==================== design 1
**Design 1: the metal 2 layer**

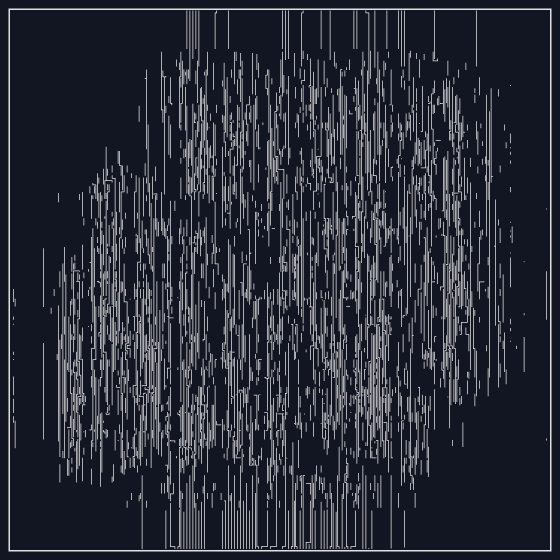

$ cat src/rtl/result_bcd_capture.sv
// Captures the calculator result written to RESULT_ADDR and converts its magnitude to ten BCD
// digits by sequential double-dabble, presenting the result until the display acknowledges it.
module result_bcd_capture #(
  parameter logic [31:0] RESULT_ADDR = 32'h0000000C
) (
  input  logic        clk,
  input  logic        reset,
  input  logic        mem_write,
  input  logic [31:0] mem_addr,
  input  logic [31:0] mem_wdata,
  input  logic        bcd_ack,
  output logic [39:0] bcd_digits,
  output logic        negative,
  output logic        bcd_valid,
  output logic        busy,
  output logic        drop_pulse
);

  typedef enum logic [1:0] {StIdle, StConvert, StHold} state_e;

  state_e      state_q;
  logic [31:0] mag_q;
  logic        sign_q;
  logic [39:0] work_q;
  logic [4:0]  cnt_q;
  logic [31:0] pend_q;
  logic        pend_valid_q;

  logic        capture;
  logic [31:0] start_word;
  logic [39:0] work_next;

  function automatic logic [31:0] abs32(input logic [31:0] v);
    return v[31] ? (~v + 32'd1) : v;
  endfunction

  // One double-dabble iteration: correct each digit >= 5, then shift in the next magnitude bit.
  function automatic logic [39:0] dabble_step(input logic [39:0] bcd, input logic bit_in);
    logic [39:0] adj;
    adj = bcd;
    for (int i = 0; i < 10; i++) begin
      if (bcd[4*i +: 4] >= 4'd5) adj[4*i +: 4] = bcd[4*i +: 4] + 4'd3;
    end
    return {adj[38:0], bit_in};
  endfunction

  assign capture    = mem_write && (mem_addr == RESULT_ADDR);
  // A fresh capture always beats the pending value when a new conversion starts.
  assign start_word = capture ? mem_wdata : pend_q;
  assign work_next  = dabble_step(work_q, mag_q[31]);
  assign busy       = (state_q != StIdle);

  always_ff @(posedge clk or posedge reset) begin
    if (reset) begin
      state_q      <= StIdle;
      mag_q        <= '0;
      sign_q       <= 1'b0;
      work_q       <= '0;
      cnt_q        <= '0;
      pend_q       <= '0;
      pend_valid_q <= 1'b0;
      bcd_digits   <= '0;
      negative     <= 1'b0;
      bcd_valid    <= 1'b0;
      drop_pulse   <= 1'b0;
    end else begin
      drop_pulse <= 1'b0;
      unique case (state_q)
        StIdle: begin
          if (capture) begin
            sign_q  <= start_word[31];
            mag_q   <= abs32(start_word);
            work_q  <= '0;
            cnt_q   <= '0;
            state_q <= StConvert;
          end
        end
        StConvert: begin
          work_q <= work_next;
          mag_q  <= mag_q << 1;
          cnt_q  <= cnt_q + 5'd1;
          if (cnt_q == 5'd31) begin
            bcd_digits <= work_next;
            negative   <= sign_q;
            bcd_valid  <= 1'b1;
            state_q    <= StHold;
          end
          if (capture) begin
            pend_q       <= mem_wdata;
            pend_valid_q <= 1'b1;
            drop_pulse   <= pend_valid_q;
          end
        end
        StHold: begin
          if (bcd_ack) begin
            bcd_valid <= 1'b0;
            if (capture || pend_valid_q) begin
              sign_q       <= start_word[31];
              mag_q        <= abs32(start_word);
              work_q       <= '0;
              cnt_q        <= '0;
              pend_valid_q <= 1'b0;
              drop_pulse   <= capture && pend_valid_q;
              state_q      <= StConvert;
            end else begin
              state_q <= StIdle;
            end
          end else if (capture) begin
            pend_q       <= mem_wdata;
            pend_valid_q <= 1'b1;
            drop_pulse   <= pend_valid_q;
          end
        end
        default: state_q <= StIdle;
      endcase
    end
  end

endmodule

$ cat config.mk
export PLATFORM = sky130hd
export DESIGN_NAME = result_bcd_capture
export DESIGN_NICKNAME = d
export VERILOG_FILES = /design/src/rtl/result_bcd_capture.sv
export SDC_FILE = /design/constraint.sdc
export NUM_CORES = 1
export LEC_CHECK = 0
export ABC_AREA = 1
export CORE_MARGIN = 10
export CORE_UTILIZATION = 45
export CTS_CLUSTER_DIAMETER = 30
export DETAILED_ROUTE_END_ITERATION = 7
export GPL_TIMING_DRIVEN = 0
export MAX_ROUTING_LAYER = met4
export PLACE_DENSITY = 0.69
export SETUP_SLACK_MARGIN = 0.02
export SYNTH_ARGS = -nofsm -noshare
export SYNTH_HDL_FRONTEND = slang
export SYNTH_SLANG_ARGS = --single-unit
export TNS_END_PERCENT = 30
$ cat constraint.sdc
create_clock -name clk -period 5.2 [get_ports clk]
set_clock_uncertainty 0.05 [all_clocks]
set_input_delay 1.04 -clock clk [delete_from_list [all_inputs] [get_ports clk]]
set_output_delay 1.04 -clock clk [all_outputs]
set_load 0.05 [all_outputs]
==================== design 2
### src/rtl/pe_conv_1x1_requant.sv
// 1x1 conv PE: LANES-wide MAC over IN_CHANNEL, requant (coeff, bias, round), out_valid 3 cycles after last beat.
// Input stalls (in_ready=0) while a result is pending; PE_RELU_EN selects ReLU/unsigned, else signed saturation.
module pe_conv_1x1_requant #(
  parameter int IN_CHANNEL = 20,
  parameter int LANES      = 8,
  parameter int COEFF_W    = 17,
  parameter int BIAS_W     = 32,
  parameter int FRAC       = 16
) (
  input  logic                 clk,
  input  logic                 rst_n,
  input  logic                 in_valid,
  output logic                 in_ready,
  input  logic [8*LANES-1:0]   input_data,
  input  logic [8*LANES-1:0]   kernel_data,
  input  logic [COEFF_W-1:0]   coeff,
  input  logic [BIAS_W-1:0]    bias,
  output logic                 out_valid,
  input  logic                 out_ready,
  output logic [7:0]           output_data
);

  localparam int NUM_BEATS  = (IN_CHANNEL + LANES - 1) / LANES;
  localparam int ACC_W      = 17 + $clog2(IN_CHANNEL);
  localparam int PROD_W     = ACC_W + COEFF_W + 1;
  localparam int SUM_W      = ((PROD_W > BIAS_W) ? PROD_W : BIAS_W) + 1;
  localparam int Q_W        = SUM_W - FRAC;
  localparam int LAST_LANES = IN_CHANNEL - (NUM_BEATS - 1) * LANES;
  localparam int CNT_W      = (NUM_BEATS > 1) ? $clog2(NUM_BEATS) : 1;

  localparam logic signed [SUM_W-1:0] RND   = SUM_W'(1) <<< (FRAC - 1);
  localparam logic signed [Q_W-1:0]   U_MAX = Q_W'(255);
  localparam logic signed [Q_W-1:0]   S_MAX = Q_W'(127);
  localparam logic signed [Q_W-1:0]   S_MIN = -(Q_W'(128));
  localparam logic signed [Q_W-1:0]   Q_ZERO = '0;

  typedef enum logic [1:0] {S_ACC, S_MUL, S_BIAS, S_OUT} state_t;

  state_t                    state, state_nxt;
  logic [CNT_W-1:0]          beat_cnt;
  logic signed [ACC_W-1:0]   acc, partial;
  logic [COEFF_W-1:0]        coeff_q;
  logic signed [BIAS_W-1:0]  bias_q;
  logic signed [PROD_W-1:0]  prod;
  logic signed [SUM_W-1:0]   sum;
  logic signed [Q_W-1:0]     q;
  logic [7:0]                q_clamped;
  logic                      last_beat;
  logic                      beat_acc;

  assign last_beat = (beat_cnt == CNT_W'(NUM_BEATS - 1));
  assign beat_acc  = in_valid && in_ready;

  always_ff @(posedge clk or negedge rst_n) begin
    if (!rst_n) state <= S_ACC;
    else        state <= state_nxt;
  end

  always_comb begin
    state_nxt = state;
    in_ready  = 1'b0;
    case (state)
      S_ACC: begin
        in_ready = rst_n;
        if (beat_acc && last_beat) state_nxt = S_MUL;
      end
      S_MUL:  state_nxt = S_BIAS;
      S_BIAS: state_nxt = S_OUT;
      S_OUT:  if (out_valid && out_ready) state_nxt = S_ACC;
      default: state_nxt = S_ACC;
    endcase
  end

  // Lanes past the channel count on the final beat carry don't-care data.
  always_comb begin
    partial = '0;
    for (int i = 0; i < LANES; i++) begin
      if (!last_beat || i < LAST_LANES)
        partial = partial + ACC_W'($signed({9'b0, input_data[8*i +: 8]}) *
                                   $signed({{9{kernel_data[8*i+7]}}, kernel_data[8*i +: 8]}));
    end
  end

  always_comb begin
    q         = sum[SUM_W-1:FRAC];
    q_clamped = q[7:0];
`ifdef PE_RELU_EN
    if (q < Q_ZERO)     q_clamped = 8'h00;
    else if (q > U_MAX) q_clamped = 8'hFF;
`else
    if (q < S_MIN)      q_clamped = 8'h80;
    else if (q > S_MAX) q_clamped = 8'h7F;
`endif
  end

  always_ff @(posedge clk or negedge rst_n) begin
    if (!rst_n) begin
      beat_cnt    <= '0;
      acc         <= '0;
      coeff_q     <= '0;
      bias_q      <= '0;
      prod        <= '0;
      sum         <= '0;
      out_valid   <= 1'b0;
      output_data <= '0;
    end else begin
      if (beat_acc) begin
        if (beat_cnt == '0) begin
          acc     <= partial;
          coeff_q <= coeff;
          bias_q  <= $signed(bias);
        end else begin
          acc <= acc + partial;
        end
        beat_cnt <= last_beat ? '0 : beat_cnt + CNT_W'(1);
      end
      if (state == S_MUL)
        prod <= PROD_W'(acc) * PROD_W'($signed({1'b0, coeff_q}));
      if (state == S_BIAS)
        sum <= SUM_W'(prod) + SUM_W'(bias_q) + RND;
      // First S_OUT cycle loads the result; output then holds until taken.
      if (state == S_OUT) begin
        if (!out_valid) begin
          out_valid   <= 1'b1;
          output_data <= q_clamped;
        end else if (out_ready) begin
          out_valid <= 1'b0;
        end
      end
    end
  end

endmodule

### config.mk
export PLATFORM = sky130hd
export DESIGN_NAME = pe_conv_1x1_requant
export DESIGN_NICKNAME = d
export VERILOG_FILES = /design/src/rtl/pe_conv_1x1_requant.sv
export SDC_FILE = /design/constraint.sdc
export NUM_CORES = 2
export LEC_CHECK = 0
export ABC_CLOCK_PERIOD_IN_PS = 15580
export CAP_MARGIN = 20
export CELL_PAD_IN_SITES_DETAIL_PLACEMENT = 1
export CELL_PAD_IN_SITES_GLOBAL_PLACEMENT = 2
export CORE_MARGIN = 8
export CORE_UTILIZATION = 40
export CTS_BUF_LIST = sky130_fd_sc_hd__clkbuf_8 sky130_fd_sc_hd__clkbuf_16
export CTS_CLUSTER_DIAMETER = 80
export DETAILED_ROUTE_END_ITERATION = 10
export PLACE_DENSITY_LB_ADDON = 0.1
export SLEW_MARGIN = 20
export SYNTH_ARGS = -nofsm -noshare
export SYNTH_HDL_FRONTEND = slang
export SYNTH_SLANG_ARGS = --single-unit
### constraint.sdc
create_clock -name clk -period 15.58 [get_ports clk]
set_input_delay 1.558 -clock clk [delete_from_list [all_inputs] [get_ports clk]]
set_output_delay 1.558 -clock clk [all_outputs]
set_load 0.01 [all_outputs]
==================== design 3
--- src/rtl/mvu_pkg.sv ---
// Shared definitions for the bit-serial datapath: default word width,
// precision-field width helper and the serializer shift-stage state type.
package mvu_pkg;

  localparam int unsigned WORD_W = 16;

  // Width needed to hold a precision value in the range 0..w.
  function automatic int unsigned prec_width(input int unsigned w);
    return $clog2(w + 1);
  endfunction

  typedef enum logic {
    ST_EMPTY = 1'b0,
    ST_SHIFT = 1'b1
  } shift_state_e;

endpackage

--- src/rtl/word_serializer_if.sv ---
// Word-in / bit-out handshake bundle of the word serializer.
interface word_serializer_if
  import mvu_pkg::*;
#(
  parameter int unsigned W = WORD_W
) ();

  localparam int unsigned PW = prec_width(W);

  logic          in_valid;
  logic          in_ready;
  logic [W-1:0]  in_data;
  logic [PW-1:0] in_prec;
  logic          out_valid;
  logic          out_ready;
  logic          out_bit;
  logic          out_first;
  logic          out_last;

  // Serializer side
  modport slave (
    input  in_valid, in_data, in_prec, out_ready,
    output in_ready, out_valid, out_bit, out_first, out_last
  );

  // Word producer / bit consumer side
  modport master (
    output in_valid, in_data, in_prec, out_ready,
    input  in_ready, out_valid, out_bit, out_first, out_last
  );

endinterface

--- src/rtl/word_serializer_hold.sv ---
// One-entry word buffer holding {prec, data} between the input handshake
// and the shift stage.
module word_hold_reg #(
  parameter int unsigned W  = 16,
  parameter int unsigned PW = 5
) (
  input  logic          clk,
  input  logic          clr,
  input  logic          push,
  input  logic          pop,
  input  logic [W-1:0]  push_data,
  input  logic [PW-1:0] push_prec,
  output logic          full,
  output logic [W-1:0]  data,
  output logic [PW-1:0] prec
);

  logic          full_q, full_d;
  logic [W-1:0]  data_q, data_d;
  logic [PW-1:0] prec_q, prec_d;

  // push only happens when empty and pop only when full, so they never collide
  always_comb begin
    full_d = full_q;
    data_d = data_q;
    prec_d = prec_q;
    if (push) begin
      full_d = 1'b1;
      data_d = push_data;
      prec_d = push_prec;
    end else if (pop) begin
      full_d = 1'b0;
    end
  end

  always_ff @(posedge clk) begin
    if (clr) begin
      full_q <= 1'b0;
      data_q <= '0;
      prec_q <= '0;
    end else begin
      full_q <= full_d;
      data_q <= data_d;
      prec_q <= prec_d;
    end
  end

  assign full = full_q;
  assign data = data_q;
  assign prec = prec_q;

endmodule

--- src/rtl/word_serializer.sv ---
// Parallel-to-serial front end: buffers one word and shifts it out MSB of
// the precision field first, one bit per fired out_valid/out_ready cycle.
module word_serializer
  import mvu_pkg::*;
#(
  parameter int unsigned W = WORD_W
) (
  input  logic               clk,
  input  logic               clr,
  word_serializer_if.slave   bus,
  output logic               busy
);

  localparam int unsigned PW = prec_width(W);

  logic          hold_full;
  logic [W-1:0]  hold_data;
  logic [PW-1:0] hold_prec;
  logic [PW-1:0] prec_in;
  logic          push, xfer, fire, shift_last, shift_full;
  logic [W-1:0]  shifted;

  shift_state_e  st_q, st_d;
  logic [W-1:0]  word_q, word_d;
  logic [PW-1:0] prec_q, prec_d;
  logic [PW-1:0] idx_q, idx_d;

  // Out-of-range precision is treated as full width
  assign prec_in = (bus.in_prec == '0 || bus.in_prec > PW'(W)) ? PW'(W) : bus.in_prec;

  assign bus.in_ready = !hold_full && !clr;
  assign push         = bus.in_valid && bus.in_ready;
  assign shift_full   = (st_q == ST_SHIFT);
  assign shift_last   = (idx_q == '0);
  assign fire         = shift_full && bus.out_ready;
  assign xfer         = hold_full && (!shift_full || (fire && shift_last));

  word_hold_reg #(.W(W), .PW(PW)) u_hold (
    .clk       (clk),
    .clr       (clr),
    .push      (push),
    .pop       (xfer),
    .push_data (bus.in_data),
    .push_prec (prec_in),
    .full      (hold_full),
    .data      (hold_data),
    .prec      (hold_prec)
  );

  always_comb begin
    st_d   = st_q;
    word_d = word_q;
    prec_d = prec_q;
    idx_d  = idx_q;
    if (xfer) begin
      st_d   = ST_SHIFT;
      word_d = hold_data;
      prec_d = hold_prec;
      idx_d  = hold_prec - PW'(1);
    end else if (fire) begin
      if (shift_last) st_d  = ST_EMPTY;
      else            idx_d = idx_q - PW'(1);
    end
  end

  always_ff @(posedge clk) begin
    if (clr) begin
      st_q   <= ST_EMPTY;
      word_q <= '0;
      prec_q <= '0;
      idx_q  <= '0;
    end else begin
      st_q   <= st_d;
      word_q <= word_d;
      prec_q <= prec_d;
      idx_q  <= idx_d;
    end
  end

  // Outputs decode straight from the shift-stage flops; zero while empty
  assign shifted       = word_q >> idx_q;
  assign bus.out_valid = shift_full;
  assign bus.out_bit   = shift_full && shifted[0];
  assign bus.out_first = shift_full && (idx_q == prec_q - PW'(1));
  assign bus.out_last  = shift_full && shift_last;
  assign busy          = hold_full || shift_full;

endmodule

--- src/flat_wrapper.sv ---
// flat-port wrapper written by rule: the top's interface ports become plain ports
module word_serializer_flat import mvu_pkg::*;
#(
  parameter int unsigned W = WORD_W
)
  (clk, clr, busy, bus_in_valid, bus_in_data, bus_in_prec, bus_out_ready, bus_in_ready, bus_out_valid, bus_out_bit, bus_out_first, bus_out_last);
  word_serializer_if #(.W(W)) bus_i ();
  input  logic clk;
  input  logic clr;
  output logic busy;
  input wire logic [$bits(bus_i.in_valid)-1:0] bus_in_valid;
  input wire logic [$bits(bus_i.in_data)-1:0] bus_in_data;
  input wire logic [$bits(bus_i.in_prec)-1:0] bus_in_prec;
  input wire logic [$bits(bus_i.out_ready)-1:0] bus_out_ready;
  output wire logic [$bits(bus_i.in_ready)-1:0] bus_in_ready;
  output wire logic [$bits(bus_i.out_valid)-1:0] bus_out_valid;
  output wire logic [$bits(bus_i.out_bit)-1:0] bus_out_bit;
  output wire logic [$bits(bus_i.out_first)-1:0] bus_out_first;
  output wire logic [$bits(bus_i.out_last)-1:0] bus_out_last;
  assign bus_i.in_valid = bus_in_valid;
  assign bus_i.in_data = bus_in_data;
  assign bus_i.in_prec = bus_in_prec;
  assign bus_i.out_ready = bus_out_ready;
  assign bus_in_ready = bus_i.in_ready;
  assign bus_out_valid = bus_i.out_valid;
  assign bus_out_bit = bus_i.out_bit;
  assign bus_out_first = bus_i.out_first;
  assign bus_out_last = bus_i.out_last;
  word_serializer #(.W(W)) u_core (.clk(clk), .clr(clr), .bus(bus_i), .busy(busy));
endmodule
--- config.mk ---
export PLATFORM = sky130hd
export DESIGN_NAME = word_serializer_flat
export DESIGN_NICKNAME = d
export VERILOG_FILES = /design/src/rtl/mvu_pkg.sv /design/src/rtl/word_serializer_if.sv /design/src/rtl/word_serializer_hold.sv /design/src/rtl/word_serializer.sv /design/src/flat_wrapper.sv
export SDC_FILE = /design/constraint.sdc
export NUM_CORES = 1
export LEC_CHECK = 0
export CORE_UTILIZATION = 58
export CTS_CLUSTER_SIZE = 16
export DETAILED_ROUTE_END_ITERATION = 8
export GPL_ROUTABILITY_DRIVEN = 1
export PLACE_DENSITY = 0.84
export SLEW_MARGIN = 15
export SYNTH_ARGS = -nofsm -noshare
export SYNTH_HDL_FRONTEND = slang
export SYNTH_SLANG_ARGS = --single-unit
export TNS_END_PERCENT = 50
--- constraint.sdc ---
create_clock -name clk -period 4.6 [get_ports clk]
set_input_delay 0.46 -clock clk [delete_from_list [all_inputs] [get_ports clk]]
set_output_delay 0.46 -clock clk [all_outputs]
set_load 0.1 [all_outputs]
==================== design 4
<file path="src/rtl/mips_exec_ctrl.sv">
// Single-cycle MIPS decode/execute slice: main and ALU control decoders, the
// source-B mux, a 32-bit ALU and a small registered status stage for debug/trap.
module mips_exec_ctrl #(
  parameter int unsigned WIDTH = 32
) (
  input  logic             clk,
  input  logic             rst_n,
  input  logic [5:0]       op,
  input  logic [5:0]       funct,
  input  logic [WIDTH-1:0] RD1,
  input  logic [WIDTH-1:0] RD2,
  input  logic [WIDTH-1:0] SignImm,
  output logic             MemtoReg,
  output logic             MemWrite,
  output logic             Branch,
  output logic             ALUSrc,
  output logic             RegDst,
  output logic             RegWrite,
  output logic             Jump,
  output logic [2:0]       ALUControl,
  output logic [WIDTH-1:0] SrcB,
  output logic [WIDTH-1:0] aluResult,
  output logic             zero,
  output logic             PCSrc,
  output logic [WIDTH-1:0] aluResult_q,
  output logic             zero_q,
  output logic             illegal
);

  typedef enum logic [1:0] {
    ALUOP_ADD   = 2'b00,
    ALUOP_SUB   = 2'b01,
    ALUOP_FUNCT = 2'b10
  } alu_op_t;

  alu_op_t    alu_op;
  logic       reg_write_main;
  logic       illegal_op;
  logic       illegal_funct;
  logic       illegal_event;

  always_comb begin
    reg_write_main = 1'b0;
    RegDst         = 1'b0;
    ALUSrc         = 1'b0;
    Branch         = 1'b0;
    MemWrite       = 1'b0;
    MemtoReg       = 1'b0;
    Jump           = 1'b0;
    alu_op         = ALUOP_ADD;
    illegal_op     = 1'b0;
    unique case (op)
      6'b000000: begin
        reg_write_main = 1'b1;
        RegDst         = 1'b1;
        alu_op         = ALUOP_FUNCT;
      end
      6'b100011: begin
        reg_write_main = 1'b1;
        ALUSrc         = 1'b1;
        MemtoReg       = 1'b1;
      end
      6'b101011: begin
        ALUSrc   = 1'b1;
        MemWrite = 1'b1;
      end
      6'b000100: begin
        Branch = 1'b1;
        alu_op = ALUOP_SUB;
      end
      6'b001000: begin
        reg_write_main = 1'b1;
        ALUSrc         = 1'b1;
      end
      6'b000010: Jump = 1'b1;
      default:   illegal_op = 1'b1;
    endcase
  end

  always_comb begin
    ALUControl    = 3'b010;
    illegal_funct = 1'b0;
    case (alu_op)
      ALUOP_SUB: ALUControl = 3'b110;
      ALUOP_FUNCT: begin
        case (funct)
          6'b100000: ALUControl = 3'b010;
          6'b100010: ALUControl = 3'b110;
          6'b100100: ALUControl = 3'b000;
          6'b100101: ALUControl = 3'b001;
          6'b101010: ALUControl = 3'b111;
          default: begin
            ALUControl    = 3'b011;
            illegal_funct = 1'b1;
          end
        endcase
      end
      default: ALUControl = 3'b010;
    endcase
  end

  // An unknown R-type funct must not write back its (zero) result.
  assign RegWrite      = reg_write_main & ~illegal_funct;
  assign illegal_event = illegal_op | illegal_funct;

  assign SrcB = ALUSrc ? SignImm : RD2;

  always_comb begin
    aluResult = '0;
    unique case (ALUControl)
      3'b000: aluResult = RD1 & SrcB;
      3'b001: aluResult = RD1 | SrcB;
      3'b010: aluResult = RD1 + SrcB;
      3'b110: aluResult = RD1 - SrcB;
      // True signed compare, so the result stays correct when A - B overflows.
      3'b111: aluResult = {{(WIDTH-1){1'b0}}, ($signed(RD1) < $signed(SrcB))};
      3'b100: aluResult = RD1 & ~SrcB;
      3'b101: aluResult = RD1 | ~SrcB;
      default: aluResult = '0;
    endcase
  end

  assign zero  = (aluResult == '0);
  assign PCSrc = Branch & zero;

  always_ff @(posedge clk) begin
    if (!rst_n) begin
      aluResult_q <= '0;
      zero_q      <= 1'b0;
      illegal     <= 1'b0;
    end else begin
      aluResult_q <= aluResult;
      zero_q      <= zero;
      illegal     <= illegal | illegal_event;
    end
  end

endmodule

</file>
<file path="config.mk">
export PLATFORM = sky130hd
export DESIGN_NAME = mips_exec_ctrl
export DESIGN_NICKNAME = d
export VERILOG_FILES = /design/src/rtl/mips_exec_ctrl.sv
export SDC_FILE = /design/constraint.sdc
export NUM_CORES = 1
export LEC_CHECK = 0
export CAP_MARGIN = 20
export CORE_MARGIN = 2
export CORE_UTILIZATION = 52
export DETAILED_ROUTE_END_ITERATION = 6
export GPL_TIMING_DRIVEN = 0
export PLACE_DENSITY = 0.94
export SLEW_MARGIN = 20
export SYNTH_ARGS = -nofsm -noshare
export SYNTH_HDL_FRONTEND = slang
export SYNTH_SLANG_ARGS = --single-unit
</file>
<file path="constraint.sdc">
create_clock -name clk -period 7.7 [get_ports clk]
set_input_delay 0.77 -clock clk [delete_from_list [all_inputs] [get_ports clk]]
set_output_delay 0.77 -clock clk [all_outputs]
set_load 0.02 [all_outputs]
</file>
==================== design 5
## src/rtl/motor_frame_tx.sv

```systemverilog
`default_nettype none
// ============================================================================
// Module      : motor_frame_tx
// Description : Transmit-side framer for the motor command byte stream.
//               Latches NUM_MOTORS 7-bit commands on start and emits a frame
//               of header, data bytes and an XOR checksum over a
//               valid/ready byte interface. Only the header carries bit 7 = 1.
// Revision    : 1.0 - initial release
// ============================================================================
module motor_frame_tx #(
  parameter int NUM_MOTORS = 4,
  parameter int SEQ_W      = 4
) (
  input  logic                      clk,
  input  logic                      rst,
  input  logic                      start,
  input  logic [7*NUM_MOTORS-1:0]   cmd_in,
  output logic [7:0]                tx_data,
  output logic                      tx_valid,
  input  logic                      tx_ready,
  output logic                      busy,
  output logic                      done
);

  localparam int IDX_W = (NUM_MOTORS > 1) ? $clog2(NUM_MOTORS) : 1;
  localparam logic [IDX_W-1:0] LAST_IDX = IDX_W'(NUM_MOTORS - 1);

  typedef enum logic [1:0] {
    S_IDLE = 2'd0,
    S_HDR  = 2'd1,
    S_DATA = 2'd2,
    S_CHK  = 2'd3
  } state_t;

  state_t                     state, state_nx;
  logic [IDX_W-1:0]           idx, idx_nx;
  logic [7*NUM_MOTORS-1:0]    cmd_q, cmd_nx;
  logic [SEQ_W-1:0]           seq, seq_nx;
  logic [7:0]                 data_q, data_nx;
  logic                       done_q, done_nx;
  logic [6:0]                 chk;
  logic                       accept;

  // Valid and busy are both simply "not idle"; they come straight from the
  // state register so they are glitch-free and rise one cycle after start.
  assign tx_valid = (state != S_IDLE);
  assign busy     = (state != S_IDLE);
  assign tx_data  = data_q;
  assign done     = done_q;
  assign accept   = tx_valid & tx_ready;

  // Checksum over the latched commands, so cmd_in changes mid-frame are harmless.
  always_comb begin
    chk = '0;
    for (int k = 0; k < NUM_MOTORS; k++) begin
      chk = chk ^ cmd_q[7*k +: 7];
    end
  end

  // Next-state and next-byte logic; the byte register is loaded with the
  // content of the state being entered so tx_data holds through stalls.
  always_comb begin
    state_nx = state;
    idx_nx   = idx;
    cmd_nx   = cmd_q;
    seq_nx   = seq;
    data_nx  = data_q;
    done_nx  = 1'b0;
    case (state)
      S_IDLE: begin
        if (start) begin
          state_nx = S_HDR;
          cmd_nx   = cmd_in;
          idx_nx   = '0;
          data_nx  = 8'h80 | {{(8-SEQ_W){1'b0}}, seq};
        end
      end
      S_HDR: begin
        if (accept) begin
          state_nx = S_DATA;
          idx_nx   = '0;
          data_nx  = {1'b0, cmd_q[6:0]};
        end
      end
      S_DATA: begin
        if (accept) begin
          if (idx == LAST_IDX) begin
            state_nx = S_CHK;
            data_nx  = {1'b0, chk};
          end else begin
            idx_nx  = idx + 1'b1;
            data_nx = {1'b0, cmd_q[7*(int'(idx) + 1) +: 7]};
          end
        end
      end
      S_CHK: begin
        if (accept) begin
          state_nx = S_IDLE;
          done_nx  = 1'b1;
          seq_nx   = seq + SEQ_W'(1);
          data_nx  = 8'h00;
        end
      end
      default: begin
        state_nx = S_IDLE;
      end
    endcase
  end

  // State, latched commands, sequence number and output byte registers.
  always_ff @(posedge clk) begin
    if (rst) begin
      state  <= S_IDLE;
      idx    <= '0;
      cmd_q  <= '0;
      seq    <= '0;
      data_q <= 8'h00;
      done_q <= 1'b0;
    end else begin
      state  <= state_nx;
      idx    <= idx_nx;
      cmd_q  <= cmd_nx;
      seq    <= seq_nx;
      data_q <= data_nx;
      done_q <= done_nx;
    end
  end

endmodule
`default_nettype wire

```

## config.mk

```make
export PLATFORM = sky130hd
export DESIGN_NAME = motor_frame_tx
export DESIGN_NICKNAME = d
export VERILOG_FILES = /design/src/rtl/motor_frame_tx.sv
export SDC_FILE = /design/constraint.sdc
export NUM_CORES = 1
export LEC_CHECK = 0
export ABC_CLOCK_PERIOD_IN_PS = 4300
export CAP_MARGIN = 20
export CELL_PAD_IN_SITES_DETAIL_PLACEMENT = 2
export CELL_PAD_IN_SITES_GLOBAL_PLACEMENT = 2
export CORE_MARGIN = 10
export CORE_UTILIZATION = 33
export CTS_CLUSTER_SIZE = 16
export DETAILED_ROUTE_END_ITERATION = 7
export PLACE_DENSITY_LB_ADDON = 0.1
export SLEW_MARGIN = 30
export SYNTH_ARGS = -nofsm -noshare
export SYNTH_HDL_FRONTEND = slang
export SYNTH_SLANG_ARGS = --single-unit
```

## constraint.sdc

```tcl
create_clock -name clk -period 4.3 [get_ports clk]
set_input_delay 1.29 -clock clk [delete_from_list [all_inputs] [get_ports clk]]
set_output_delay 1.29 -clock clk [all_outputs]
set_load 0.005 [all_outputs]
```

**Design 3: congestion heat map**

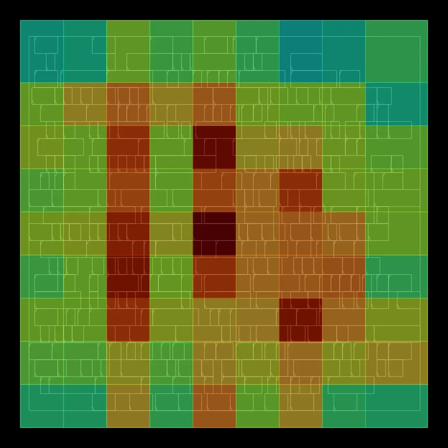
met3 Resource Use GR: 7.64%
overall track demand over capacity in global routing: 26.4%
met1 usage: 31.6%

==> run_summary.xml, design 3 <==
<?xml version="1.0" encoding="UTF-8"?>
<metrics>
  <group name="placed_design">
    <metric name="weighted_congestion_reported_at_the_end_of_routability_driven_placement" unit="">0.902</metric>
    <metric name="io_buffers" unit="">30</metric>
    <metric name="detailed_place_hpwl" unit="µm">3390</metric>
  </group>
  <group name="setup_path">
    <metric name="crit_fanout" unit="">11</metric>
    <metric name="crit-reg2reg-capture" unit="">u_core.idx_q[4]</metric>
    <metric name="worst-setup-path-type" unit="">register to output pin</metric>
  </group>
  <group name="logic_synthesis">
    <metric name="synthesis.instances" unit="">289</metric>
    <metric name="postSynth.asyncResetShare" unit="%">0</metric>
    <metric name="top_cells_by_area" unit="">sky130_fd_sc_hd__dfxtp_1 (42%), sky130_fd_sc_hd__nand2_1 (14%), sky130_fd_sc_hd__a21oi_1 (7.4%), sky130_fd_sc_hd__mux4_1 (4.5%), sky130_fd_sc_hd__nand3_1 (4.5%)</metric>
  </group>
  <group name="clocking">
    <metric name="numCtsBuffers" unit="">5</metric>
    <metric name="tritoncts" unit="">done</metric>
  </group>
  <group name="routing">
    <metric name="wl_met1" unit="µm">2170</metric>
    <metric name="routed_wirelength" unit="µm">4850</metric>
  </group>
  <group name="layout">
    <metric name="comb-cell-share" unit="%">45.2</metric>
    <metric name="signal_buffer_area_fraction" unit="%">11.7</metric>
    <metric name="area.share.sequential" unit="%">36.5</metric>
  </group>
  <group name="timing">
    <metric name="final.setup.tns" unit="ns">0</metric>
  </group>
  <group name="floorplanning">
    <metric name="initial_utilization" unit="%">61.8</metric>
    <metric name="tap-cell-count" unit="">48</metric>
  </group>
  <group name="status">
    <metric name="status" unit="">finished, final reports clean</metric>
  </group>
</metrics>
==> design 3: per-stage QoR <==
step                      setup slack, ns  utilization, %  area (µm²)  instances
final                               0.918            71.9        2690        358
after global routing                0.845            71.9        2690        358
after CTS                           0.932            71.9        2690        358
after detailed placement             1.27            69.5        2600        350
after global placement               1.38            69.5        2600        350
after floorplan                      1.20               -        2310        289
**Design 5: wires at chosen ports, followed through buffers**

The bar under the picture is 20 µm long.
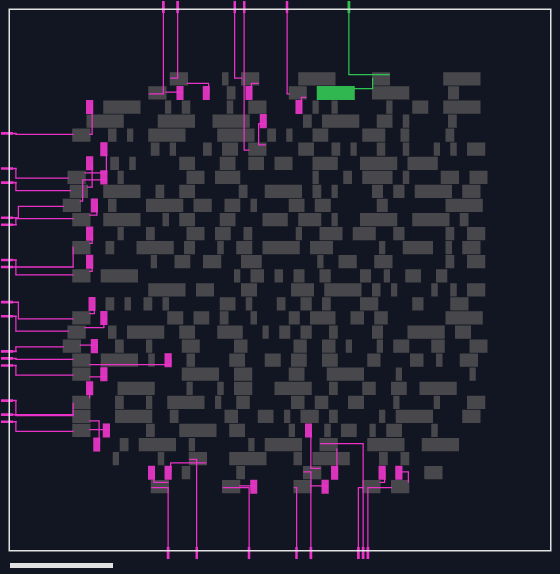
| port | colour | direction | edge | end cells | buffers | wire |
|---|---|---|---|---|---|---|
| cmd_in | magenta | input | 15 west, 8 south, 5 north | 28 | 28 | 573 µm |
| done | green | output | north | 1 | 1 | 25.8 µm |
boundary pin count: 43
I/O Buffers: 42

**Design 5: the metal 1 layer**

The bar under the picture is 20 µm long.
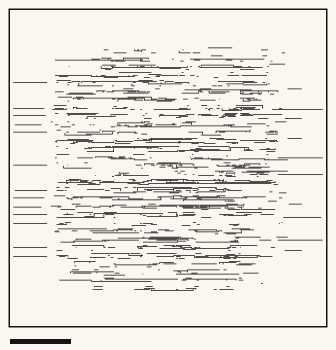
longest straight run: 40.5 µm
nets with wire on the layer: 334
share of all routed wire: 49%
main direction: horizontal
final wirelength: 6610 µm
via count: 2058

==> run_summary.xml, design 5 <==
<?xml version="1.0" encoding="UTF-8"?>
<metrics>
  <group name="status">
    <metric name="status" unit="">finished, final reports clean</metric>
  </group>
  <group name="logic_synthesis">
    <metric name="post-synth-top-area-cell" unit="">sky130_fd_sc_hd__dfxtp_1</metric>
    <metric name="postSynth.asyncResetShare" unit="%">0</metric>
    <metric name="avgSynthCellArea" unit="µm²">8.32</metric>
    <metric name="muxShareOfSynthArea" unit="%">3.40</metric>
    <metric name="edf_count" unit="">0</metric>
    <metric name="yosysUniqueCellTypes" unit="">43</metric>
  </group>
  <group name="layout">
    <metric name="nNetsFinal" unit="">356</metric>
    <metric name="layout_top_cell_excl_fill_tap" unit="">sky130_fd_sc_hd__nand2_1</metric>
    <metric name="comb-cell-share" unit="%">45.0</metric>
    <metric name="fill_cells" unit="">794</metric>
    <metric name="nonClockInverterCount" unit="">11</metric>
    <metric name="clock_distribution_area_overhead_in_the_final_layout" unit="%">2.78</metric>
    <metric name="final_cell_mix" unit="">sky130_fd_sc_hd__nand2_1 (69), sky130_fd_sc_hd__dfxtp_1 (45), sky130_fd_sc_hd__clkdlybuf4s50_1 (42)</metric>
  </group>
  <group name="grt">
    <metric name="globalRouteOverflowTotal" unit="">0</metric>
    <metric name="met1_usage" unit="%">15.1</metric>
    <metric name="grt_pass1_vias" unit="">2364</metric>
  </group>
  <group name="timing">
    <metric name="slew_at_the_pin_closest_to_its_max_slew_limit" unit="ns">0.801</metric>
    <metric name="final.hold.worst_slack" unit="ns">0.479</metric>
    <metric name="maxSlewViolCount" unit="">0</metric>
  </group>
  <group name="clocking">
    <metric name="clk_latency" unit="ns">0.30</metric>
    <metric name="post_cts_hold_buffer_count" unit="">0</metric>
    <metric name="clockRootBuffer" unit="">sky130_fd_sc_hd__clkbuf_8</metric>
  </group>
  <group name="setup_path">
    <metric name="critPathSlowestCell" unit="">sky130_fd_sc_hd__clkdlybuf4s50_1</metric>
  </group>
  <group name="routing">
    <metric name="routedWlPerCell" unit="µm">15.9</metric>
    <metric name="wl_met1" unit="µm">3260</metric>
  </group>
  <group name="floorplanning">
    <metric name="floorplan.rows" unit="">30</metric>
  </group>
  <group name="placed_design">
    <metric name="detailed_place_hpwl" unit="µm">5000</metric>
  </group>
</metrics>
## design 5: final timing paths
kind	startpoint	to	slack, ns	cells after the start
max	state[0]	tx_valid	1.15	4
min	tx_data[7]	tx_data[7]	0.48	2
max reg2reg	idx[1]	tx_data[0]	1.94	5
min reg2reg	tx_data[7]	tx_data[7]	0.48	2
## design 5: registers in the layout, indices dropped and copies added (netlist names)
name / flops
cmd_q: 28
done: 1
idx: 2
seq: 4
state: 2
tx_data: 8
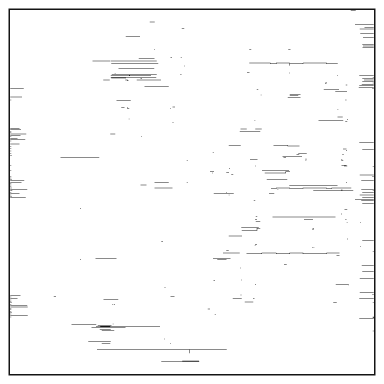
**Above:** design 2 (M3 wires).
longest straight run: 124 µm
wire length on this layer: 2440 µm
main direction: horizontal
nets with wire on the layer: 191
via count: 33475
final wirelength: 126000 µm
met3 Resource Use GR: 1.50%

==> run_summary.xml, design 2 <==
<?xml version="1.0" encoding="UTF-8"?>
<metrics>
  <group name="layout">
    <metric name="area.share.sequential" unit="%">7.02</metric>
    <metric name="layoutNonFillerInstCount" unit="">6872</metric>
    <metric name="max_flop_register" unit="">prod</metric>
    <metric name="finalCoreUtilization" unit="%">48.1</metric>
  </group>
  <group name="logic_synthesis">
    <metric name="postSynth.asyncResetShare" unit="%">100</metric>
    <metric name="synthFlopType" unit="">sky130_fd_sc_hd__dfrtp_1</metric>
    <metric name="muxShareOfSynthArea" unit="%">2.83</metric>
    <metric name="synth.net_count" unit="">6436</metric>
  </group>
  <group name="timing">
    <metric name="finalWorstSetupSlack" unit="ns">-4.92</metric>
    <metric name="fmaxAchievable" unit="MHz">48.8</metric>
    <metric name="worst_clock_skew" unit="ns">0.0122</metric>
    <metric name="rsz_0062_raised_after_global_routing" unit="">yes</metric>
    <metric name="number_of_failing_setup_endpoints_in_the_final_timing_report" unit="">18</metric>
    <metric name="final.setup.tns" unit="ns">-72.78</metric>
  </group>
  <group name="status">
    <metric name="status" unit="">finished with violations</metric>
    <metric name="violations_in_the_final_reports" unit="">setup timing</metric>
  </group>
  <group name="placed_design">
    <metric name="weighted_congestion_reported_at_the_end_of_routability_driven_placement" unit="">0.866</metric>
  </group>
</metrics>
-- design 2: final timing paths --
path / from / end / slack [ns] / cells past startpoint
worst max-delay path: kernel_data[24] / acc[21] / -4.92 / 69
worst min-delay path: output_data[0] / output_data[0] / 0.48 / 2
worst max register to register: beat_cnt[1] / acc[21] / 2.57 / 49
worst min register to register: output_data[0] / output_data[0] / 0.48 / 2
max in group asynchronous: rst_n / sum[34] / 12.77 / 3
min in group asynchronous: rst_n / bias_q[2] / 1.04 / 1
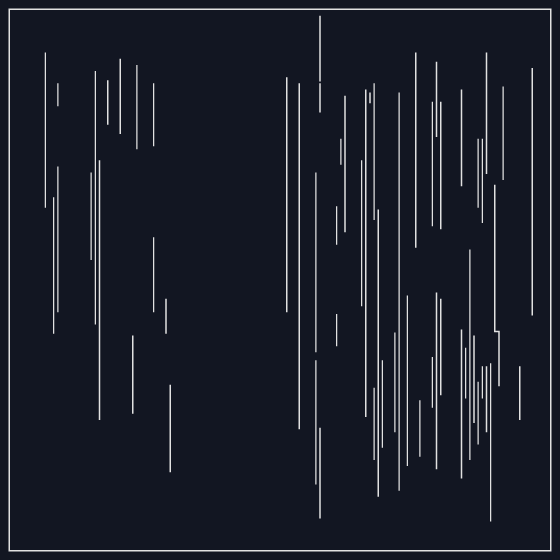
**Above:** design 4 (the metal 4 layer).
wire length on this layer: 1600 µm
longest straight run: 87.7 µm
nets with wire on the layer: 47
main direction: vertical
via count: 9436
final wirelength: 33900 µm

==> run_summary.xml, design 4 <==
<?xml version="1.0" encoding="UTF-8"?>
<metrics>
  <group name="placed_design">
    <metric name="io_buffers" unit="">219</metric>
    <metric name="weighted_congestion_reported_at_the_end_of_routability_driven_placement" unit="">1.10</metric>
  </group>
  <group name="logic_synthesis">
    <metric name="synth_flops" unit="">34</metric>
    <metric name="adder_share" unit="%">12.9</metric>
    <metric name="muxShareOfSynthArea" unit="%">5.17</metric>
    <metric name="synth_compound_gate_area_share" unit="%">32.3</metric>
    <metric name="yosysUniqueCellTypes" unit="">93</metric>
    <metric name="synthFlopType" unit="">sky130_fd_sc_hd__dfxtp_1</metric>
    <metric name="yosys-stat-cells" unit="">994</metric>
    <metric name="top_cells_by_area" unit="">sky130_fd_sc_hd__ha_1 (13%), sky130_fd_sc_hd__dfxtp_1 (9.8%), sky130_fd_sc_hd__a21oi_1 (6.7%), sky130_fd_sc_hd__o21ai_0 (5.5%), sky130_fd_sc_hd__nand2_1 (5.4%)</metric>
    <metric name="topCombFamilyByArea" unit="">AND-OR/OR-AND gates</metric>
    <metric name="post-synth-top-area-cell" unit="">sky130_fd_sc_hd__ha_1</metric>
  </group>
  <group name="grt">
    <metric name="groute.usage.overall" unit="%">45.7</metric>
    <metric name="globalRouteOverflowTotal" unit="">0</metric>
    <metric name="busiest_layer" unit="">met2</metric>
  </group>
  <group name="layout">
    <metric name="syn2layout_area_growth" unit="%">38.6</metric>
    <metric name="max_flop_register" unit="">aluResult_q</metric>
    <metric name="layout-drive-gt1-share" unit="%">7.20</metric>
    <metric name="flop_area" unit="µm²">681</metric>
  </group>
  <group name="floorplanning">
    <metric name="die_w" unit="µm">119</metric>
  </group>
  <group name="clocking">
    <metric name="ctsResizeCount" unit="">15</metric>
  </group>
  <group name="setup_path">
    <metric name="cpLargestDelayFamily" unit="">buffers and inverters</metric>
    <metric name="cp.depth" unit="">18</metric>
  </group>
  <group name="status">
    <metric name="status" unit="">finished, final reports clean</metric>
  </group>
  <group name="timing">
    <metric name="layout_worst_path_cycle_share" unit="%">99.6</metric>
    <metric name="maxSlewViolCount" unit="">0</metric>
  </group>
</metrics>
## design 4: cell type report
| cell class | count | area share [%] |
|---|---|---|
| clock buffers | 5 | 1.30 |
| clock inverters | 3 | 0.417 |
| well taps | 176 | 2.30 |
| multi-input cells | 843 | 60.2 |
| repair buffers | 222 | 23.0 |
| inverters | 67 | 2.65 |
| plain buffers | 49 | 3.09 |
| flip-flops and latches | 34 | 7.10 |
## design 4: worst min-delay path, delay by kind of cell, from the launching register on
family | cells | cell delay (ns)
flops | 1 | 0.35
compound gates | 1 | 0.16
simple gates | 1 | 0.08
**Design 1: the metal 1 layer**

The bar under the picture is 50 µm long.
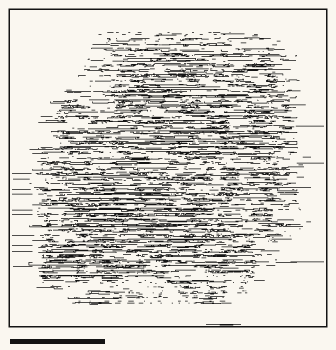
main direction: horizontal
wire length on this layer: 12600 µm

**Design 1: congestion heat map**

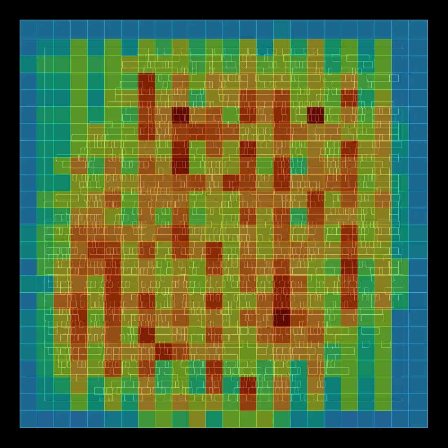
overall track demand over capacity in global routing: 20.6%
final cell utilization of the core: 55.8%
average detailed-routed wire length per instance: 15.9 µm
met2 global-route usage: 33.8%

About 'the metal 2 layer' of design 1:
longest straight run: 81.9 µm
wire length on this layer: 13700 µm
nets with wire on the layer: 1223

==> run_summary.xml, design 1 <==
<?xml version="1.0" encoding="UTF-8"?>
<metrics>
  <group name="flow_run">
    <metric name="drv_cap" unit="">0</metric>
  </group>
  <group name="logic_synthesis">
    <metric name="postSynth.asyncResetShare" unit="%">100</metric>
    <metric name="synthFlopType" unit="">sky130_fd_sc_hd__dfrtp_1</metric>
    <metric name="avgSynthCellArea" unit="µm²">7.21</metric>
    <metric name="synth_sequential_area_ratio" unit="%">40.4</metric>
    <metric name="synth_flops" unit="">156</metric>
  </group>
  <group name="placed_design">
    <metric name="dp_slack" unit="ns">1.41</metric>
    <metric name="placed_area" unit="µm²">11200</metric>
  </group>
  <group name="setup_path">
    <metric name="rr_startpoint" unit="">state_q[1]</metric>
    <metric name="worst-r2r-cell-count" unit="">7</metric>
    <metric name="crit_fanout" unit="">8</metric>
  </group>
  <group name="layout">
    <metric name="layoutNonFillerInstCount" unit="">1759</metric>
    <metric name="antennaDiodeCount" unit="">0</metric>
    <metric name="layout_top_cell_excl_fill_tap" unit="">sky130_fd_sc_hd__nand2_1</metric>
    <metric name="nFlopsAndLatches" unit="">156</metric>
    <metric name="signal_buffer_area_fraction" unit="%">12.7</metric>
    <metric name="largest_registers" unit="">bcd_digits x40, work_q x40</metric>
    <metric name="n_all_buffers" unit="">171</metric>
  </group>
  <group name="floorplanning">
    <metric name="die_w" unit="µm">166</metric>
  </group>
  <group name="routing">
    <metric name="routed_wirelength" unit="µm">28000</metric>
  </group>
  <group name="clocking">
    <metric name="tritoncts" unit="">done</metric>
  </group>
  <group name="status">
    <metric name="status" unit="">finished, final reports clean</metric>
  </group>
  <group name="timing">
    <metric name="final.setup.tns" unit="ns">0</metric>
  </group>
</metrics>
-- design 1: kinds of logic (layout without fill, tap and decap cells) --
| kind of cell | after synthesis | after routing | share of synthesized area, % |
|---|---|---|---|
| fa+ha+maj | 27 | 27 | 3.50 |
| flops | 156 | 156 | 40.4 |
| buf+inv | 179 | 324 | 7.94 |
| simple gates | 760 | 760 | 35.3 |
| xor+xnor | 18 | 18 | 1.63 |
| compound gates | 199 | 199 | 11.1 |

==================== design 6
**Design 6: M3 wires**

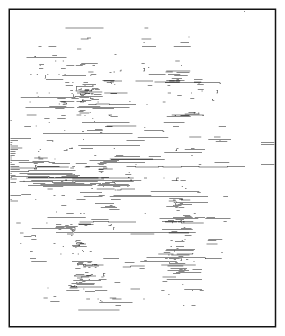

File: src/rtl/prog_clk_divider.sv
// rtl/prog_clk_divider.sv - multi-channel programmable clock divider with glitch-free period updates
// Each channel counts 0..P-1; new periods wait in a pending slot until the channel wraps or restart.
module prog_clk_divider #(
    parameter int N_CH       = 4,
    parameter int W          = 30,
    parameter int DEF_PERIOD = 500000000
) (
    input  logic            clk,
    input  logic            reset,
    input  logic            en,
    input  logic            restart,
    input  logic            wr_en,
    input  logic [2:0]      wr_ch,
    input  logic [W-1:0]    wr_period,
    output logic [N_CH-1:0] q,
    output logic [N_CH-1:0] tick,
    output logic [N_CH-1:0] pend
);

    localparam logic [W-1:0] DEF = W'(DEF_PERIOD);
    localparam logic [W-1:0] ONE = W'(1);
    localparam logic [W-1:0] TWO = W'(2);

    logic [W-1:0]    cnt_q [N_CH];
    logic [W-1:0]    cnt_d [N_CH];
    logic [W-1:0]    per_q [N_CH];
    logic [W-1:0]    per_d [N_CH];
    logic [W-1:0]    nxt_q [N_CH];
    logic [W-1:0]    nxt_d [N_CH];
    logic [N_CH-1:0] pend_q;
    logic [N_CH-1:0] pend_d;

    logic            wr_ok;
    logic [N_CH-1:0] wr_hit;
    logic [N_CH-1:0] at_end;

    always_comb begin
        wr_ok = wr_en && ({1'b0, wr_ch} < 4'(N_CH)) && (wr_period >= TWO);
    end

    always_comb begin
        wr_hit = '0;
        at_end = '0;
        for (int i = 0; i < N_CH; i++) begin
            wr_hit[i] = wr_ok && (wr_ch == 3'(i));
            at_end[i] = (cnt_q[i] == per_q[i] - ONE);
        end
    end

    always_comb begin
        for (int i = 0; i < N_CH; i++) begin
            cnt_d[i]  = cnt_q[i];
            per_d[i]  = per_q[i];
            nxt_d[i]  = nxt_q[i];
            pend_d[i] = pend_q[i];
            if (restart) begin
                // A write coinciding with restart bypasses the pending slot entirely.
                cnt_d[i]  = '0;
                pend_d[i] = 1'b0;
                if (wr_hit[i]) begin
                    per_d[i] = wr_period;
                    nxt_d[i] = wr_period;
                end else if (pend_q[i]) begin
                    per_d[i] = nxt_q[i];
                end
            end else begin
                if (en) begin
                    cnt_d[i] = at_end[i] ? '0 : cnt_q[i] + ONE;
                end
                // A write landing in the wrap cycle defers to the following wrap.
                if (wr_hit[i]) begin
                    nxt_d[i]  = wr_period;
                    pend_d[i] = 1'b1;
                end else if (en && at_end[i] && pend_q[i]) begin
                    per_d[i]  = nxt_q[i];
                    pend_d[i] = 1'b0;
                end
            end
        end
    end

    always_ff @(posedge clk or posedge reset) begin
        if (reset) begin
            for (int i = 0; i < N_CH; i++) begin
                cnt_q[i] <= '0;
                per_q[i] <= DEF;
                nxt_q[i] <= DEF;
            end
            pend_q <= '0;
        end else begin
            for (int i = 0; i < N_CH; i++) begin
                cnt_q[i] <= cnt_d[i];
                per_q[i] <= per_d[i];
                nxt_q[i] <= nxt_d[i];
            end
            pend_q <= pend_d;
        end
    end

    // en only qualifies tick; the terminal-count decode itself comes from registers.
    always_comb begin
        q    = '0;
        tick = '0;
        for (int i = 0; i < N_CH; i++) begin
            q[i]    = (cnt_q[i] >= (per_q[i] >> 1));
            tick[i] = en && at_end[i];
        end
    end

    assign pend = pend_q;

endmodule

File: config.mk
export PLATFORM = sky130hd
export DESIGN_NAME = prog_clk_divider
export DESIGN_NICKNAME = d
export VERILOG_FILES = /design/src/rtl/prog_clk_divider.sv
export SDC_FILE = /design/constraint.sdc
export NUM_CORES = 1
export LEC_CHECK = 0
export CAP_MARGIN = 10
export CORE_ASPECT_RATIO = 1.2
export CORE_MARGIN = 3
export CORE_UTILIZATION = 56
export DETAILED_ROUTE_END_ITERATION = 6
export GPL_ROUTABILITY_DRIVEN = 0
export PLACE_DENSITY = 0.81
export SLEW_MARGIN = 25
export SYNTH_ARGS = -nofsm -noshare
export SYNTH_HDL_FRONTEND = slang
export SYNTH_SLANG_ARGS = --single-unit
File: constraint.sdc
create_clock -name clk -period 22.8 [get_ports clk]
set_clock_uncertainty 0.05 [all_clocks]
set_input_delay 4.56 -clock clk [delete_from_list [all_inputs] [get_ports clk]]
set_output_delay 4.56 -clock clk [all_outputs]
set_load 0.02 [all_outputs]
==================== design 7
`config.mk`:
```
export PLATFORM = sky130hd
export DESIGN_NAME = instr_fetch
export DESIGN_NICKNAME = d
export VERILOG_FILES = /design/src/rtl/rv32_pkg.sv /design/src/rtl/fetch_fifo.sv /design/src/rtl/instr_fetch.sv
export SDC_FILE = /design/constraint.sdc
export NUM_CORES = 1
export LEC_CHECK = 0
export ABC_AREA = 1
export CAP_MARGIN = 20
export CORE_MARGIN = 2
export CORE_UTILIZATION = 25
export CTS_CLUSTER_DIAMETER = 40
export DETAILED_ROUTE_END_ITERATION = 8
export PLACE_DENSITY = 0.43
export REMOVE_ABC_BUFFERS = 1
export SETUP_SLACK_MARGIN = 0.1
export SLEW_MARGIN = 0
export SYNTH_ARGS = -nofsm -noshare
export SYNTH_HDL_FRONTEND = slang
export SYNTH_HIERARCHICAL = 1
export SYNTH_SLANG_ARGS = --single-unit
```
`constraint.sdc`:
```
create_clock -name clk -period 5.3 [get_ports clk]
set_clock_uncertainty 0.1 [all_clocks]
set_input_delay 1.06 -clock clk [delete_from_list [all_inputs] [get_ports clk]]
set_output_delay 1.06 -clock clk [all_outputs]
set_load 0.01 [all_outputs]
```
`src/rtl/rv32_pkg.sv`:
```
// rtl/rv32_pkg.sv - shared RV32 constants, fetch FSM state type and helpers
package rv32_pkg;

    localparam int XLEN = 32;

    localparam logic [6:0] OPC_LOAD  = 7'b0000011;
    localparam logic [6:0] OPC_STORE = 7'b0100011;
    localparam logic [6:0] OPC_OP    = 7'b0110011;

    // addi x0, x0, 0
    localparam logic [XLEN-1:0] NOP_INSTR = 32'h0000_0013;

    typedef enum logic [1:0] {
        FS_BOOT  = 2'd0,
        FS_RUN   = 2'd1,
        FS_DRAIN = 2'd2
    } fetch_state_e;

    // Fetch addresses are always word aligned; low two bits are dropped.
    function automatic logic [XLEN-1:0] word_align(input logic [XLEN-1:0] addr);
        return {addr[XLEN-1:2], 2'b00};
    endfunction

endpackage

```
`src/rtl/fetch_fifo.sv`:
```
// rtl/fetch_fifo.sv - instruction buffer with push/pop/flush and occupancy count
module fetch_fifo #(
    parameter int  DEPTH = 2,
    parameter int  WIDTH = 64,
    localparam int CW    = $clog2(DEPTH + 1)
) (
    input  logic             clk,
    input  logic             rst_n,
    input  logic             push,
    input  logic [WIDTH-1:0] push_data,
    input  logic             pop,
    input  logic             flush,
    output logic [WIDTH-1:0] head_data,
    output logic             empty,
    output logic [CW-1:0]    count
);

    localparam int AW = (DEPTH > 1) ? $clog2(DEPTH) : 1;

    logic [WIDTH-1:0] mem_q [DEPTH];
    logic [WIDTH-1:0] mem_d [DEPTH];
    logic [AW-1:0]    rd_ptr_q, rd_ptr_d;
    logic [AW-1:0]    wr_ptr_q, wr_ptr_d;
    logic [CW-1:0]    count_q, count_d;
    logic             do_pop;
    logic             do_push;

    function automatic logic [AW-1:0] ptr_inc(input logic [AW-1:0] p);
        return (p == AW'(DEPTH - 1)) ? '0 : p + 1'b1;
    endfunction

    // A push into a full buffer is accepted only when the head leaves in the same cycle.
    assign do_pop  = pop && (count_q != '0);
    assign do_push = push && ((count_q != CW'(DEPTH)) || do_pop);

    // Next pointer/count/storage; flush empties the buffer and wins over push/pop.
    always_comb begin
        mem_d    = mem_q;
        rd_ptr_d = rd_ptr_q;
        wr_ptr_d = wr_ptr_q;
        count_d  = count_q;
        if (flush) begin
            rd_ptr_d = '0;
            wr_ptr_d = '0;
            count_d  = '0;
        end else begin
            if (do_push) begin
                mem_d[wr_ptr_q] = push_data;
                wr_ptr_d        = ptr_inc(wr_ptr_q);
            end
            if (do_pop) begin
                rd_ptr_d = ptr_inc(rd_ptr_q);
            end
            count_d = count_q + CW'(do_push) - CW'(do_pop);
        end
    end

    // Buffer storage and pointers.
    always_ff @(posedge clk or negedge rst_n) begin
        if (!rst_n) begin
            for (int i = 0; i < DEPTH; i++) begin
                mem_q[i] <= '0;
            end
            rd_ptr_q <= '0;
            wr_ptr_q <= '0;
            count_q  <= '0;
        end else begin
            mem_q    <= mem_d;
            rd_ptr_q <= rd_ptr_d;
            wr_ptr_q <= wr_ptr_d;
            count_q  <= count_d;
        end
    end

    assign head_data = mem_q[rd_ptr_q];
    assign empty     = (count_q == '0);
    assign count     = count_q;

endmodule

```
`src/rtl/instr_fetch.sv`:
```
// rtl/instr_fetch.sv - credit-based instruction fetch unit with redirect and drain
module instr_fetch
    import rv32_pkg::*;
#(
    parameter logic [XLEN-1:0] RESET_PC = 32'h0000_0000,
    parameter int              DEPTH    = 2
) (
    input  logic            clk,
    input  logic            rst_n,
    output logic            imem_req,
    output logic [XLEN-1:0] imem_addr,
    input  logic            imem_gnt,
    input  logic            imem_rvalid,
    input  logic [XLEN-1:0] imem_rdata,
    input  logic            redirect_valid,
    input  logic [XLEN-1:0] redirect_pc,
    output logic            instr_valid,
    input  logic            instr_ready,
    output logic [XLEN-1:0] instr,
    output logic [XLEN-1:0] instr_pc,
    output logic [6:0]      op_code,
    output logic [2:0]      func3,
    output logic [6:0]      func7
);

    localparam int CW = $clog2(DEPTH + 1);
    localparam int SW = CW + 1;

    fetch_state_e    state_q, state_d;
    logic [XLEN-1:0] pc_q, pc_d;
    logic [XLEN-1:0] resp_pc_q, resp_pc_d;
    logic [CW-1:0]   outst_q, outst_d;
    logic [CW-1:0]   stale_q, stale_d;

    logic [CW-1:0]     fifo_count;
    logic [2*XLEN-1:0] fifo_head;
    logic              fifo_empty;
    logic              credit_ok;
    logic              fire;
    logic              rv_live;
    logic              rv_stale;
    logic              pop;
    logic              push;

    // Every in-flight request reserves a buffer slot, so the buffer can never overflow.
    assign credit_ok = ({1'b0, outst_q} + {1'b0, fifo_count}) < SW'(DEPTH);
    assign fire      = imem_req && imem_gnt;
    // A response with nothing outstanding is a protocol error and is dropped.
    assign rv_live   = imem_rvalid && (state_q == FS_RUN) && (outst_q != '0);
    assign rv_stale  = imem_rvalid && (state_q == FS_DRAIN) && (stale_q != '0);
    assign pop       = instr_ready && !fifo_empty;
    // A redirect flushes the buffer, so a same-cycle response must not land in it.
    assign push      = rv_live && !redirect_valid;

    fetch_fifo #(
        .DEPTH (DEPTH),
        .WIDTH (2 * XLEN)
    ) u_fifo (
        .clk       (clk),
        .rst_n     (rst_n),
        .push      (push),
        .push_data ({imem_rdata, resp_pc_q}),
        .pop       (pop),
        .flush     (redirect_valid),
        .head_data (fifo_head),
        .empty     (fifo_empty),
        .count     (fifo_count)
    );

    // State register: FSM state, fetch PC, response PC and request counters.
    always_ff @(posedge clk or negedge rst_n) begin
        if (!rst_n) begin
            state_q   <= FS_BOOT;
            pc_q      <= RESET_PC;
            resp_pc_q <= RESET_PC;
            outst_q   <= '0;
            stale_q   <= '0;
        end else begin
            state_q   <= state_d;
            pc_q      <= pc_d;
            resp_pc_q <= resp_pc_d;
            outst_q   <= outst_d;
            stale_q   <= stale_d;
        end
    end

    // Next state: count requests/responses, convert live requests to stale ones on redirect.
    always_comb begin
        state_d   = state_q;
        pc_d      = pc_q;
        resp_pc_d = resp_pc_q;
        outst_d   = outst_q;
        stale_d   = stale_q;
        case (state_q)
            FS_BOOT: begin
                state_d = FS_RUN;
            end
            FS_RUN: begin
                if (redirect_valid) begin
                    // Whatever is still in flight after this cycle must be thrown away.
                    stale_d = outst_q + CW'(fire) - CW'(rv_live);
                    outst_d = '0;
                    state_d = (stale_d != '0) ? FS_DRAIN : FS_RUN;
                end else begin
                    outst_d = outst_q + CW'(fire) - CW'(rv_live);
                    if (fire) begin
                        pc_d = pc_q + 32'd4;
                    end
                    if (rv_live) begin
                        resp_pc_d = resp_pc_q + 32'd4;
                    end
                end
            end
            FS_DRAIN: begin
                stale_d = stale_q - CW'(rv_stale);
                if (stale_d == '0) begin
                    state_d = FS_RUN;
                end
            end
            default: begin
                state_d = FS_BOOT;
            end
        endcase
        // The first response after a redirect (once stale ones are gone) belongs to the new PC.
        if (redirect_valid) begin
            pc_d      = word_align(redirect_pc);
            resp_pc_d = word_align(redirect_pc);
        end
    end

    // Outputs: request only in RUN with a free credit; empty buffer presents a NOP.
    always_comb begin
        imem_req    = (state_q == FS_RUN) && credit_ok;
        imem_addr   = pc_q;
        instr_valid = !fifo_empty;
        instr       = fifo_empty ? NOP_INSTR : fifo_head[2*XLEN-1:XLEN];
        instr_pc    = fifo_empty ? RESET_PC : fifo_head[XLEN-1:0];
    end

    assign op_code = instr[6:0];
    assign func3   = instr[14:12];
    assign func7   = instr[31:25];

endmodule

```
==================== design 8
==> src/rtl/seq_scan_ctrl_if.sv <==
// Handshake and result bundle between a frame requester and seq_scan_ctrl.
// The master drives the frame request; the slave returns status and results.
interface seq_scan_ctrl_if #(
  parameter int WIDTH = 8,
  parameter int CNT_W = 4
);
  logic             start;
  logic [WIDTH-1:0] data;
  logic [3:0]       pattern;
  logic             busy;
  logic             done;
  logic             found;
  logic [CNT_W-1:0] match_count;
  logic [2:0]       first_pos;

  modport master (
    output start, data, pattern,
    input  busy, done, found, match_count, first_pos
  );

  modport slave (
    input  start, data, pattern,
    output busy, done, found, match_count, first_pos
  );
endinterface

==> src/rtl/seq_scan_ctrl.sv <==
// Serial 4-bit pattern scanner: shifts a latched frame MSB first through a window, counting overlapping matches.
// Latency WIDTH+1 cycles from accepted start to done; start is ignored while SCAN or DONE.
module seq_scan_ctrl #(
  parameter int WIDTH = 8,
  parameter int CNT_W = 4
) (
  input  logic           clk,
  input  logic           reset,
  seq_scan_ctrl_if.slave bus
);
  localparam int IDX_W = (WIDTH > 1) ? $clog2(WIDTH) : 1;

  typedef enum logic [1:0] {IDLE, SCAN, DONE} state_t;

  state_t           r_state;
  state_t           w_state_nxt;
  logic [WIDTH-1:0] r_data;
  logic [3:0]       r_pattern;
  logic [3:0]       r_win;
  logic [3:0]       w_win_nxt;
  logic [IDX_W-1:0] r_idx;
  logic [CNT_W-1:0] r_match_count;
  logic             r_found;
  logic [2:0]       r_first_pos;
  logic             w_last;
  logic             w_match;

  // r_data shifts left each scan cycle, so its MSB is always the next bit to consume.
  assign w_win_nxt = {r_win[2:0], r_data[WIDTH-1]};
  assign w_last    = (32'(r_idx) == WIDTH - 1);
  assign w_match   = (32'(r_idx) >= 3) && (w_win_nxt == r_pattern);

  always_ff @(posedge clk) begin
    if (reset) begin
      r_state <= IDLE;
    end else begin
      r_state <= w_state_nxt;
    end
  end

  always_comb begin
    w_state_nxt = r_state;
    case (r_state)
      IDLE:    if (bus.start) w_state_nxt = SCAN;
      SCAN:    if (w_last) w_state_nxt = DONE;
      DONE:    w_state_nxt = IDLE;
      default: w_state_nxt = IDLE;
    endcase
  end

  always_ff @(posedge clk) begin
    if (reset) begin
      r_data        <= '0;
      r_pattern     <= '0;
      r_win         <= '0;
      r_idx         <= '0;
      r_match_count <= '0;
      r_found       <= 1'b0;
      r_first_pos   <= '0;
    end else begin
      case (r_state)
        IDLE: begin
          if (bus.start) begin
            r_data        <= bus.data;
            r_pattern     <= bus.pattern;
            r_win         <= '0;
            r_idx         <= '0;
            r_match_count <= '0;
            r_found       <= 1'b0;
            r_first_pos   <= '0;
          end
        end
        SCAN: begin
          r_data <= r_data << 1;
          r_win  <= w_win_nxt;
          r_idx  <= r_idx + IDX_W'(1);
          if (w_match) begin
            if (r_match_count != {CNT_W{1'b1}}) begin
              r_match_count <= r_match_count + CNT_W'(1);
            end
            if (!r_found) begin
              r_found     <= 1'b1;
              r_first_pos <= 3'(r_idx);
            end
          end
        end
        default: begin
        end
      endcase
    end
  end

  always_comb begin
    bus.busy        = (r_state == SCAN);
    bus.done        = (r_state == DONE);
    bus.found       = r_found;
    bus.match_count = r_match_count;
    bus.first_pos   = r_first_pos;
  end
endmodule
==> src/flat_wrapper.sv <==
// flat-port wrapper written by rule: the top's interface ports become plain ports
module seq_scan_ctrl_flat 
#(
  parameter int WIDTH = 8,
  parameter int CNT_W = 4
)
  (clk, reset, bus_start, bus_data, bus_pattern, bus_busy, bus_done, bus_found, bus_match_count, bus_first_pos);
  seq_scan_ctrl_if #(.WIDTH(WIDTH), .CNT_W(CNT_W)) bus_i ();
  input  logic clk;
  input  logic reset;
  input wire logic [$bits(bus_i.start)-1:0] bus_start;
  input wire logic [$bits(bus_i.data)-1:0] bus_data;
  input wire logic [$bits(bus_i.pattern)-1:0] bus_pattern;
  output wire logic [$bits(bus_i.busy)-1:0] bus_busy;
  output wire logic [$bits(bus_i.done)-1:0] bus_done;
  output wire logic [$bits(bus_i.found)-1:0] bus_found;
  output wire logic [$bits(bus_i.match_count)-1:0] bus_match_count;
  output wire logic [$bits(bus_i.first_pos)-1:0] bus_first_pos;
  assign bus_i.start = bus_start;
  assign bus_i.data = bus_data;
  assign bus_i.pattern = bus_pattern;
  assign bus_busy = bus_i.busy;
  assign bus_done = bus_i.done;
  assign bus_found = bus_i.found;
  assign bus_match_count = bus_i.match_count;
  assign bus_first_pos = bus_i.first_pos;
  seq_scan_ctrl #(.WIDTH(WIDTH), .CNT_W(CNT_W)) u_core (.clk(clk), .reset(reset), .bus(bus_i));
endmodule
==> config.mk <==
export PLATFORM = sky130hd
export DESIGN_NAME = seq_scan_ctrl_flat
export DESIGN_NICKNAME = d
export VERILOG_FILES = /design/src/rtl/seq_scan_ctrl_if.sv /design/src/rtl/seq_scan_ctrl.sv /design/src/flat_wrapper.sv
export SDC_FILE = /design/constraint.sdc
export NUM_CORES = 1
export LEC_CHECK = 0
export ABC_AREA = 1
export CAP_MARGIN = 5
export CORE_MARGIN = 5
export CORE_UTILIZATION = 55
export DETAILED_ROUTE_END_ITERATION = 12
export PLACE_DENSITY = 0.92
export SYNTH_ARGS = -nofsm -noshare
export SYNTH_HDL_FRONTEND = slang
export SYNTH_SLANG_ARGS = --single-unit
==> constraint.sdc <==
create_clock -name clk -period 3.8 [get_ports clk]
set_clock_uncertainty 0.1 [all_clocks]
set_input_delay 0.76 -clock clk [delete_from_list [all_inputs] [get_ports clk]]
set_output_delay 0.76 -clock clk [all_outputs]
set_load 0.02 [all_outputs]
==================== design 9
==> src/rtl/serial_frame_rx_if.sv <==
// serial_frame_rx_if: serial line input plus valid/ready byte output and status of the framed receiver
interface serial_frame_rx_if #(parameter int DATA_WIDTH = 8);
    logic                  serialIn;
    logic                  outReady;
    logic [DATA_WIDTH-1:0] parallelOut;
    logic                  outValid;
    logic                  parityError;
    logic                  frameError;
    logic                  overrun;
    logic                  busy;
    modport master (
        input  serialIn, outReady,
        output parallelOut, outValid, parityError, frameError, overrun, busy
    );
    modport slave (
        output serialIn, outReady,
        input  parallelOut, outValid, parityError, frameError, overrun, busy
    );
endinterface

==> src/rtl/serial_frame_rx.sv <==
// serial_frame_rx: start-bit framed MSB-first deserializer with even parity, stop check and a one-entry output buffer
module serial_frame_rx #(
    parameter int DATA_WIDTH = 8,
    parameter bit PARITY_EN  = 1
) (
    input logic clock,
    input logic reset,
    serial_frame_rx_if.master bus
);
    localparam int CW = $clog2(DATA_WIDTH + 1);
    typedef enum logic [2:0] {IDLE, DATA, PARITY, STOP, WAIT_IDLE} state_t;
    state_t                state;
    logic [DATA_WIDTH-1:0] shift;
    logic [DATA_WIDTH-1:0] data;
    logic [CW-1:0]         cnt;
    logic                  par;
    logic                  valid;
    logic                  parity_error;
    logic                  frame_error;
    logic                  overrun;
    assign bus.parallelOut = data;
    assign bus.outValid    = valid;
    assign bus.parityError = parity_error;
    assign bus.frameError  = frame_error;
    assign bus.overrun     = overrun;
    assign bus.busy        = state != IDLE;
    always_ff @(posedge clock) begin
        if (reset) begin
            state        <= IDLE;
            shift        <= '0;
            data         <= '0;
            cnt          <= '0;
            par          <= 1'b0;
            valid        <= 1'b0;
            parity_error <= 1'b0;
            frame_error  <= 1'b0;
            overrun      <= 1'b0;
        end else begin
            parity_error <= 1'b0;
            frame_error  <= 1'b0;
            overrun      <= 1'b0;
            if (valid && bus.outReady) valid <= 1'b0;
            case (state)
                IDLE: if (!bus.serialIn) begin
                    state <= DATA;
                    cnt   <= '0;
                    par   <= 1'b0;
                end
                DATA: begin
                    shift <= {shift[DATA_WIDTH-2:0], bus.serialIn};
                    par   <= par ^ bus.serialIn;
                    cnt   <= cnt + 1'b1;
                    if (cnt == CW'(DATA_WIDTH - 1)) state <= PARITY_EN ? PARITY : STOP;
                end
                PARITY: begin
                    par   <= par ^ bus.serialIn;
                    state <= STOP;
                end
                STOP: if (!bus.serialIn) begin
                    frame_error <= 1'b1;
                    state       <= WAIT_IDLE;
                end else if (PARITY_EN && par) begin
                    parity_error <= 1'b1;
                    state        <= IDLE;
                end else begin
                    state <= IDLE;
                    // a byte being accepted on this edge frees the buffer for the new one
                    if (!valid || bus.outReady) begin
                        data  <= shift;
                        valid <= 1'b1;
                    end else begin
                        overrun <= 1'b1;
                    end
                end
                WAIT_IDLE: if (bus.serialIn) state <= IDLE;
                default: state <= IDLE;
            endcase
        end
    end
endmodule

==> src/flat_wrapper.sv <==
// flat-port wrapper written by rule: the top's interface ports become plain ports
module serial_frame_rx_flat 
#(
    parameter int DATA_WIDTH = 8,
    parameter bit PARITY_EN  = 1
)
  (clock, reset, bus_serialIn, bus_outReady, bus_parallelOut, bus_outValid, bus_parityError, bus_frameError, bus_overrun, bus_busy);
  serial_frame_rx_if #(.DATA_WIDTH(DATA_WIDTH)) bus_i ();
  input logic clock;
  input logic reset;
  input wire logic [$bits(bus_i.serialIn)-1:0] bus_serialIn;
  input wire logic [$bits(bus_i.outReady)-1:0] bus_outReady;
  output wire logic [$bits(bus_i.parallelOut)-1:0] bus_parallelOut;
  output wire logic [$bits(bus_i.outValid)-1:0] bus_outValid;
  output wire logic [$bits(bus_i.parityError)-1:0] bus_parityError;
  output wire logic [$bits(bus_i.frameError)-1:0] bus_frameError;
  output wire logic [$bits(bus_i.overrun)-1:0] bus_overrun;
  output wire logic [$bits(bus_i.busy)-1:0] bus_busy;
  assign bus_i.serialIn = bus_serialIn;
  assign bus_i.outReady = bus_outReady;
  assign bus_parallelOut = bus_i.parallelOut;
  assign bus_outValid = bus_i.outValid;
  assign bus_parityError = bus_i.parityError;
  assign bus_frameError = bus_i.frameError;
  assign bus_overrun = bus_i.overrun;
  assign bus_busy = bus_i.busy;
  serial_frame_rx #(.DATA_WIDTH(DATA_WIDTH), .PARITY_EN(PARITY_EN)) u_core (.clock(clock), .reset(reset), .bus(bus_i));
endmodule
==> config.mk <==
export PLATFORM = sky130hd
export DESIGN_NAME = serial_frame_rx_flat
export DESIGN_NICKNAME = d
export VERILOG_FILES = /design/src/rtl/serial_frame_rx_if.sv /design/src/rtl/serial_frame_rx.sv /design/src/flat_wrapper.sv
export SDC_FILE = /design/constraint.sdc
export NUM_CORES = 1
export LEC_CHECK = 0
export ABC_AREA = 1
export CORE_MARGIN = 2
export CORE_UTILIZATION = 49
export CTS_BUF_LIST = sky130_fd_sc_hd__clkbuf_4 sky130_fd_sc_hd__clkbuf_8
export CTS_CLUSTER_SIZE = 10
export DETAILED_ROUTE_END_ITERATION = 6
export PLACE_DENSITY_LB_ADDON = 0.05
export SYNTH_ARGS = -nofsm -noshare
export SYNTH_HDL_FRONTEND = slang
export SYNTH_SLANG_ARGS = --single-unit
export TNS_END_PERCENT = 30
==> constraint.sdc <==
create_clock -name clock -period 1.15 [get_ports clock]
set_input_delay 0.1725 -clock clock [delete_from_list [all_inputs] [get_ports clock]]
set_output_delay 0.1725 -clock clock [all_outputs]
set_load 0.01 [all_outputs]
**Design 9: wires at chosen ports, followed through buffers**

The bar under the picture is 20 µm long.
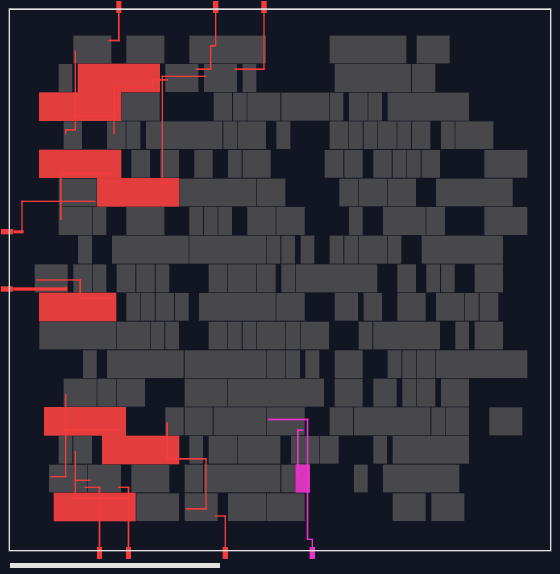
| port | colour | direction | edge | end cells | buffers | wire |
|---|---|---|---|---|---|---|
| bus_parallelOut | red | output | 3 south, 3 north, 2 west | 8 | 8 | 147 µm |
| bus_outReady | magenta | input | south | 1 | 1 | 21.3 µm |

==> run_summary.xml, design 9 <==
<?xml version="1.0" encoding="UTF-8"?>
<metrics>
  <group name="setup_path">
    <metric name="critPathCapture" unit="">bus_busy</metric>
    <metric name="critPathCaptureType" unit="">output pin</metric>
    <metric name="cp.depth" unit="">3</metric>
    <metric name="required" unit="ns">0.98</metric>
  </group>
  <group name="clocking">
    <metric name="clk_latency" unit="ns">0.33</metric>
    <metric name="ctsResizeCount" unit="">21</metric>
    <metric name="numCtsBuffers" unit="">3</metric>
  </group>
  <group name="grt">
    <metric name="grtUsageMet3" unit="%">3.51</metric>
    <metric name="groute.usage.overall" unit="%">20.9</metric>
    <metric name="wire_length_of_the_first_global_routing_pass" unit="µm">4210</metric>
    <metric name="grt_max_degree" unit="">16</metric>
  </group>
  <group name="floorplanning">
    <metric name="chip_area" unit="µm²">2640</metric>
    <metric name="die_y" unit="µm">51.4</metric>
  </group>
  <group name="timing">
    <metric name="number_of_failing_setup_endpoints_in_the_final_timing_report" unit="">1</metric>
    <metric name="finalWorstSetupSlack" unit="ns">-0.00232</metric>
    <metric name="slew_at_the_pin_closest_to_its_max_slew_limit" unit="ns">0.355</metric>
    <metric name="max_transition_margin" unit="%">76.3</metric>
  </group>
  <group name="layout">
    <metric name="signal_buffer_area_fraction" unit="%">19.6</metric>
    <metric name="flop_area" unit="µm²">577</metric>
    <metric name="nFlopsAndLatches" unit="">28</metric>
  </group>
  <group name="power">
    <metric name="max-vdd-ir-drop" unit="mV">1.07</metric>
    <metric name="switching_share" unit="%">26.5</metric>
    <metric name="internal-power" unit="mW">1.34</metric>
    <metric name="pwr-share-comb" unit="%">17.6</metric>
  </group>
  <group name="logic_synthesis">
    <metric name="synth_dominant_cell_count" unit="">sky130_fd_sc_hd__nand2_1</metric>
    <metric name="muxShareOfSynthArea" unit="%">0</metric>
    <metric name="netlist_area" unit="µm²">1100</metric>
  </group>
  <group name="status">
    <metric name="status" unit="">finished with violations</metric>
    <metric name="violations_in_the_final_reports" unit="">setup timing</metric>
  </group>
  <group name="hold_path">
    <metric name="worstHoldEndpoint" unit="">u_core.shift[3]</metric>
  </group>
  <group name="routing">
    <metric name="route.vias.total" unit="">1075</metric>
  </group>
</metrics>
-- design 9: through the flow --
stage	setup TNS (ns)	worst slack [ns]	hold slack [ns]	instances
global route	-0.370	-0.0565	0.506	208
detailed placement	-3.82	-0.358	0.460	201
finish	-0.00232	-0.00232	0.476	208
CTS	-0.331	-0.0717	0.480	206
global placement	-3.11	-0.254	0.450	201
floorplan	0	0.0423	0.315	145
-- design 9: kinds of logic (layout without fill, tap and decap cells) --
family | Yosys count | in the layout
AND-OR/OR-AND | 28 | 28
adder cells (fa/ha/maj) | 2 | 2
buffers and inverters | 17 | 52
flip-flops | 28 | 28
AND/OR/NAND/NOR | 70 | 70
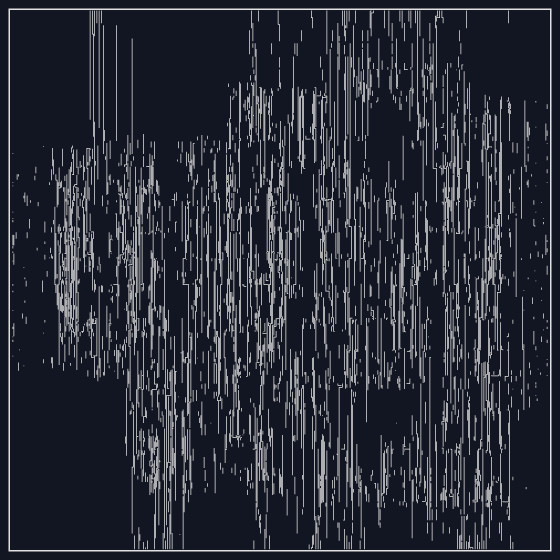
**Above:** design 7 (the metal 2 layer).
main direction: vertical
longest straight run: 72.8 µm
share of all routed wire: 45%
nets with wire on the layer: 1384
wire length on this layer: 17500 µm

**Design 7: congestion heat map**

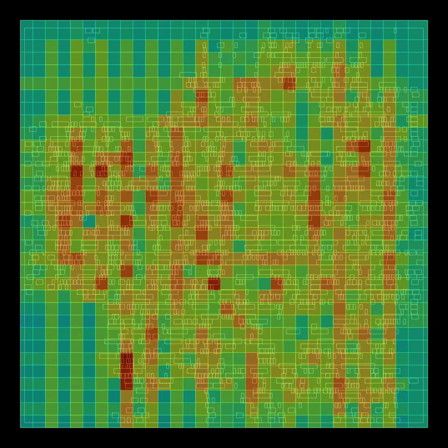
met1 usage: 22.3%
met2 global-route usage: 25.3%
Most Used Layer, Global Route: met2
met3 Resource Use GR: 2.39%
average detailed-routed wire length per instance: 15.6 µm

==> run_summary.xml, design 7 <==
<?xml version="1.0" encoding="UTF-8"?>
<metrics>
  <group name="timing">
    <metric name="post-route-min-period" unit="ns">3.97</metric>
    <metric name="fmaxAchievable" unit="MHz">252</metric>
    <metric name="slew_at_the_pin_closest_to_its_max_slew_limit" unit="ns">0.975</metric>
    <metric name="layout_worst_path_cycle_share" unit="%">75.0</metric>
  </group>
  <group name="layout">
    <metric name="layout-drive-gt1-share" unit="%">7.66</metric>
    <metric name="signal_buffer_area_fraction" unit="%">13.2</metric>
  </group>
  <group name="setup_path">
    <metric name="worst_setup_path_start_kind" unit="">register</metric>
    <metric name="critPathCaptureType" unit="">output pin</metric>
    <metric name="critPathCapture" unit="">instr_pc[18]</metric>
    <metric name="worst-setup-path-type" unit="">register to output pin</metric>
  </group>
  <group name="routing">
    <metric name="dr.first_iter.drc_count" unit="">910</metric>
    <metric name="wl_met1" unit="µm">18900</metric>
  </group>
  <group name="logic_synthesis">
    <metric name="simple_gate_share" unit="%">41.0</metric>
  </group>
  <group name="flow_run">
    <metric name="drv_cap" unit="">0</metric>
    <metric name="tool_warnings" unit="">27</metric>
  </group>
  <group name="power">
    <metric name="total_leakage_power" unit="nW">7.07</metric>
  </group>
  <group name="hold_path">
    <metric name="worstHoldEndpoint" unit="">u_fifo/mem_q[86]</metric>
    <metric name="timing.hold.worst.class" unit="">register to register</metric>
  </group>
  <group name="clocking">
    <metric name="htree_num_levels" unit="">4</metric>
  </group>
  <group name="status">
    <metric name="status" unit="">finished, final reports clean</metric>
  </group>
  <group name="floorplanning">
    <metric name="chip_area" unit="µm²">50400</metric>
  </group>
</metrics>
==> design 7: report_power, final <==
group / total [mW] / switching [mW] / internal (mW)
clock: 1.38 / 0.656 / 0.723
sequential: 2.28 / 0.380 / 1.90
combinational: 1.61 / 0.939 / 0.668
total: 5.26 / 1.97 / 3.29
==> design 7: state kept, by name, indices dropped and copies added, names as in the netlist <==
signal           count
imem_addr           30
u_fifo/rd_ptr_q      1
u_fifo/mem_q       128
state_q              2
outst_q              2
resp_pc_q           30
stale_q              2
u_fifo/count         2
u_fifo/wr_ptr_q      1
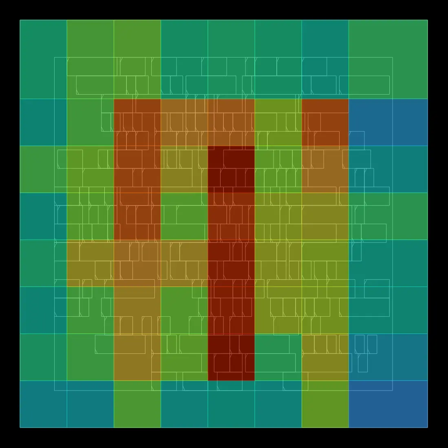
**Above:** design 8 (congestion heat map).
average detailed-routed wire length per instance: 11.7 µm
Most Used Layer, Global Route: met2

**Design 8: wires at chosen ports, followed through buffers**

The bar under the picture is 20 µm long.
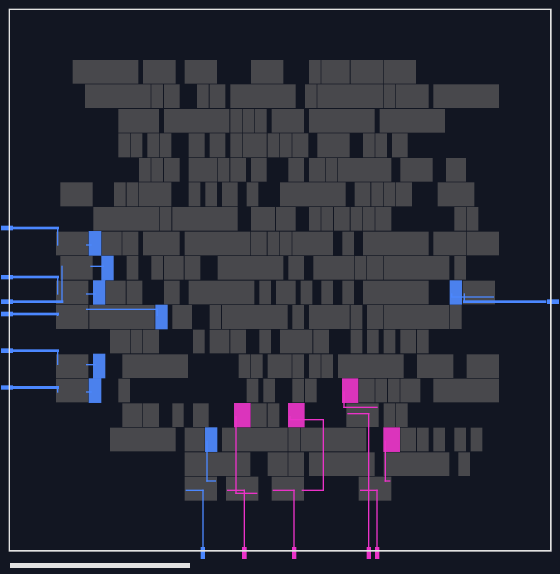
| port | colour | direction | edge | end cells | buffers | wire |
|---|---|---|---|---|---|---|
| bus_pattern | magenta | input | south | 4 | 4 | 77.1 µm |
| bus_data | blue | input | 6 west, 1 east, 1 south | 8 | 8 | 80.2 µm |

==> run_summary.xml, design 8 <==
<?xml version="1.0" encoding="UTF-8"?>
<metrics>
  <group name="timing">
    <metric name="finalWorstSetupSlack" unit="ns">1.12</metric>
    <metric name="slew_at_the_pin_closest_to_its_max_slew_limit" unit="ns">0.537</metric>
    <metric name="fmaxAchievable" unit="MHz">373</metric>
    <metric name="final.hold.worst_slack" unit="ns">0.377</metric>
  </group>
  <group name="grt">
    <metric name="antenna_found_initial" unit="">0</metric>
    <metric name="grtUsageMet3" unit="%">2.81</metric>
  </group>
  <group name="power">
    <metric name="clock_power_share" unit="%">21.4</metric>
    <metric name="internal-power" unit="mW">0.396</metric>
  </group>
  <group name="placed_design">
    <metric name="dp_slack" unit="ns">1.39</metric>
  </group>
  <group name="layout">
    <metric name="n_all_buffers" unit="">24</metric>
    <metric name="comb-cell-share" unit="%">42.3</metric>
    <metric name="nonClockInverterCount" unit="">20</metric>
    <metric name="layout.clock_buffers" unit="">3</metric>
    <metric name="nNetsFinal" unit="">228</metric>
  </group>
  <group name="setup_path">
    <metric name="crit_fanout" unit="">19</metric>
    <metric name="worst-setup-path-type" unit="">register to output pin</metric>
  </group>
  <group name="clocking">
    <metric name="cts.sinks" unit="">28</metric>
  </group>
  <group name="routing">
    <metric name="topRoutingLayerUsed" unit="">met4</metric>
    <metric name="wl_met3" unit="µm">133</metric>
  </group>
  <group name="logic_synthesis">
    <metric name="adder_share" unit="%">3.66</metric>
    <metric name="synth_flops" unit="">28</metric>
    <metric name="synth_compound_gate_area_share" unit="%">15.6</metric>
  </group>
  <group name="status">
    <metric name="status" unit="">finished, final reports clean</metric>
  </group>
  <group name="floorplanning">
    <metric name="area_of_the_core" unit="µm²">2430</metric>
  </group>
  <group name="hold_path">
    <metric name="timing.hold.worst.class" unit="">register to register</metric>
  </group>
</metrics>
## design 8: registers in the layout, indices dropped and copies added (netlist names)
signal	count
u_core.bus.match_count	4
u_core.r_idx	3
u_core.bus.first_pos	3
u_core.r_state	2
u_core.bus.found	1
u_core.r_win	3
u_core.r_data	8
u_core.r_pattern	4
## design 8: power by group through the flow
stage	Combinational, mW	Sequential [mW]	Clock, mW
2_1_floorplan	0.0783	0.332	0
3_3_place_gp	0.111	0.330	0
3_5_place_dp	0.114	0.330	0
4_1_cts	0.115	0.324	0.123
5_1_grt	0.128	0.327	0.136
6_report	0.114	0.324	0.120
**Design 6: the metal 2 layer**

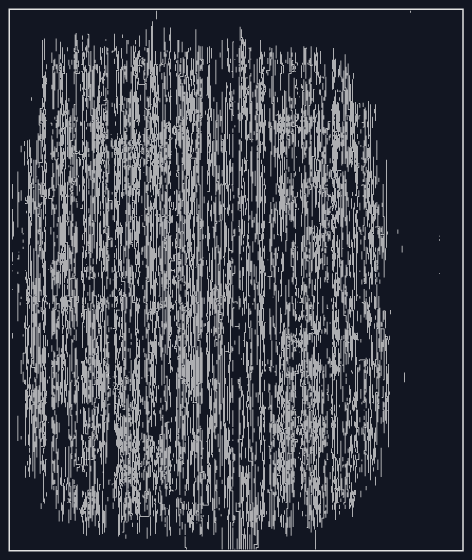
wire length on this layer: 31.0 mm
longest straight run: 53.7 µm
main direction: vertical
nets with wire on the layer: 2425

About 'M3 wires' of design 6:
wire length on this layer: 4420 µm
nets with wire on the layer: 339
met3 Resource Use GR: 4.50%
final wirelength: 65600 µm

==> run_summary.xml, design 6 <==
<?xml version="1.0" encoding="UTF-8"?>
<metrics>
  <group name="layout">
    <metric name="logic_area" unit="µm²">14000</metric>
    <metric name="finalCoreUtilization" unit="%">61.9</metric>
    <metric name="layout.comb_gates.multi_input" unit="">1977</metric>
  </group>
  <group name="clocking">
    <metric name="cts.sinks" unit="">364</metric>
  </group>
  <group name="routing">
    <metric name="vias_per_cell" unit="">6.45</metric>
    <metric name="drt_pass1_iterations" unit="">6</metric>
  </group>
  <group name="status">
    <metric name="status" unit="">finished, final reports clean</metric>
  </group>
  <group name="power">
    <metric name="total_leakage_power" unit="nW">12.6</metric>
  </group>
  <group name="setup_path">
    <metric name="required" unit="ns">18.19</metric>
    <metric name="crit_buf_inv" unit="">3</metric>
  </group>
  <group name="logic_synthesis">
    <metric name="edf_count" unit="">0</metric>
    <metric name="synthesis.instances" unit="">2659</metric>
    <metric name="synth_dominant_cell_count" unit="">sky130_fd_sc_hd__nand2_1</metric>
  </group>
  <group name="floorplanning">
    <metric name="floorplan.rows" unit="">83</metric>
    <metric name="area_of_the_core" unit="µm²">42900</metric>
    <metric name="ios" unit="">50</metric>
  </group>
  <group name="hold_path">
    <metric name="min_delay_path_depth" unit="">2</metric>
  </group>
  <group name="timing">
    <metric name="final.hold.worst_slack" unit="ns">0.409</metric>
  </group>
  <group name="placed_design">
    <metric name="io_buffers" unit="">49</metric>
  </group>
</metrics>
[design 6: state kept, by name, summed over array words and instances (netlist names)]
register	flops
nxt_q	120
per_q	120
cnt_q	120
pend	4
[design 6: kinds of logic (layout without fill, tap and decap cells)]
kind of cell             after synthesis  in the layout  synth area share (%)
AND/OR/NAND/NOR                      949            949                  19.5
buffers and inverters                318            306                  5.25
multiplexers                         315            315                  13.3
AND-OR/OR-AND                        423            423                  11.8
XOR/XNOR                             166            166                  6.02
flip-flops                           364            364                  37.9
adder cells (fa/ha/maj)              124            124                  6.36

## Gallery

M3 wires.
Plate I
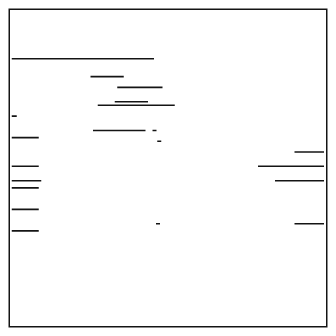
Plate II
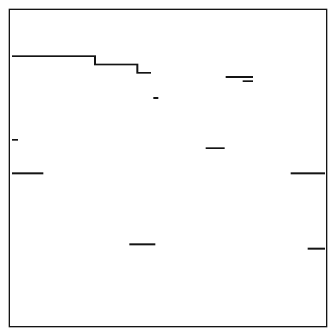
Plate III
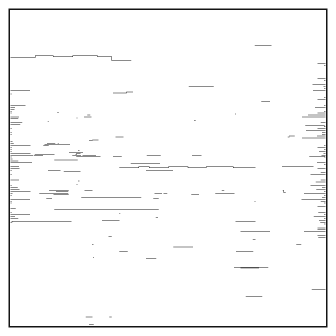
Design 8 is Plate I.
Design 7 is Plate III.
Design 9 is Plate II.

Key to Plate II:
longest straight run: 13.3 µm
main direction: horizontal
share of all routed wire: 1.9%
nets with wire on the layer: 9
wire length on this layer: 50.8 µm


==================== design 10
**Design 10: congestion heat map**

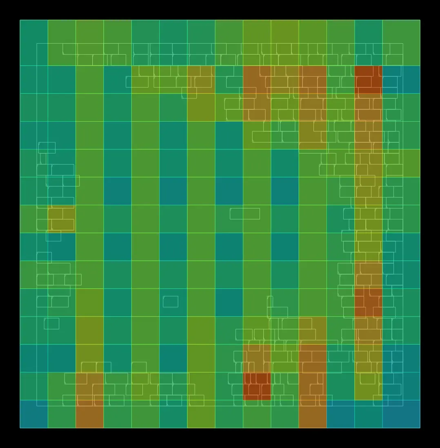

<file path="src/rtl/demo_de0_sys_ram_arbiter_if.sv">
// demo_de0_sys_ram_arbiter_if: one Avalon-MM port into the RAM arbiter; lock exists only with RAM_ARB_LOCK_EN
interface demo_de0_sys_ram_arbiter_if #(
  parameter int ADDR_W = 11,
  parameter int DATA_W = 32
);
  localparam int BE_W = DATA_W / 8;
  logic [ADDR_W-1:0] address;
  logic read;
  logic write;
  logic [BE_W-1:0] byteenable;
  logic [DATA_W-1:0] writedata;
`ifdef RAM_ARB_LOCK_EN
  logic lock;
`endif
  logic waitrequest;
  logic [DATA_W-1:0] readdata;
  logic readdatavalid;
  modport master (
    output address, read, write, byteenable, writedata,
`ifdef RAM_ARB_LOCK_EN
    output lock,
`endif
    input waitrequest, readdata, readdatavalid
  );
  modport slave (
    input address, read, write, byteenable, writedata,
`ifdef RAM_ARB_LOCK_EN
    input lock,
`endif
    output waitrequest, readdata, readdatavalid
  );
endinterface

</file>
<file path="src/rtl/demo_de0_sys_ram_arbiter.sv">
// demo_de0_sys_ram_arbiter: two-master round-robin arbiter for a 1-cycle-read single-port RAM
// Optional RAM_ARB_LOCK_EN lets a granted master hold the RAM for up to LOCK_MAX grants.
module demo_de0_sys_ram_arbiter #(
  parameter int ADDR_W = 11,
  parameter int DATA_W = 32,
  parameter int LOCK_MAX = 16,
  localparam int BE_W = DATA_W / 8
) (
  input  logic clk,
  input  logic reset,
  demo_de0_sys_ram_arbiter_if.slave m0,
  demo_de0_sys_ram_arbiter_if.slave m1,
  output logic [ADDR_W-1:0] ram_address,
  output logic [BE_W-1:0] ram_byteenable,
  output logic ram_chipselect,
  output logic ram_write,
  output logic [DATA_W-1:0] ram_writedata,
  output logic ram_clken,
  input  logic [DATA_W-1:0] ram_readdata
);
  logic req0, req1, grant0, grant1, pri0, last_grant, rv0, rv1;
  assign req0 = m0.read | m0.write;
  assign req1 = m1.read | m1.write;
`ifdef RAM_ARB_LOCK_EN
  logic lock_act, lock_who, lock_g, hold;
  logic [7:0] lock_cnt, cnt_n;
  // holder keeps priority only while both its request and lock stay high
  assign hold = lock_act & (lock_who ? req1 & m1.lock : req0 & m0.lock);
  assign pri0 = hold ? ~lock_who : last_grant;
  assign lock_g = (grant0 & m0.lock) | (grant1 & m1.lock);
  assign cnt_n = ((lock_act && lock_who == grant1) ? lock_cnt : 8'd0) + 8'd1;
  always_ff @(posedge clk or posedge reset)
    if (reset) begin
      lock_act <= 1'b0;
      lock_who <= 1'b0;
      lock_cnt <= 8'd0;
    end else begin
      lock_act <= lock_g && cnt_n != 8'(LOCK_MAX);
      lock_who <= grant1;
      lock_cnt <= (lock_g && cnt_n != 8'(LOCK_MAX)) ? cnt_n : 8'd0;
    end
`else
  assign pri0 = last_grant;
`endif
  assign grant0 = req0 & (~req1 | pri0);
  assign grant1 = req1 & ~grant0;
  assign m0.waitrequest = req0 & ~grant0;
  assign m1.waitrequest = req1 & ~grant1;
  assign ram_address = grant1 ? m1.address : m0.address;
  assign ram_byteenable = grant1 ? m1.byteenable : m0.byteenable;
  assign ram_writedata = grant1 ? m1.writedata : m0.writedata;
  assign ram_chipselect = grant0 | grant1;
  assign ram_write = (grant0 & m0.write) | (grant1 & m1.write);
  assign ram_clken = 1'b1;
  assign m0.readdata = ram_readdata;
  assign m1.readdata = ram_readdata;
  assign m0.readdatavalid = rv0;
  assign m1.readdatavalid = rv1;
  // read+write together is a protocol error: the write proceeds, the read gets no response
  always_ff @(posedge clk or posedge reset)
    if (reset) begin
      last_grant <= 1'b1;
      rv0 <= 1'b0;
      rv1 <= 1'b0;
    end else begin
      last_grant <= (grant0 | grant1) ? grant1 : last_grant;
      rv0 <= grant0 & m0.read & ~m0.write;
      rv1 <= grant1 & m1.read & ~m1.write;
    end
endmodule

</file>
<file path="src/flat_wrapper.sv">
// flat-port wrapper written by rule: the top's interface ports become plain ports
module demo_de0_sys_ram_arbiter_flat 
#(
  parameter int ADDR_W = 11,
  parameter int DATA_W = 32,
  parameter int LOCK_MAX = 16,
  localparam int BE_W = DATA_W / 8
)
  (clk, reset, ram_address, ram_byteenable, ram_chipselect, ram_write, ram_writedata, ram_clken, ram_readdata, m0_address, m0_read, m0_write, m0_byteenable, m0_writedata, m0_waitrequest, m0_readdata, m0_readdatavalid, m1_address, m1_read, m1_write, m1_byteenable, m1_writedata, m1_waitrequest, m1_readdata, m1_readdatavalid);
  demo_de0_sys_ram_arbiter_if #(.ADDR_W(ADDR_W), .DATA_W(DATA_W)) m0_i ();
  demo_de0_sys_ram_arbiter_if #(.ADDR_W(ADDR_W), .DATA_W(DATA_W)) m1_i ();
  input  logic clk;
  input  logic reset;
  output logic [ADDR_W-1:0] ram_address;
  output logic [BE_W-1:0] ram_byteenable;
  output logic ram_chipselect;
  output logic ram_write;
  output logic [DATA_W-1:0] ram_writedata;
  output logic ram_clken;
  input  logic [DATA_W-1:0] ram_readdata;
  input wire logic [$bits(m0_i.address)-1:0] m0_address;
  input wire logic [$bits(m0_i.read)-1:0] m0_read;
  input wire logic [$bits(m0_i.write)-1:0] m0_write;
  input wire logic [$bits(m0_i.byteenable)-1:0] m0_byteenable;
  input wire logic [$bits(m0_i.writedata)-1:0] m0_writedata;
  output wire logic [$bits(m0_i.waitrequest)-1:0] m0_waitrequest;
  output wire logic [$bits(m0_i.readdata)-1:0] m0_readdata;
  output wire logic [$bits(m0_i.readdatavalid)-1:0] m0_readdatavalid;
  input wire logic [$bits(m1_i.address)-1:0] m1_address;
  input wire logic [$bits(m1_i.read)-1:0] m1_read;
  input wire logic [$bits(m1_i.write)-1:0] m1_write;
  input wire logic [$bits(m1_i.byteenable)-1:0] m1_byteenable;
  input wire logic [$bits(m1_i.writedata)-1:0] m1_writedata;
  output wire logic [$bits(m1_i.waitrequest)-1:0] m1_waitrequest;
  output wire logic [$bits(m1_i.readdata)-1:0] m1_readdata;
  output wire logic [$bits(m1_i.readdatavalid)-1:0] m1_readdatavalid;
  assign m0_i.address = m0_address;
  assign m0_i.read = m0_read;
  assign m0_i.write = m0_write;
  assign m0_i.byteenable = m0_byteenable;
  assign m0_i.writedata = m0_writedata;
  assign m0_waitrequest = m0_i.waitrequest;
  assign m0_readdata = m0_i.readdata;
  assign m0_readdatavalid = m0_i.readdatavalid;
  assign m1_i.address = m1_address;
  assign m1_i.read = m1_read;
  assign m1_i.write = m1_write;
  assign m1_i.byteenable = m1_byteenable;
  assign m1_i.writedata = m1_writedata;
  assign m1_waitrequest = m1_i.waitrequest;
  assign m1_readdata = m1_i.readdata;
  assign m1_readdatavalid = m1_i.readdatavalid;
  demo_de0_sys_ram_arbiter #(.ADDR_W(ADDR_W), .DATA_W(DATA_W), .LOCK_MAX(LOCK_MAX)) u_core (.clk(clk), .reset(reset), .m0(m0_i), .m1(m1_i), .ram_address(ram_address), .ram_byteenable(ram_byteenable), .ram_chipselect(ram_chipselect), .ram_write(ram_write), .ram_writedata(ram_writedata), .ram_clken(ram_clken), .ram_readdata(ram_readdata));
endmodule
</file>
<file path="config.mk">
export PLATFORM = sky130hd
export DESIGN_NAME = demo_de0_sys_ram_arbiter_flat
export DESIGN_NICKNAME = d
export VERILOG_FILES = /design/src/rtl/demo_de0_sys_ram_arbiter_if.sv /design/src/rtl/demo_de0_sys_ram_arbiter.sv /design/src/flat_wrapper.sv
export SDC_FILE = /design/constraint.sdc
export NUM_CORES = 1
export LEC_CHECK = 0
export CAP_MARGIN = 30
export CORE_AREA = 4 4 95 97
export CTS_CLUSTER_DIAMETER = 80
export CTS_CLUSTER_SIZE = 28
export DETAILED_ROUTE_END_ITERATION = 12
export DIE_AREA = 0 0 99 101
export GPL_TIMING_DRIVEN = 1
export PLACE_DENSITY = 0.73
export SYNTH_ARGS = -nofsm -noshare
export SYNTH_HDL_FRONTEND = slang
export SYNTH_SLANG_ARGS = --single-unit
</file>
<file path="constraint.sdc">
create_clock -name clk -period 1.5 [get_ports clk]
set_input_delay 0.3 -clock clk [delete_from_list [all_inputs] [get_ports clk]]
set_output_delay 0.3 -clock clk [all_outputs]
set_load 0.03 [all_outputs]
</file>
==================== design 11
<file path="config.mk">
export PLATFORM = sky130hd
export DESIGN_NAME = univ_shift_reg
export DESIGN_NICKNAME = d
export VERILOG_FILES = /design/src/rtl/univ_shift_reg.sv
export SDC_FILE = /design/constraint.sdc
export NUM_CORES = 1
export LEC_CHECK = 0
export ABC_CLOCK_PERIOD_IN_PS = 1260
export CORE_UTILIZATION = 34
export DETAILED_ROUTE_END_ITERATION = 8
export PLACE_DENSITY = 0.74
export SYNTH_ARGS = -nofsm -noshare
export SYNTH_HDL_FRONTEND = slang
export SYNTH_SLANG_ARGS = --single-unit
</file>
<file path="constraint.sdc">
create_clock -name clk -period 1.26 [get_ports clk]
set_clock_uncertainty 0.05 [all_clocks]
set_input_delay 0.252 -clock clk [delete_from_list [all_inputs] [get_ports clk]]
set_output_delay 0.252 -clock clk [all_outputs]
set_load 0.005 [all_outputs]
</file>
<file path="src/rtl/univ_shift_reg.sv">
// Universal WIDTH-bit register: hold, shift, rotate, load, clear and invert, chosen per cycle by mode.
// The only state is q. All other outputs are decoded combinationally from q.
module univ_shift_reg #(
    parameter int unsigned      WIDTH   = 8,
    parameter logic [WIDTH-1:0] RST_VAL = {WIDTH{1'b0}}
) (
    input  logic             clk,
    input  logic             rst,
    input  logic             en,
    input  logic [2:0]       mode,
    input  logic             sin_r,
    input  logic             sin_l,
    input  logic [WIDTH-1:0] pdata,
    output logic [WIDTH-1:0] q,
    output logic [WIDTH-1:0] qbar,
    output logic             sout_msb,
    output logic             sout_lsb,
    output logic             zero
);

    localparam logic [2:0] MODE_HOLD = 3'b000;
    localparam logic [2:0] MODE_SHL  = 3'b001;
    localparam logic [2:0] MODE_SHR  = 3'b010;
    localparam logic [2:0] MODE_ROL  = 3'b011;
    localparam logic [2:0] MODE_ROR  = 3'b100;
    localparam logic [2:0] MODE_LOAD = 3'b101;
    localparam logic [2:0] MODE_CLR  = 3'b110;
    localparam logic [2:0] MODE_INV  = 3'b111;

    logic [WIDTH-1:0] q_r;
    logic [WIDTH-1:0] shl_v;
    logic [WIDTH-1:0] shr_v;
    logic [WIDTH-1:0] rol_v;
    logic [WIDTH-1:0] ror_v;
    logic [WIDTH-1:0] q_next;

    // A one-bit register has no interior slice: shifts take the serial input, rotates hold.
    generate
        if (WIDTH == 1) begin : g_w1
            assign shl_v = sin_r;
            assign shr_v = sin_l;
            assign rol_v = q_r;
            assign ror_v = q_r;
        end else begin : g_wn
            assign shl_v = {q_r[WIDTH-2:0], sin_r};
            assign shr_v = {sin_l, q_r[WIDTH-1:1]};
            assign rol_v = {q_r[WIDTH-2:0], q_r[WIDTH-1]};
            assign ror_v = {q_r[0], q_r[WIDTH-1:1]};
        end
    endgenerate

    always_comb begin
        q_next = q_r;
        case (mode)
            MODE_HOLD: q_next = q_r;
            MODE_SHL:  q_next = shl_v;
            MODE_SHR:  q_next = shr_v;
            MODE_ROL:  q_next = rol_v;
            MODE_ROR:  q_next = ror_v;
            MODE_LOAD: q_next = pdata;
            MODE_CLR:  q_next = '0;
            MODE_INV:  q_next = ~q_r;
            default:   q_next = q_r;
        endcase
    end

    always_ff @(posedge clk) begin
        if (rst) begin
            q_r <= RST_VAL;
        end else if (en) begin
            q_r <= q_next;
        end
    end

    assign q        = q_r;
    assign qbar     = ~q_r;
    assign sout_msb = q_r[WIDTH-1];
    assign sout_lsb = q_r[0];
    assign zero     = (q_r == '0);

endmodule

</file>
==================== design 12
==> config.mk <==
export PLATFORM = sky130hd
export DESIGN_NAME = aes_latch_arbiter
export DESIGN_NICKNAME = d
export VERILOG_FILES = /design/src/rtl/aes_latch_arbiter.sv
export SDC_FILE = /design/constraint.sdc
export NUM_CORES = 1
export LEC_CHECK = 0
export ABC_AREA = 1
export ABC_CLOCK_PERIOD_IN_PS = 5700
export CAP_MARGIN = 20
export CORE_AREA = 2 2 154 156
export CTS_CLUSTER_DIAMETER = 40
export DETAILED_ROUTE_END_ITERATION = 7
export DIE_AREA = 0 0 156 158
export GPL_TIMING_DRIVEN = 0
export MAX_ROUTING_LAYER = met4
export PLACE_DENSITY = 0.65
export SLEW_MARGIN = 20
export SYNTH_ARGS = -nofsm -noshare
export SYNTH_HDL_FRONTEND = slang
export SYNTH_SLANG_ARGS = --single-unit
==> constraint.sdc <==
create_clock -name clk -period 5.7 [get_ports clk]
set_clock_uncertainty 0.2 [all_clocks]
set_input_delay 0.57 -clock clk [delete_from_list [all_inputs] [get_ports clk]]
set_output_delay 0.57 -clock clk [all_outputs]
set_load 0.01 [all_outputs]
==> src/rtl/aes_latch_arbiter.sv <==
// ---------------------------------------------------------------------------
// aes_latch_arbiter
//
// Shares a single 128-bit AES block latch and its downstream core among
// NUM_REQ requesters. A round-robin arbiter picks one requester in IDLE. Its
// block is registered toward the latch and loaded, and the core is started.
// The arbiter then waits for completion and presents the result to the
// consumer, tagged with the requester index. Finally it clears the latch.
//
// Optional feature (macro AES_ARB_TIMEOUT_EN): a WAIT-state watchdog. If the
// core does not finish within TIMEOUT_CYCLES, the block aborts to CLEAR and
// raises a sticky timeout_err_o. Only reset clears timeout_err_o.
//
// Ports:
//   clk, reset      clock; asynchronous active-high reset
//   req_valid_i     per-requester block valid
//   req_data_i      flattened blocks, requester i at [i*WIDTH +: WIDTH]
//   req_ready_o     per-requester accept (one-hot or zero)
//   latch_d_o       registered block driven to the latch data input
//   latch_valid_o   latch load strobe
//   latch_clear_o   latch clear strobe
//   core_start_o    one-cycle core start pulse
//   core_done_i     core completion pulse (sampled in WAIT only)
//   out_valid_o     result available (data is read from the latch output)
//   out_ready_i     consumer accept
//   out_tag_o       requester index of the current result
//   flush_i         synchronous abort
//   timeout_err_o   sticky watchdog error (AES_ARB_TIMEOUT_EN only)
//   busy_o          high whenever the FSM is not IDLE
// ---------------------------------------------------------------------------
module aes_latch_arbiter #(
    parameter int WIDTH          = 128,
    parameter int NUM_REQ        = 2,
    parameter int TIMEOUT_CYCLES = 64,
    localparam int TAG_W         = $clog2(NUM_REQ)
) (
    input  logic                     clk,
    input  logic                     reset,
    input  logic [NUM_REQ-1:0]       req_valid_i,
    input  logic [NUM_REQ*WIDTH-1:0] req_data_i,
    output logic [NUM_REQ-1:0]       req_ready_o,
    output logic [WIDTH-1:0]         latch_d_o,
    output logic                     latch_valid_o,
    output logic                     latch_clear_o,
    output logic                     core_start_o,
    input  logic                     core_done_i,
    output logic                     out_valid_o,
    input  logic                     out_ready_i,
    output logic [TAG_W-1:0]         out_tag_o,
    input  logic                     flush_i,
`ifdef AES_ARB_TIMEOUT_EN
    output logic                     timeout_err_o,
`endif
    output logic                     busy_o
);

    if (NUM_REQ < 2 || NUM_REQ > 8 || TIMEOUT_CYCLES < 1) begin : g_param_check
        $error("aes_latch_arbiter: NUM_REQ must be 2..8 and TIMEOUT_CYCLES >= 1");
    end

    typedef enum logic [2:0] {
        ST_IDLE,
        ST_LOAD,
        ST_START,
        ST_WAIT,
        ST_OUT,
        ST_CLEAR
    } state_e;

    state_e             state_q, state_d;
    // The last grant is both the round-robin pointer and the result tag.
    // Both always take the same value, so a single register serves for both.
    logic [TAG_W-1:0]   grant_q, grant_d;
    logic [WIDTH-1:0]   data_q, data_d;

    logic [TAG_W-1:0]   scan_idx;
    logic [TAG_W-1:0]   win_idx;
    logic               win_found;
    logic [WIDTH-1:0]   win_data;
    logic               handshake;

`ifdef AES_ARB_TIMEOUT_EN
    localparam int CNT_W = $clog2(TIMEOUT_CYCLES + 1);
    logic [CNT_W-1:0]   wait_cnt_q, wait_cnt_d;
    logic               timeout_err_q, timeout_err_d;
`endif

    // Round-robin scan. It starts one past the last grant and wraps at
    // NUM_REQ-1, so NUM_REQ need not be a power of two.
    always_comb begin
        // NOTE: every combinationally assigned signal gets a default first,
        // so no path leaves it unassigned and no latch is inferred.
        win_found = 1'b0;
        win_idx   = '0;
        scan_idx  = (grant_q == TAG_W'(NUM_REQ - 1)) ? '0 : grant_q + 1'b1;
        for (int k = 0; k < NUM_REQ; k++) begin
            if (!win_found && req_valid_i[scan_idx]) begin
                win_found = 1'b1;
                win_idx   = scan_idx;
            end
            scan_idx = (scan_idx == TAG_W'(NUM_REQ - 1)) ? '0 : scan_idx + 1'b1;
        end
    end

    // Block mux using constant part-select bases.
    always_comb begin
        win_data = '0;
        for (int i = 0; i < NUM_REQ; i++) begin
            if (win_idx == TAG_W'(i)) begin
                win_data = req_data_i[i*WIDTH +: WIDTH];
            end
        end
    end

    // Offer the grant only in IDLE. Flush and reset both suppress it, so
    // flush beats a simultaneous handshake.
    always_comb begin
        req_ready_o = '0;
        if (state_q == ST_IDLE && win_found && !flush_i && !reset) begin
            req_ready_o[win_idx] = 1'b1;
        end
    end

    assign handshake = |(req_valid_i & req_ready_o);

    always_comb begin
        state_d       = state_q;
        grant_d       = grant_q;
        data_d        = data_q;
        latch_valid_o = 1'b0;
        latch_clear_o = 1'b0;
        core_start_o  = 1'b0;
        out_valid_o   = 1'b0;
`ifdef AES_ARB_TIMEOUT_EN
        // The count restarts from zero each time WAIT is entered.
        wait_cnt_d    = (state_q == ST_WAIT) ? wait_cnt_q + 1'b1 : '0;
        timeout_err_d = timeout_err_q;
`endif
        unique case (state_q)
            ST_IDLE: begin
                if (handshake) begin
                    state_d = ST_LOAD;
                    grant_d = win_idx;
                    data_d  = win_data;
                end
            end
            ST_LOAD: begin
                latch_valid_o = 1'b1;
                state_d       = flush_i ? ST_CLEAR : ST_START;
            end
            ST_START: begin
                if (flush_i) begin
                    state_d = ST_CLEAR;
                end else begin
                    core_start_o = 1'b1;
                    state_d      = ST_WAIT;
                end
            end
            ST_WAIT: begin
                if (flush_i) begin
                    state_d = ST_CLEAR;
                end else if (core_done_i) begin
                    // Completion wins over a watchdog expiry in the same cycle.
                    state_d = ST_OUT;
`ifdef AES_ARB_TIMEOUT_EN
                end else if (wait_cnt_q == CNT_W'(TIMEOUT_CYCLES - 1)) begin
                    state_d       = ST_CLEAR;
                    timeout_err_d = 1'b1;
`endif
                end
            end
            ST_OUT: begin
                if (flush_i) begin
                    state_d = ST_CLEAR;
                end else begin
                    out_valid_o = 1'b1;
                    if (out_ready_i) begin
                        state_d = ST_CLEAR;
                    end
                end
            end
            ST_CLEAR: begin
                latch_clear_o = 1'b1;
                state_d       = ST_IDLE;
            end
            default: state_d = ST_IDLE;
        endcase
    end

    always_ff @(posedge clk or posedge reset) begin
        if (reset) begin
            state_q       <= ST_IDLE;
            grant_q       <= '0;
            // NOTE: the block register is reset too, because downstream
            // logic expects latch_d_o to read zero out of reset.
            data_q        <= '0;
`ifdef AES_ARB_TIMEOUT_EN
            wait_cnt_q    <= '0;
            timeout_err_q <= 1'b0;
`endif
        end else begin
            // NOTE: non-blocking assignments, so every register updates
            // from pre-edge values.
            state_q       <= state_d;
            grant_q       <= grant_d;
            data_q        <= data_d;
`ifdef AES_ARB_TIMEOUT_EN
            wait_cnt_q    <= wait_cnt_d;
            timeout_err_q <= timeout_err_d;
`endif
        end
    end

    assign latch_d_o = data_q;
    assign out_tag_o = grant_q;
    assign busy_o    = (state_q != ST_IDLE);
`ifdef AES_ARB_TIMEOUT_EN
    assign timeout_err_o = timeout_err_q;
`endif

endmodule

**Design 12: the metal 1 layer**

The bar under the picture is 50 µm long.
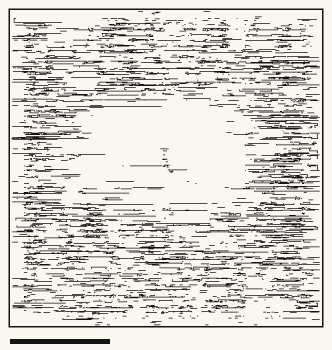
share of all routed wire: 38%
nets with wire on the layer: 1449

==> run_summary.xml, design 12 <==
<?xml version="1.0" encoding="UTF-8"?>
<metrics>
  <group name="status">
    <metric name="status" unit="">finished, final reports clean</metric>
  </group>
  <group name="grt">
    <metric name="grt_pass1_vias" unit="">7343</metric>
  </group>
  <group name="floorplanning">
    <metric name="die_w" unit="µm">156</metric>
    <metric name="floorplan.rows" unit="">56</metric>
    <metric name="ios" unit="">399</metric>
    <metric name="chip_area" unit="µm²">24600</metric>
  </group>
  <group name="timing">
    <metric name="layout_worst_path_cycle_share" unit="%">58.2</metric>
  </group>
  <group name="logic_synthesis">
    <metric name="synth_top_area_share" unit="%">48.8</metric>
    <metric name="yosys.stat.chipArea" unit="µm²">6760</metric>
    <metric name="postSynth.asyncResetShare" unit="%">100</metric>
    <metric name="simple_gate_share" unit="%">44.6</metric>
    <metric name="adder_share" unit="%">0</metric>
  </group>
  <group name="setup_path">
    <metric name="cpLargestDelayFamily" unit="">buffers and inverters</metric>
    <metric name="crit_path_max_incr_delay" unit="ns">0.59</metric>
    <metric name="cp.depth" unit="">8</metric>
    <metric name="crit_buf_inv" unit="">4</metric>
  </group>
  <group name="placed_design">
    <metric name="placed_area" unit="µm²">11100</metric>
    <metric name="dpl.cell_count" unit="">1690</metric>
    <metric name="io_buffers" unit="">398</metric>
  </group>
  <group name="power">
    <metric name="seq_power" unit="mW">1.66</metric>
  </group>
  <group name="layout">
    <metric name="layout_top_cell_excl_fill_tap" unit="">sky130_fd_sc_hd__nand2_1</metric>
    <metric name="layoutNonFillerInstCount" unit="">1724</metric>
    <metric name="nNetsFinal" unit="">1682</metric>
  </group>
  <group name="hold_path">
    <metric name="min_delay_path_depth" unit="">2</metric>
  </group>
  <group name="clocking">
    <metric name="htree_num_levels" unit="">4</metric>
    <metric name="clk_latency" unit="ns">0.42</metric>
  </group>
</metrics>
-- design 12: cell type report --
class | count | area (µm²) | area share [%]
timing repair buffer | 399 | 4010 | 34.1
tap | 290 | 363 | 3.08
clock buffer | 20 | 447 | 3.80
clock inverter | 12 | 169 | 1.44
antenna | 2 | 5.00 | 0.0425
sequential | 132 | 3300 | 28.1
inverter | 11 | 48.8 | 0.415
buffer | 56 | 378 | 3.21
multi-input combinational | 802 | 3040 | 25.8
-- design 12: cells by family (layout without fill, tap and decap cells) --
logic type	after synthesis	after routing
buf+inv	67	498
compound gates	4	4
other cells	0	2
flops	132	132
simple gates	798	798
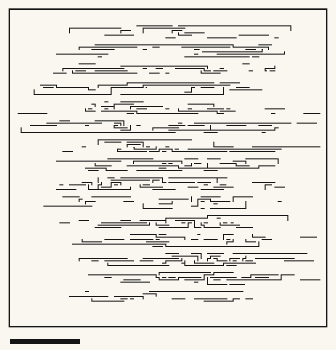
**Above:** design 11 (the metal 1 layer).
The bar under the picture is 10 µm long.
longest straight run: 22.1 µm
main direction: horizontal
share of all routed wire: 42%
wire length on this layer: 1070 µm
nets with wire on the layer: 142

==> run_summary.xml, design 11 <==
<?xml version="1.0" encoding="UTF-8"?>
<metrics>
  <group name="status">
    <metric name="status" unit="">finished with violations</metric>
    <metric name="violations_in_the_final_reports" unit="">setup timing</metric>
  </group>
  <group name="logic_synthesis">
    <metric name="synth_dominant_cell_count" unit="">sky130_fd_sc_hd__nor2_1</metric>
    <metric name="netlist_area" unit="µm²">637</metric>
    <metric name="synthesis.instances" unit="">82</metric>
    <metric name="synth_top_area_share" unit="%">25.1</metric>
  </group>
  <group name="clocking">
    <metric name="tritoncts" unit="">done</metric>
    <metric name="clk_latency" unit="ns">0.25</metric>
  </group>
  <group name="floorplanning">
    <metric name="tap-cell-count" unit="">25</metric>
    <metric name="area_of_the_core" unit="µm²">1750</metric>
  </group>
  <group name="routing">
    <metric name="routedWlPerCell" unit="µm">15.5</metric>
    <metric name="remaining_drc_errors" unit="">0</metric>
  </group>
  <group name="timing">
    <metric name="rsz_0062_raised_after_global_routing" unit="">yes</metric>
    <metric name="slew_at_the_pin_closest_to_its_max_slew_limit" unit="ns">0.418</metric>
    <metric name="finalWorstSetupSlack" unit="ns">-0.0104</metric>
    <metric name="fmaxAchievable" unit="MHz">787</metric>
    <metric name="final.setup.tns" unit="ns">-0.0104</metric>
    <metric name="number_of_failing_setup_endpoints_in_the_final_timing_report" unit="">1</metric>
  </group>
  <group name="layout">
    <metric name="clock_distribution_area_overhead_in_the_final_layout" unit="%">1.78</metric>
    <metric name="fill_cells" unit="">137</metric>
    <metric name="flop_area" unit="µm²">169</metric>
  </group>
  <group name="setup_path">
    <metric name="critical_path_cell_by_cell" unit="">inv_2 -&gt; nand4_1 -&gt; nor2_1 -&gt; buf_2</metric>
    <metric name="critPathCaptureType" unit="">output pin</metric>
  </group>
  <group name="hold_path">
    <metric name="timing.hold.worst.class" unit="">input pin to register</metric>
  </group>
</metrics>
==> design 11: per-layer routing <==
layer / vias to the layer above / GRT usage [%] / wire length (µm)
li1: 418 / - / -
met1: 405 / 34.1 / 1070
met2: 53 / 38.0 / 1260
met3: 6 / 5.60 / 189
met4: 0 / 13.3 / 43
met5: - / 0 / 0
==> design 11: final timing paths <==
| kind | slack [ns] | endpoint | start |
|---|---|---|---|
| setup / recovery | -0.01 | zero | q[2] |
| hold / removal | 0.36 | q[7] | en |
| setup reg to reg | 0.05 | q[7] | q[7] |
| hold reg to reg | 0.57 | q[4] | q[5] |
**Design 10: wires at chosen ports, followed through buffers**

The bar under the picture is 20 µm long.
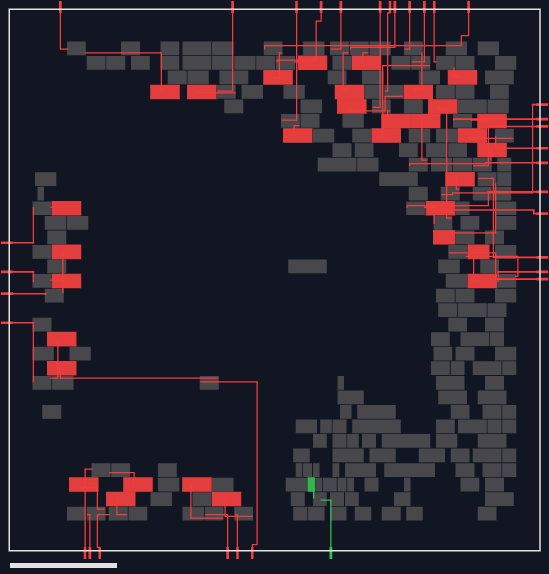
| port | colour | direction | edge | end cells | buffers | wire |
|---|---|---|---|---|---|---|
| m0_writedata | red | input | 12 north, 10 east, 6 south, 4 west | 32 | 32 | 824 µm |
| ram_chipselect | green | output | south | 1 | 1 | 12.5 µm |

## Picture notes: 'congestion heat map' of design 10
met2 global-route usage: 14.8%
average detailed-routed wire length per instance: 15.2 µm

==> run_summary.xml, design 10 <==
<?xml version="1.0" encoding="UTF-8"?>
<metrics>
  <group name="status">
    <metric name="status" unit="">finished with violations</metric>
    <metric name="violations_in_the_final_reports" unit="">setup timing</metric>
  </group>
  <group name="setup_path">
    <metric name="crit_buf_inv" unit="">4</metric>
  </group>
  <group name="timing">
    <metric name="finalWorstSetupSlack" unit="ns">-0.491</metric>
    <metric name="number_of_failing_setup_endpoints_in_the_final_timing_report" unit="">49</metric>
  </group>
  <group name="floorplanning">
    <metric name="ios" unit="">250</metric>
    <metric name="floorplan.rows" unit="">33</metric>
    <metric name="area_of_the_core" unit="µm²">8130</metric>
  </group>
  <group name="logic_synthesis">
    <metric name="yosys.area_share.xor_xnor" unit="%">0</metric>
  </group>
  <group name="routing">
    <metric name="antenna_left" unit="">0</metric>
    <metric name="wl_met1" unit="µm">1740</metric>
    <metric name="wl_met2" unit="µm">2520</metric>
    <metric name="topRoutingLayerUsed" unit="">met4</metric>
  </group>
  <group name="clocking">
    <metric name="clockRootBuffer" unit="">sky130_fd_sc_hd__clkbuf_8</metric>
    <metric name="numCtsBuffers" unit="">3</metric>
  </group>
  <group name="layout">
    <metric name="layoutNonFillerInstCount" unit="">343</metric>
  </group>
  <group name="power">
    <metric name="internal-power" unit="mW">1.22</metric>
  </group>
  <group name="grt">
    <metric name="grt_pass1_vias" unit="">1347</metric>
    <metric name="met1_usage" unit="%">9.29</metric>
  </group>
</metrics>
[design 10: worst register-to-register path, delay by kind of cell, from the launching register on]
family / cells / cell delay [ns]
AND/OR/NAND/NOR: 2 / 0.29
flip-flops: 1 / 0.55
buffers and inverters: 1 / 0.13
[design 10: registers in the layout, indices dropped and copies added (netlist names)]
signal,flops
u_core.last_grant,1
u_core.m1.readdatavalid,1
u_core.m0.readdatavalid,1
[design 10: layout make-up]
cell class / count / area share [%]
multi-input cells: 64 / 29.4
flip-flops and latches: 3 / 2.76
clock buffers: 4 / 1.63
inverters: 1 / 0.136
repair buffers: 166 / 61.3
well taps: 105 / 4.75

==> gallery <==
M3 wires.
panel A
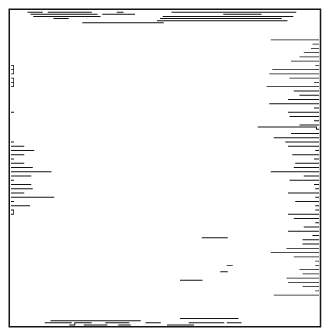
panel B
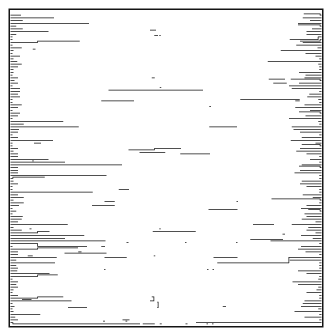
panel C
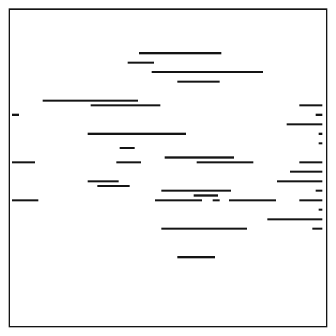
- panel C = design 11
- panel A = design 10
- panel B = design 12



==> gallery <==
The metal 2 layer.
shot_01.png
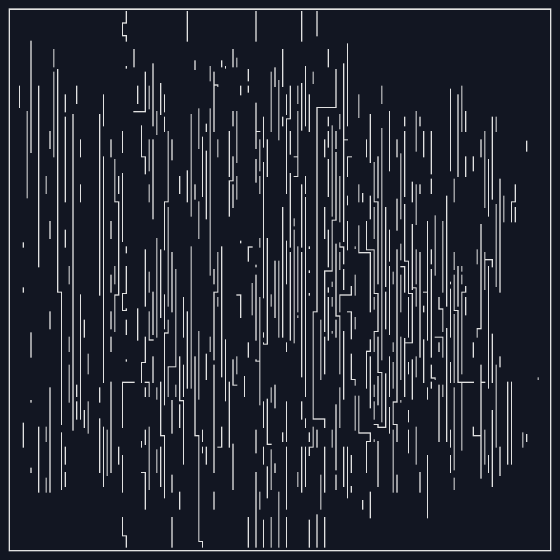
shot_02.png
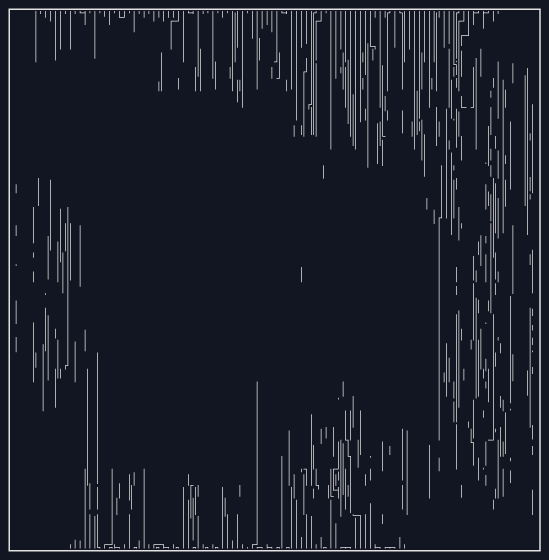
shot_03.png
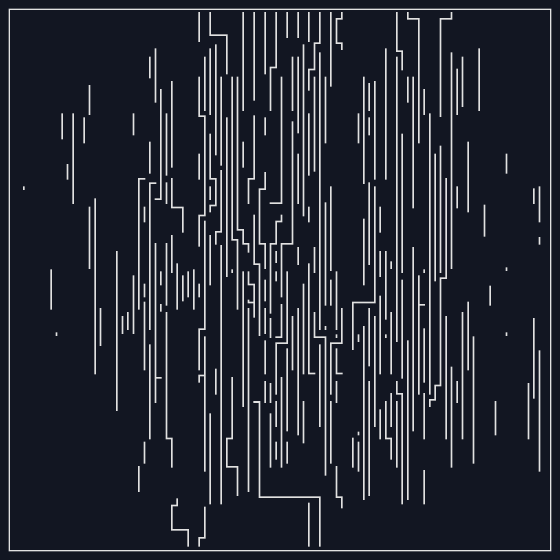
shot_04.png
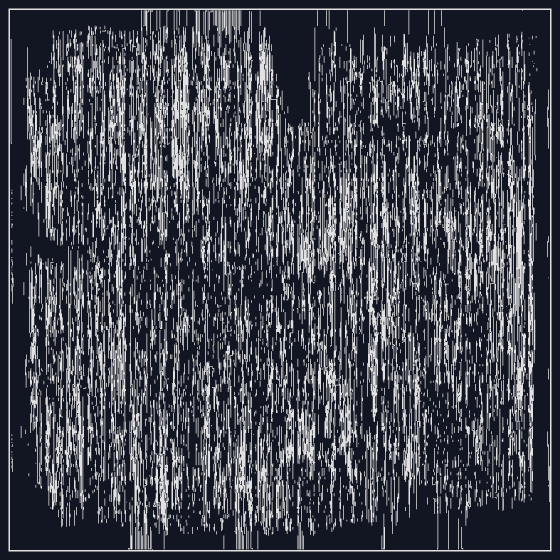
shot_05.png
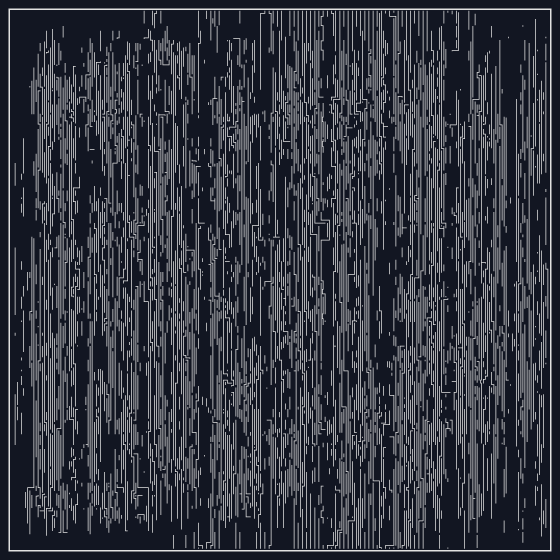
shot_06.png
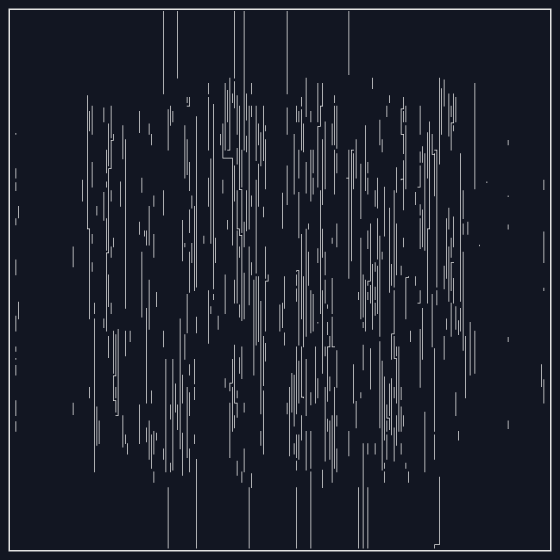
design 11: shot_03.png
design 3: shot_01.png
design 4: shot_05.png
design 2: shot_04.png
design 5: shot_06.png
design 10: shot_02.png


==> gallery <==
The metal 2 layer.
picture 1
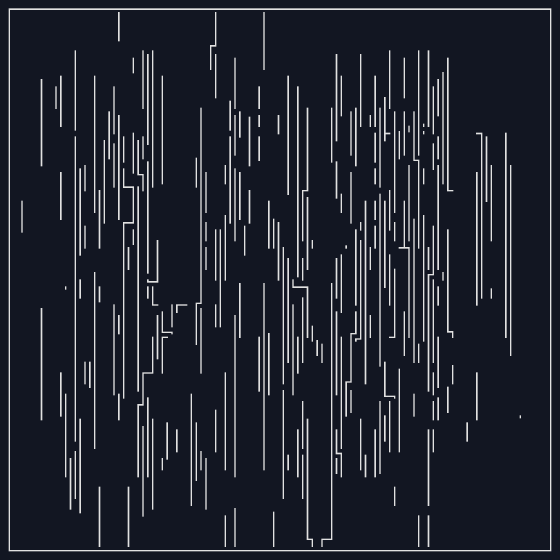
picture 2
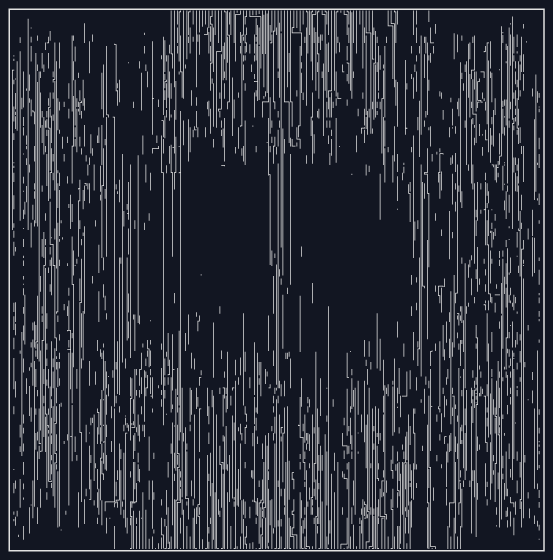
picture 3
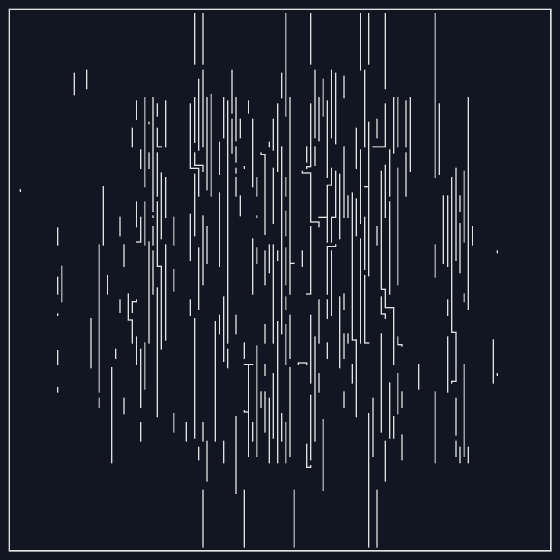
design 12 -> picture 2
design 8 -> picture 3
design 9 -> picture 1

No activity file was given, so power comes from the tool's default toggle rates.
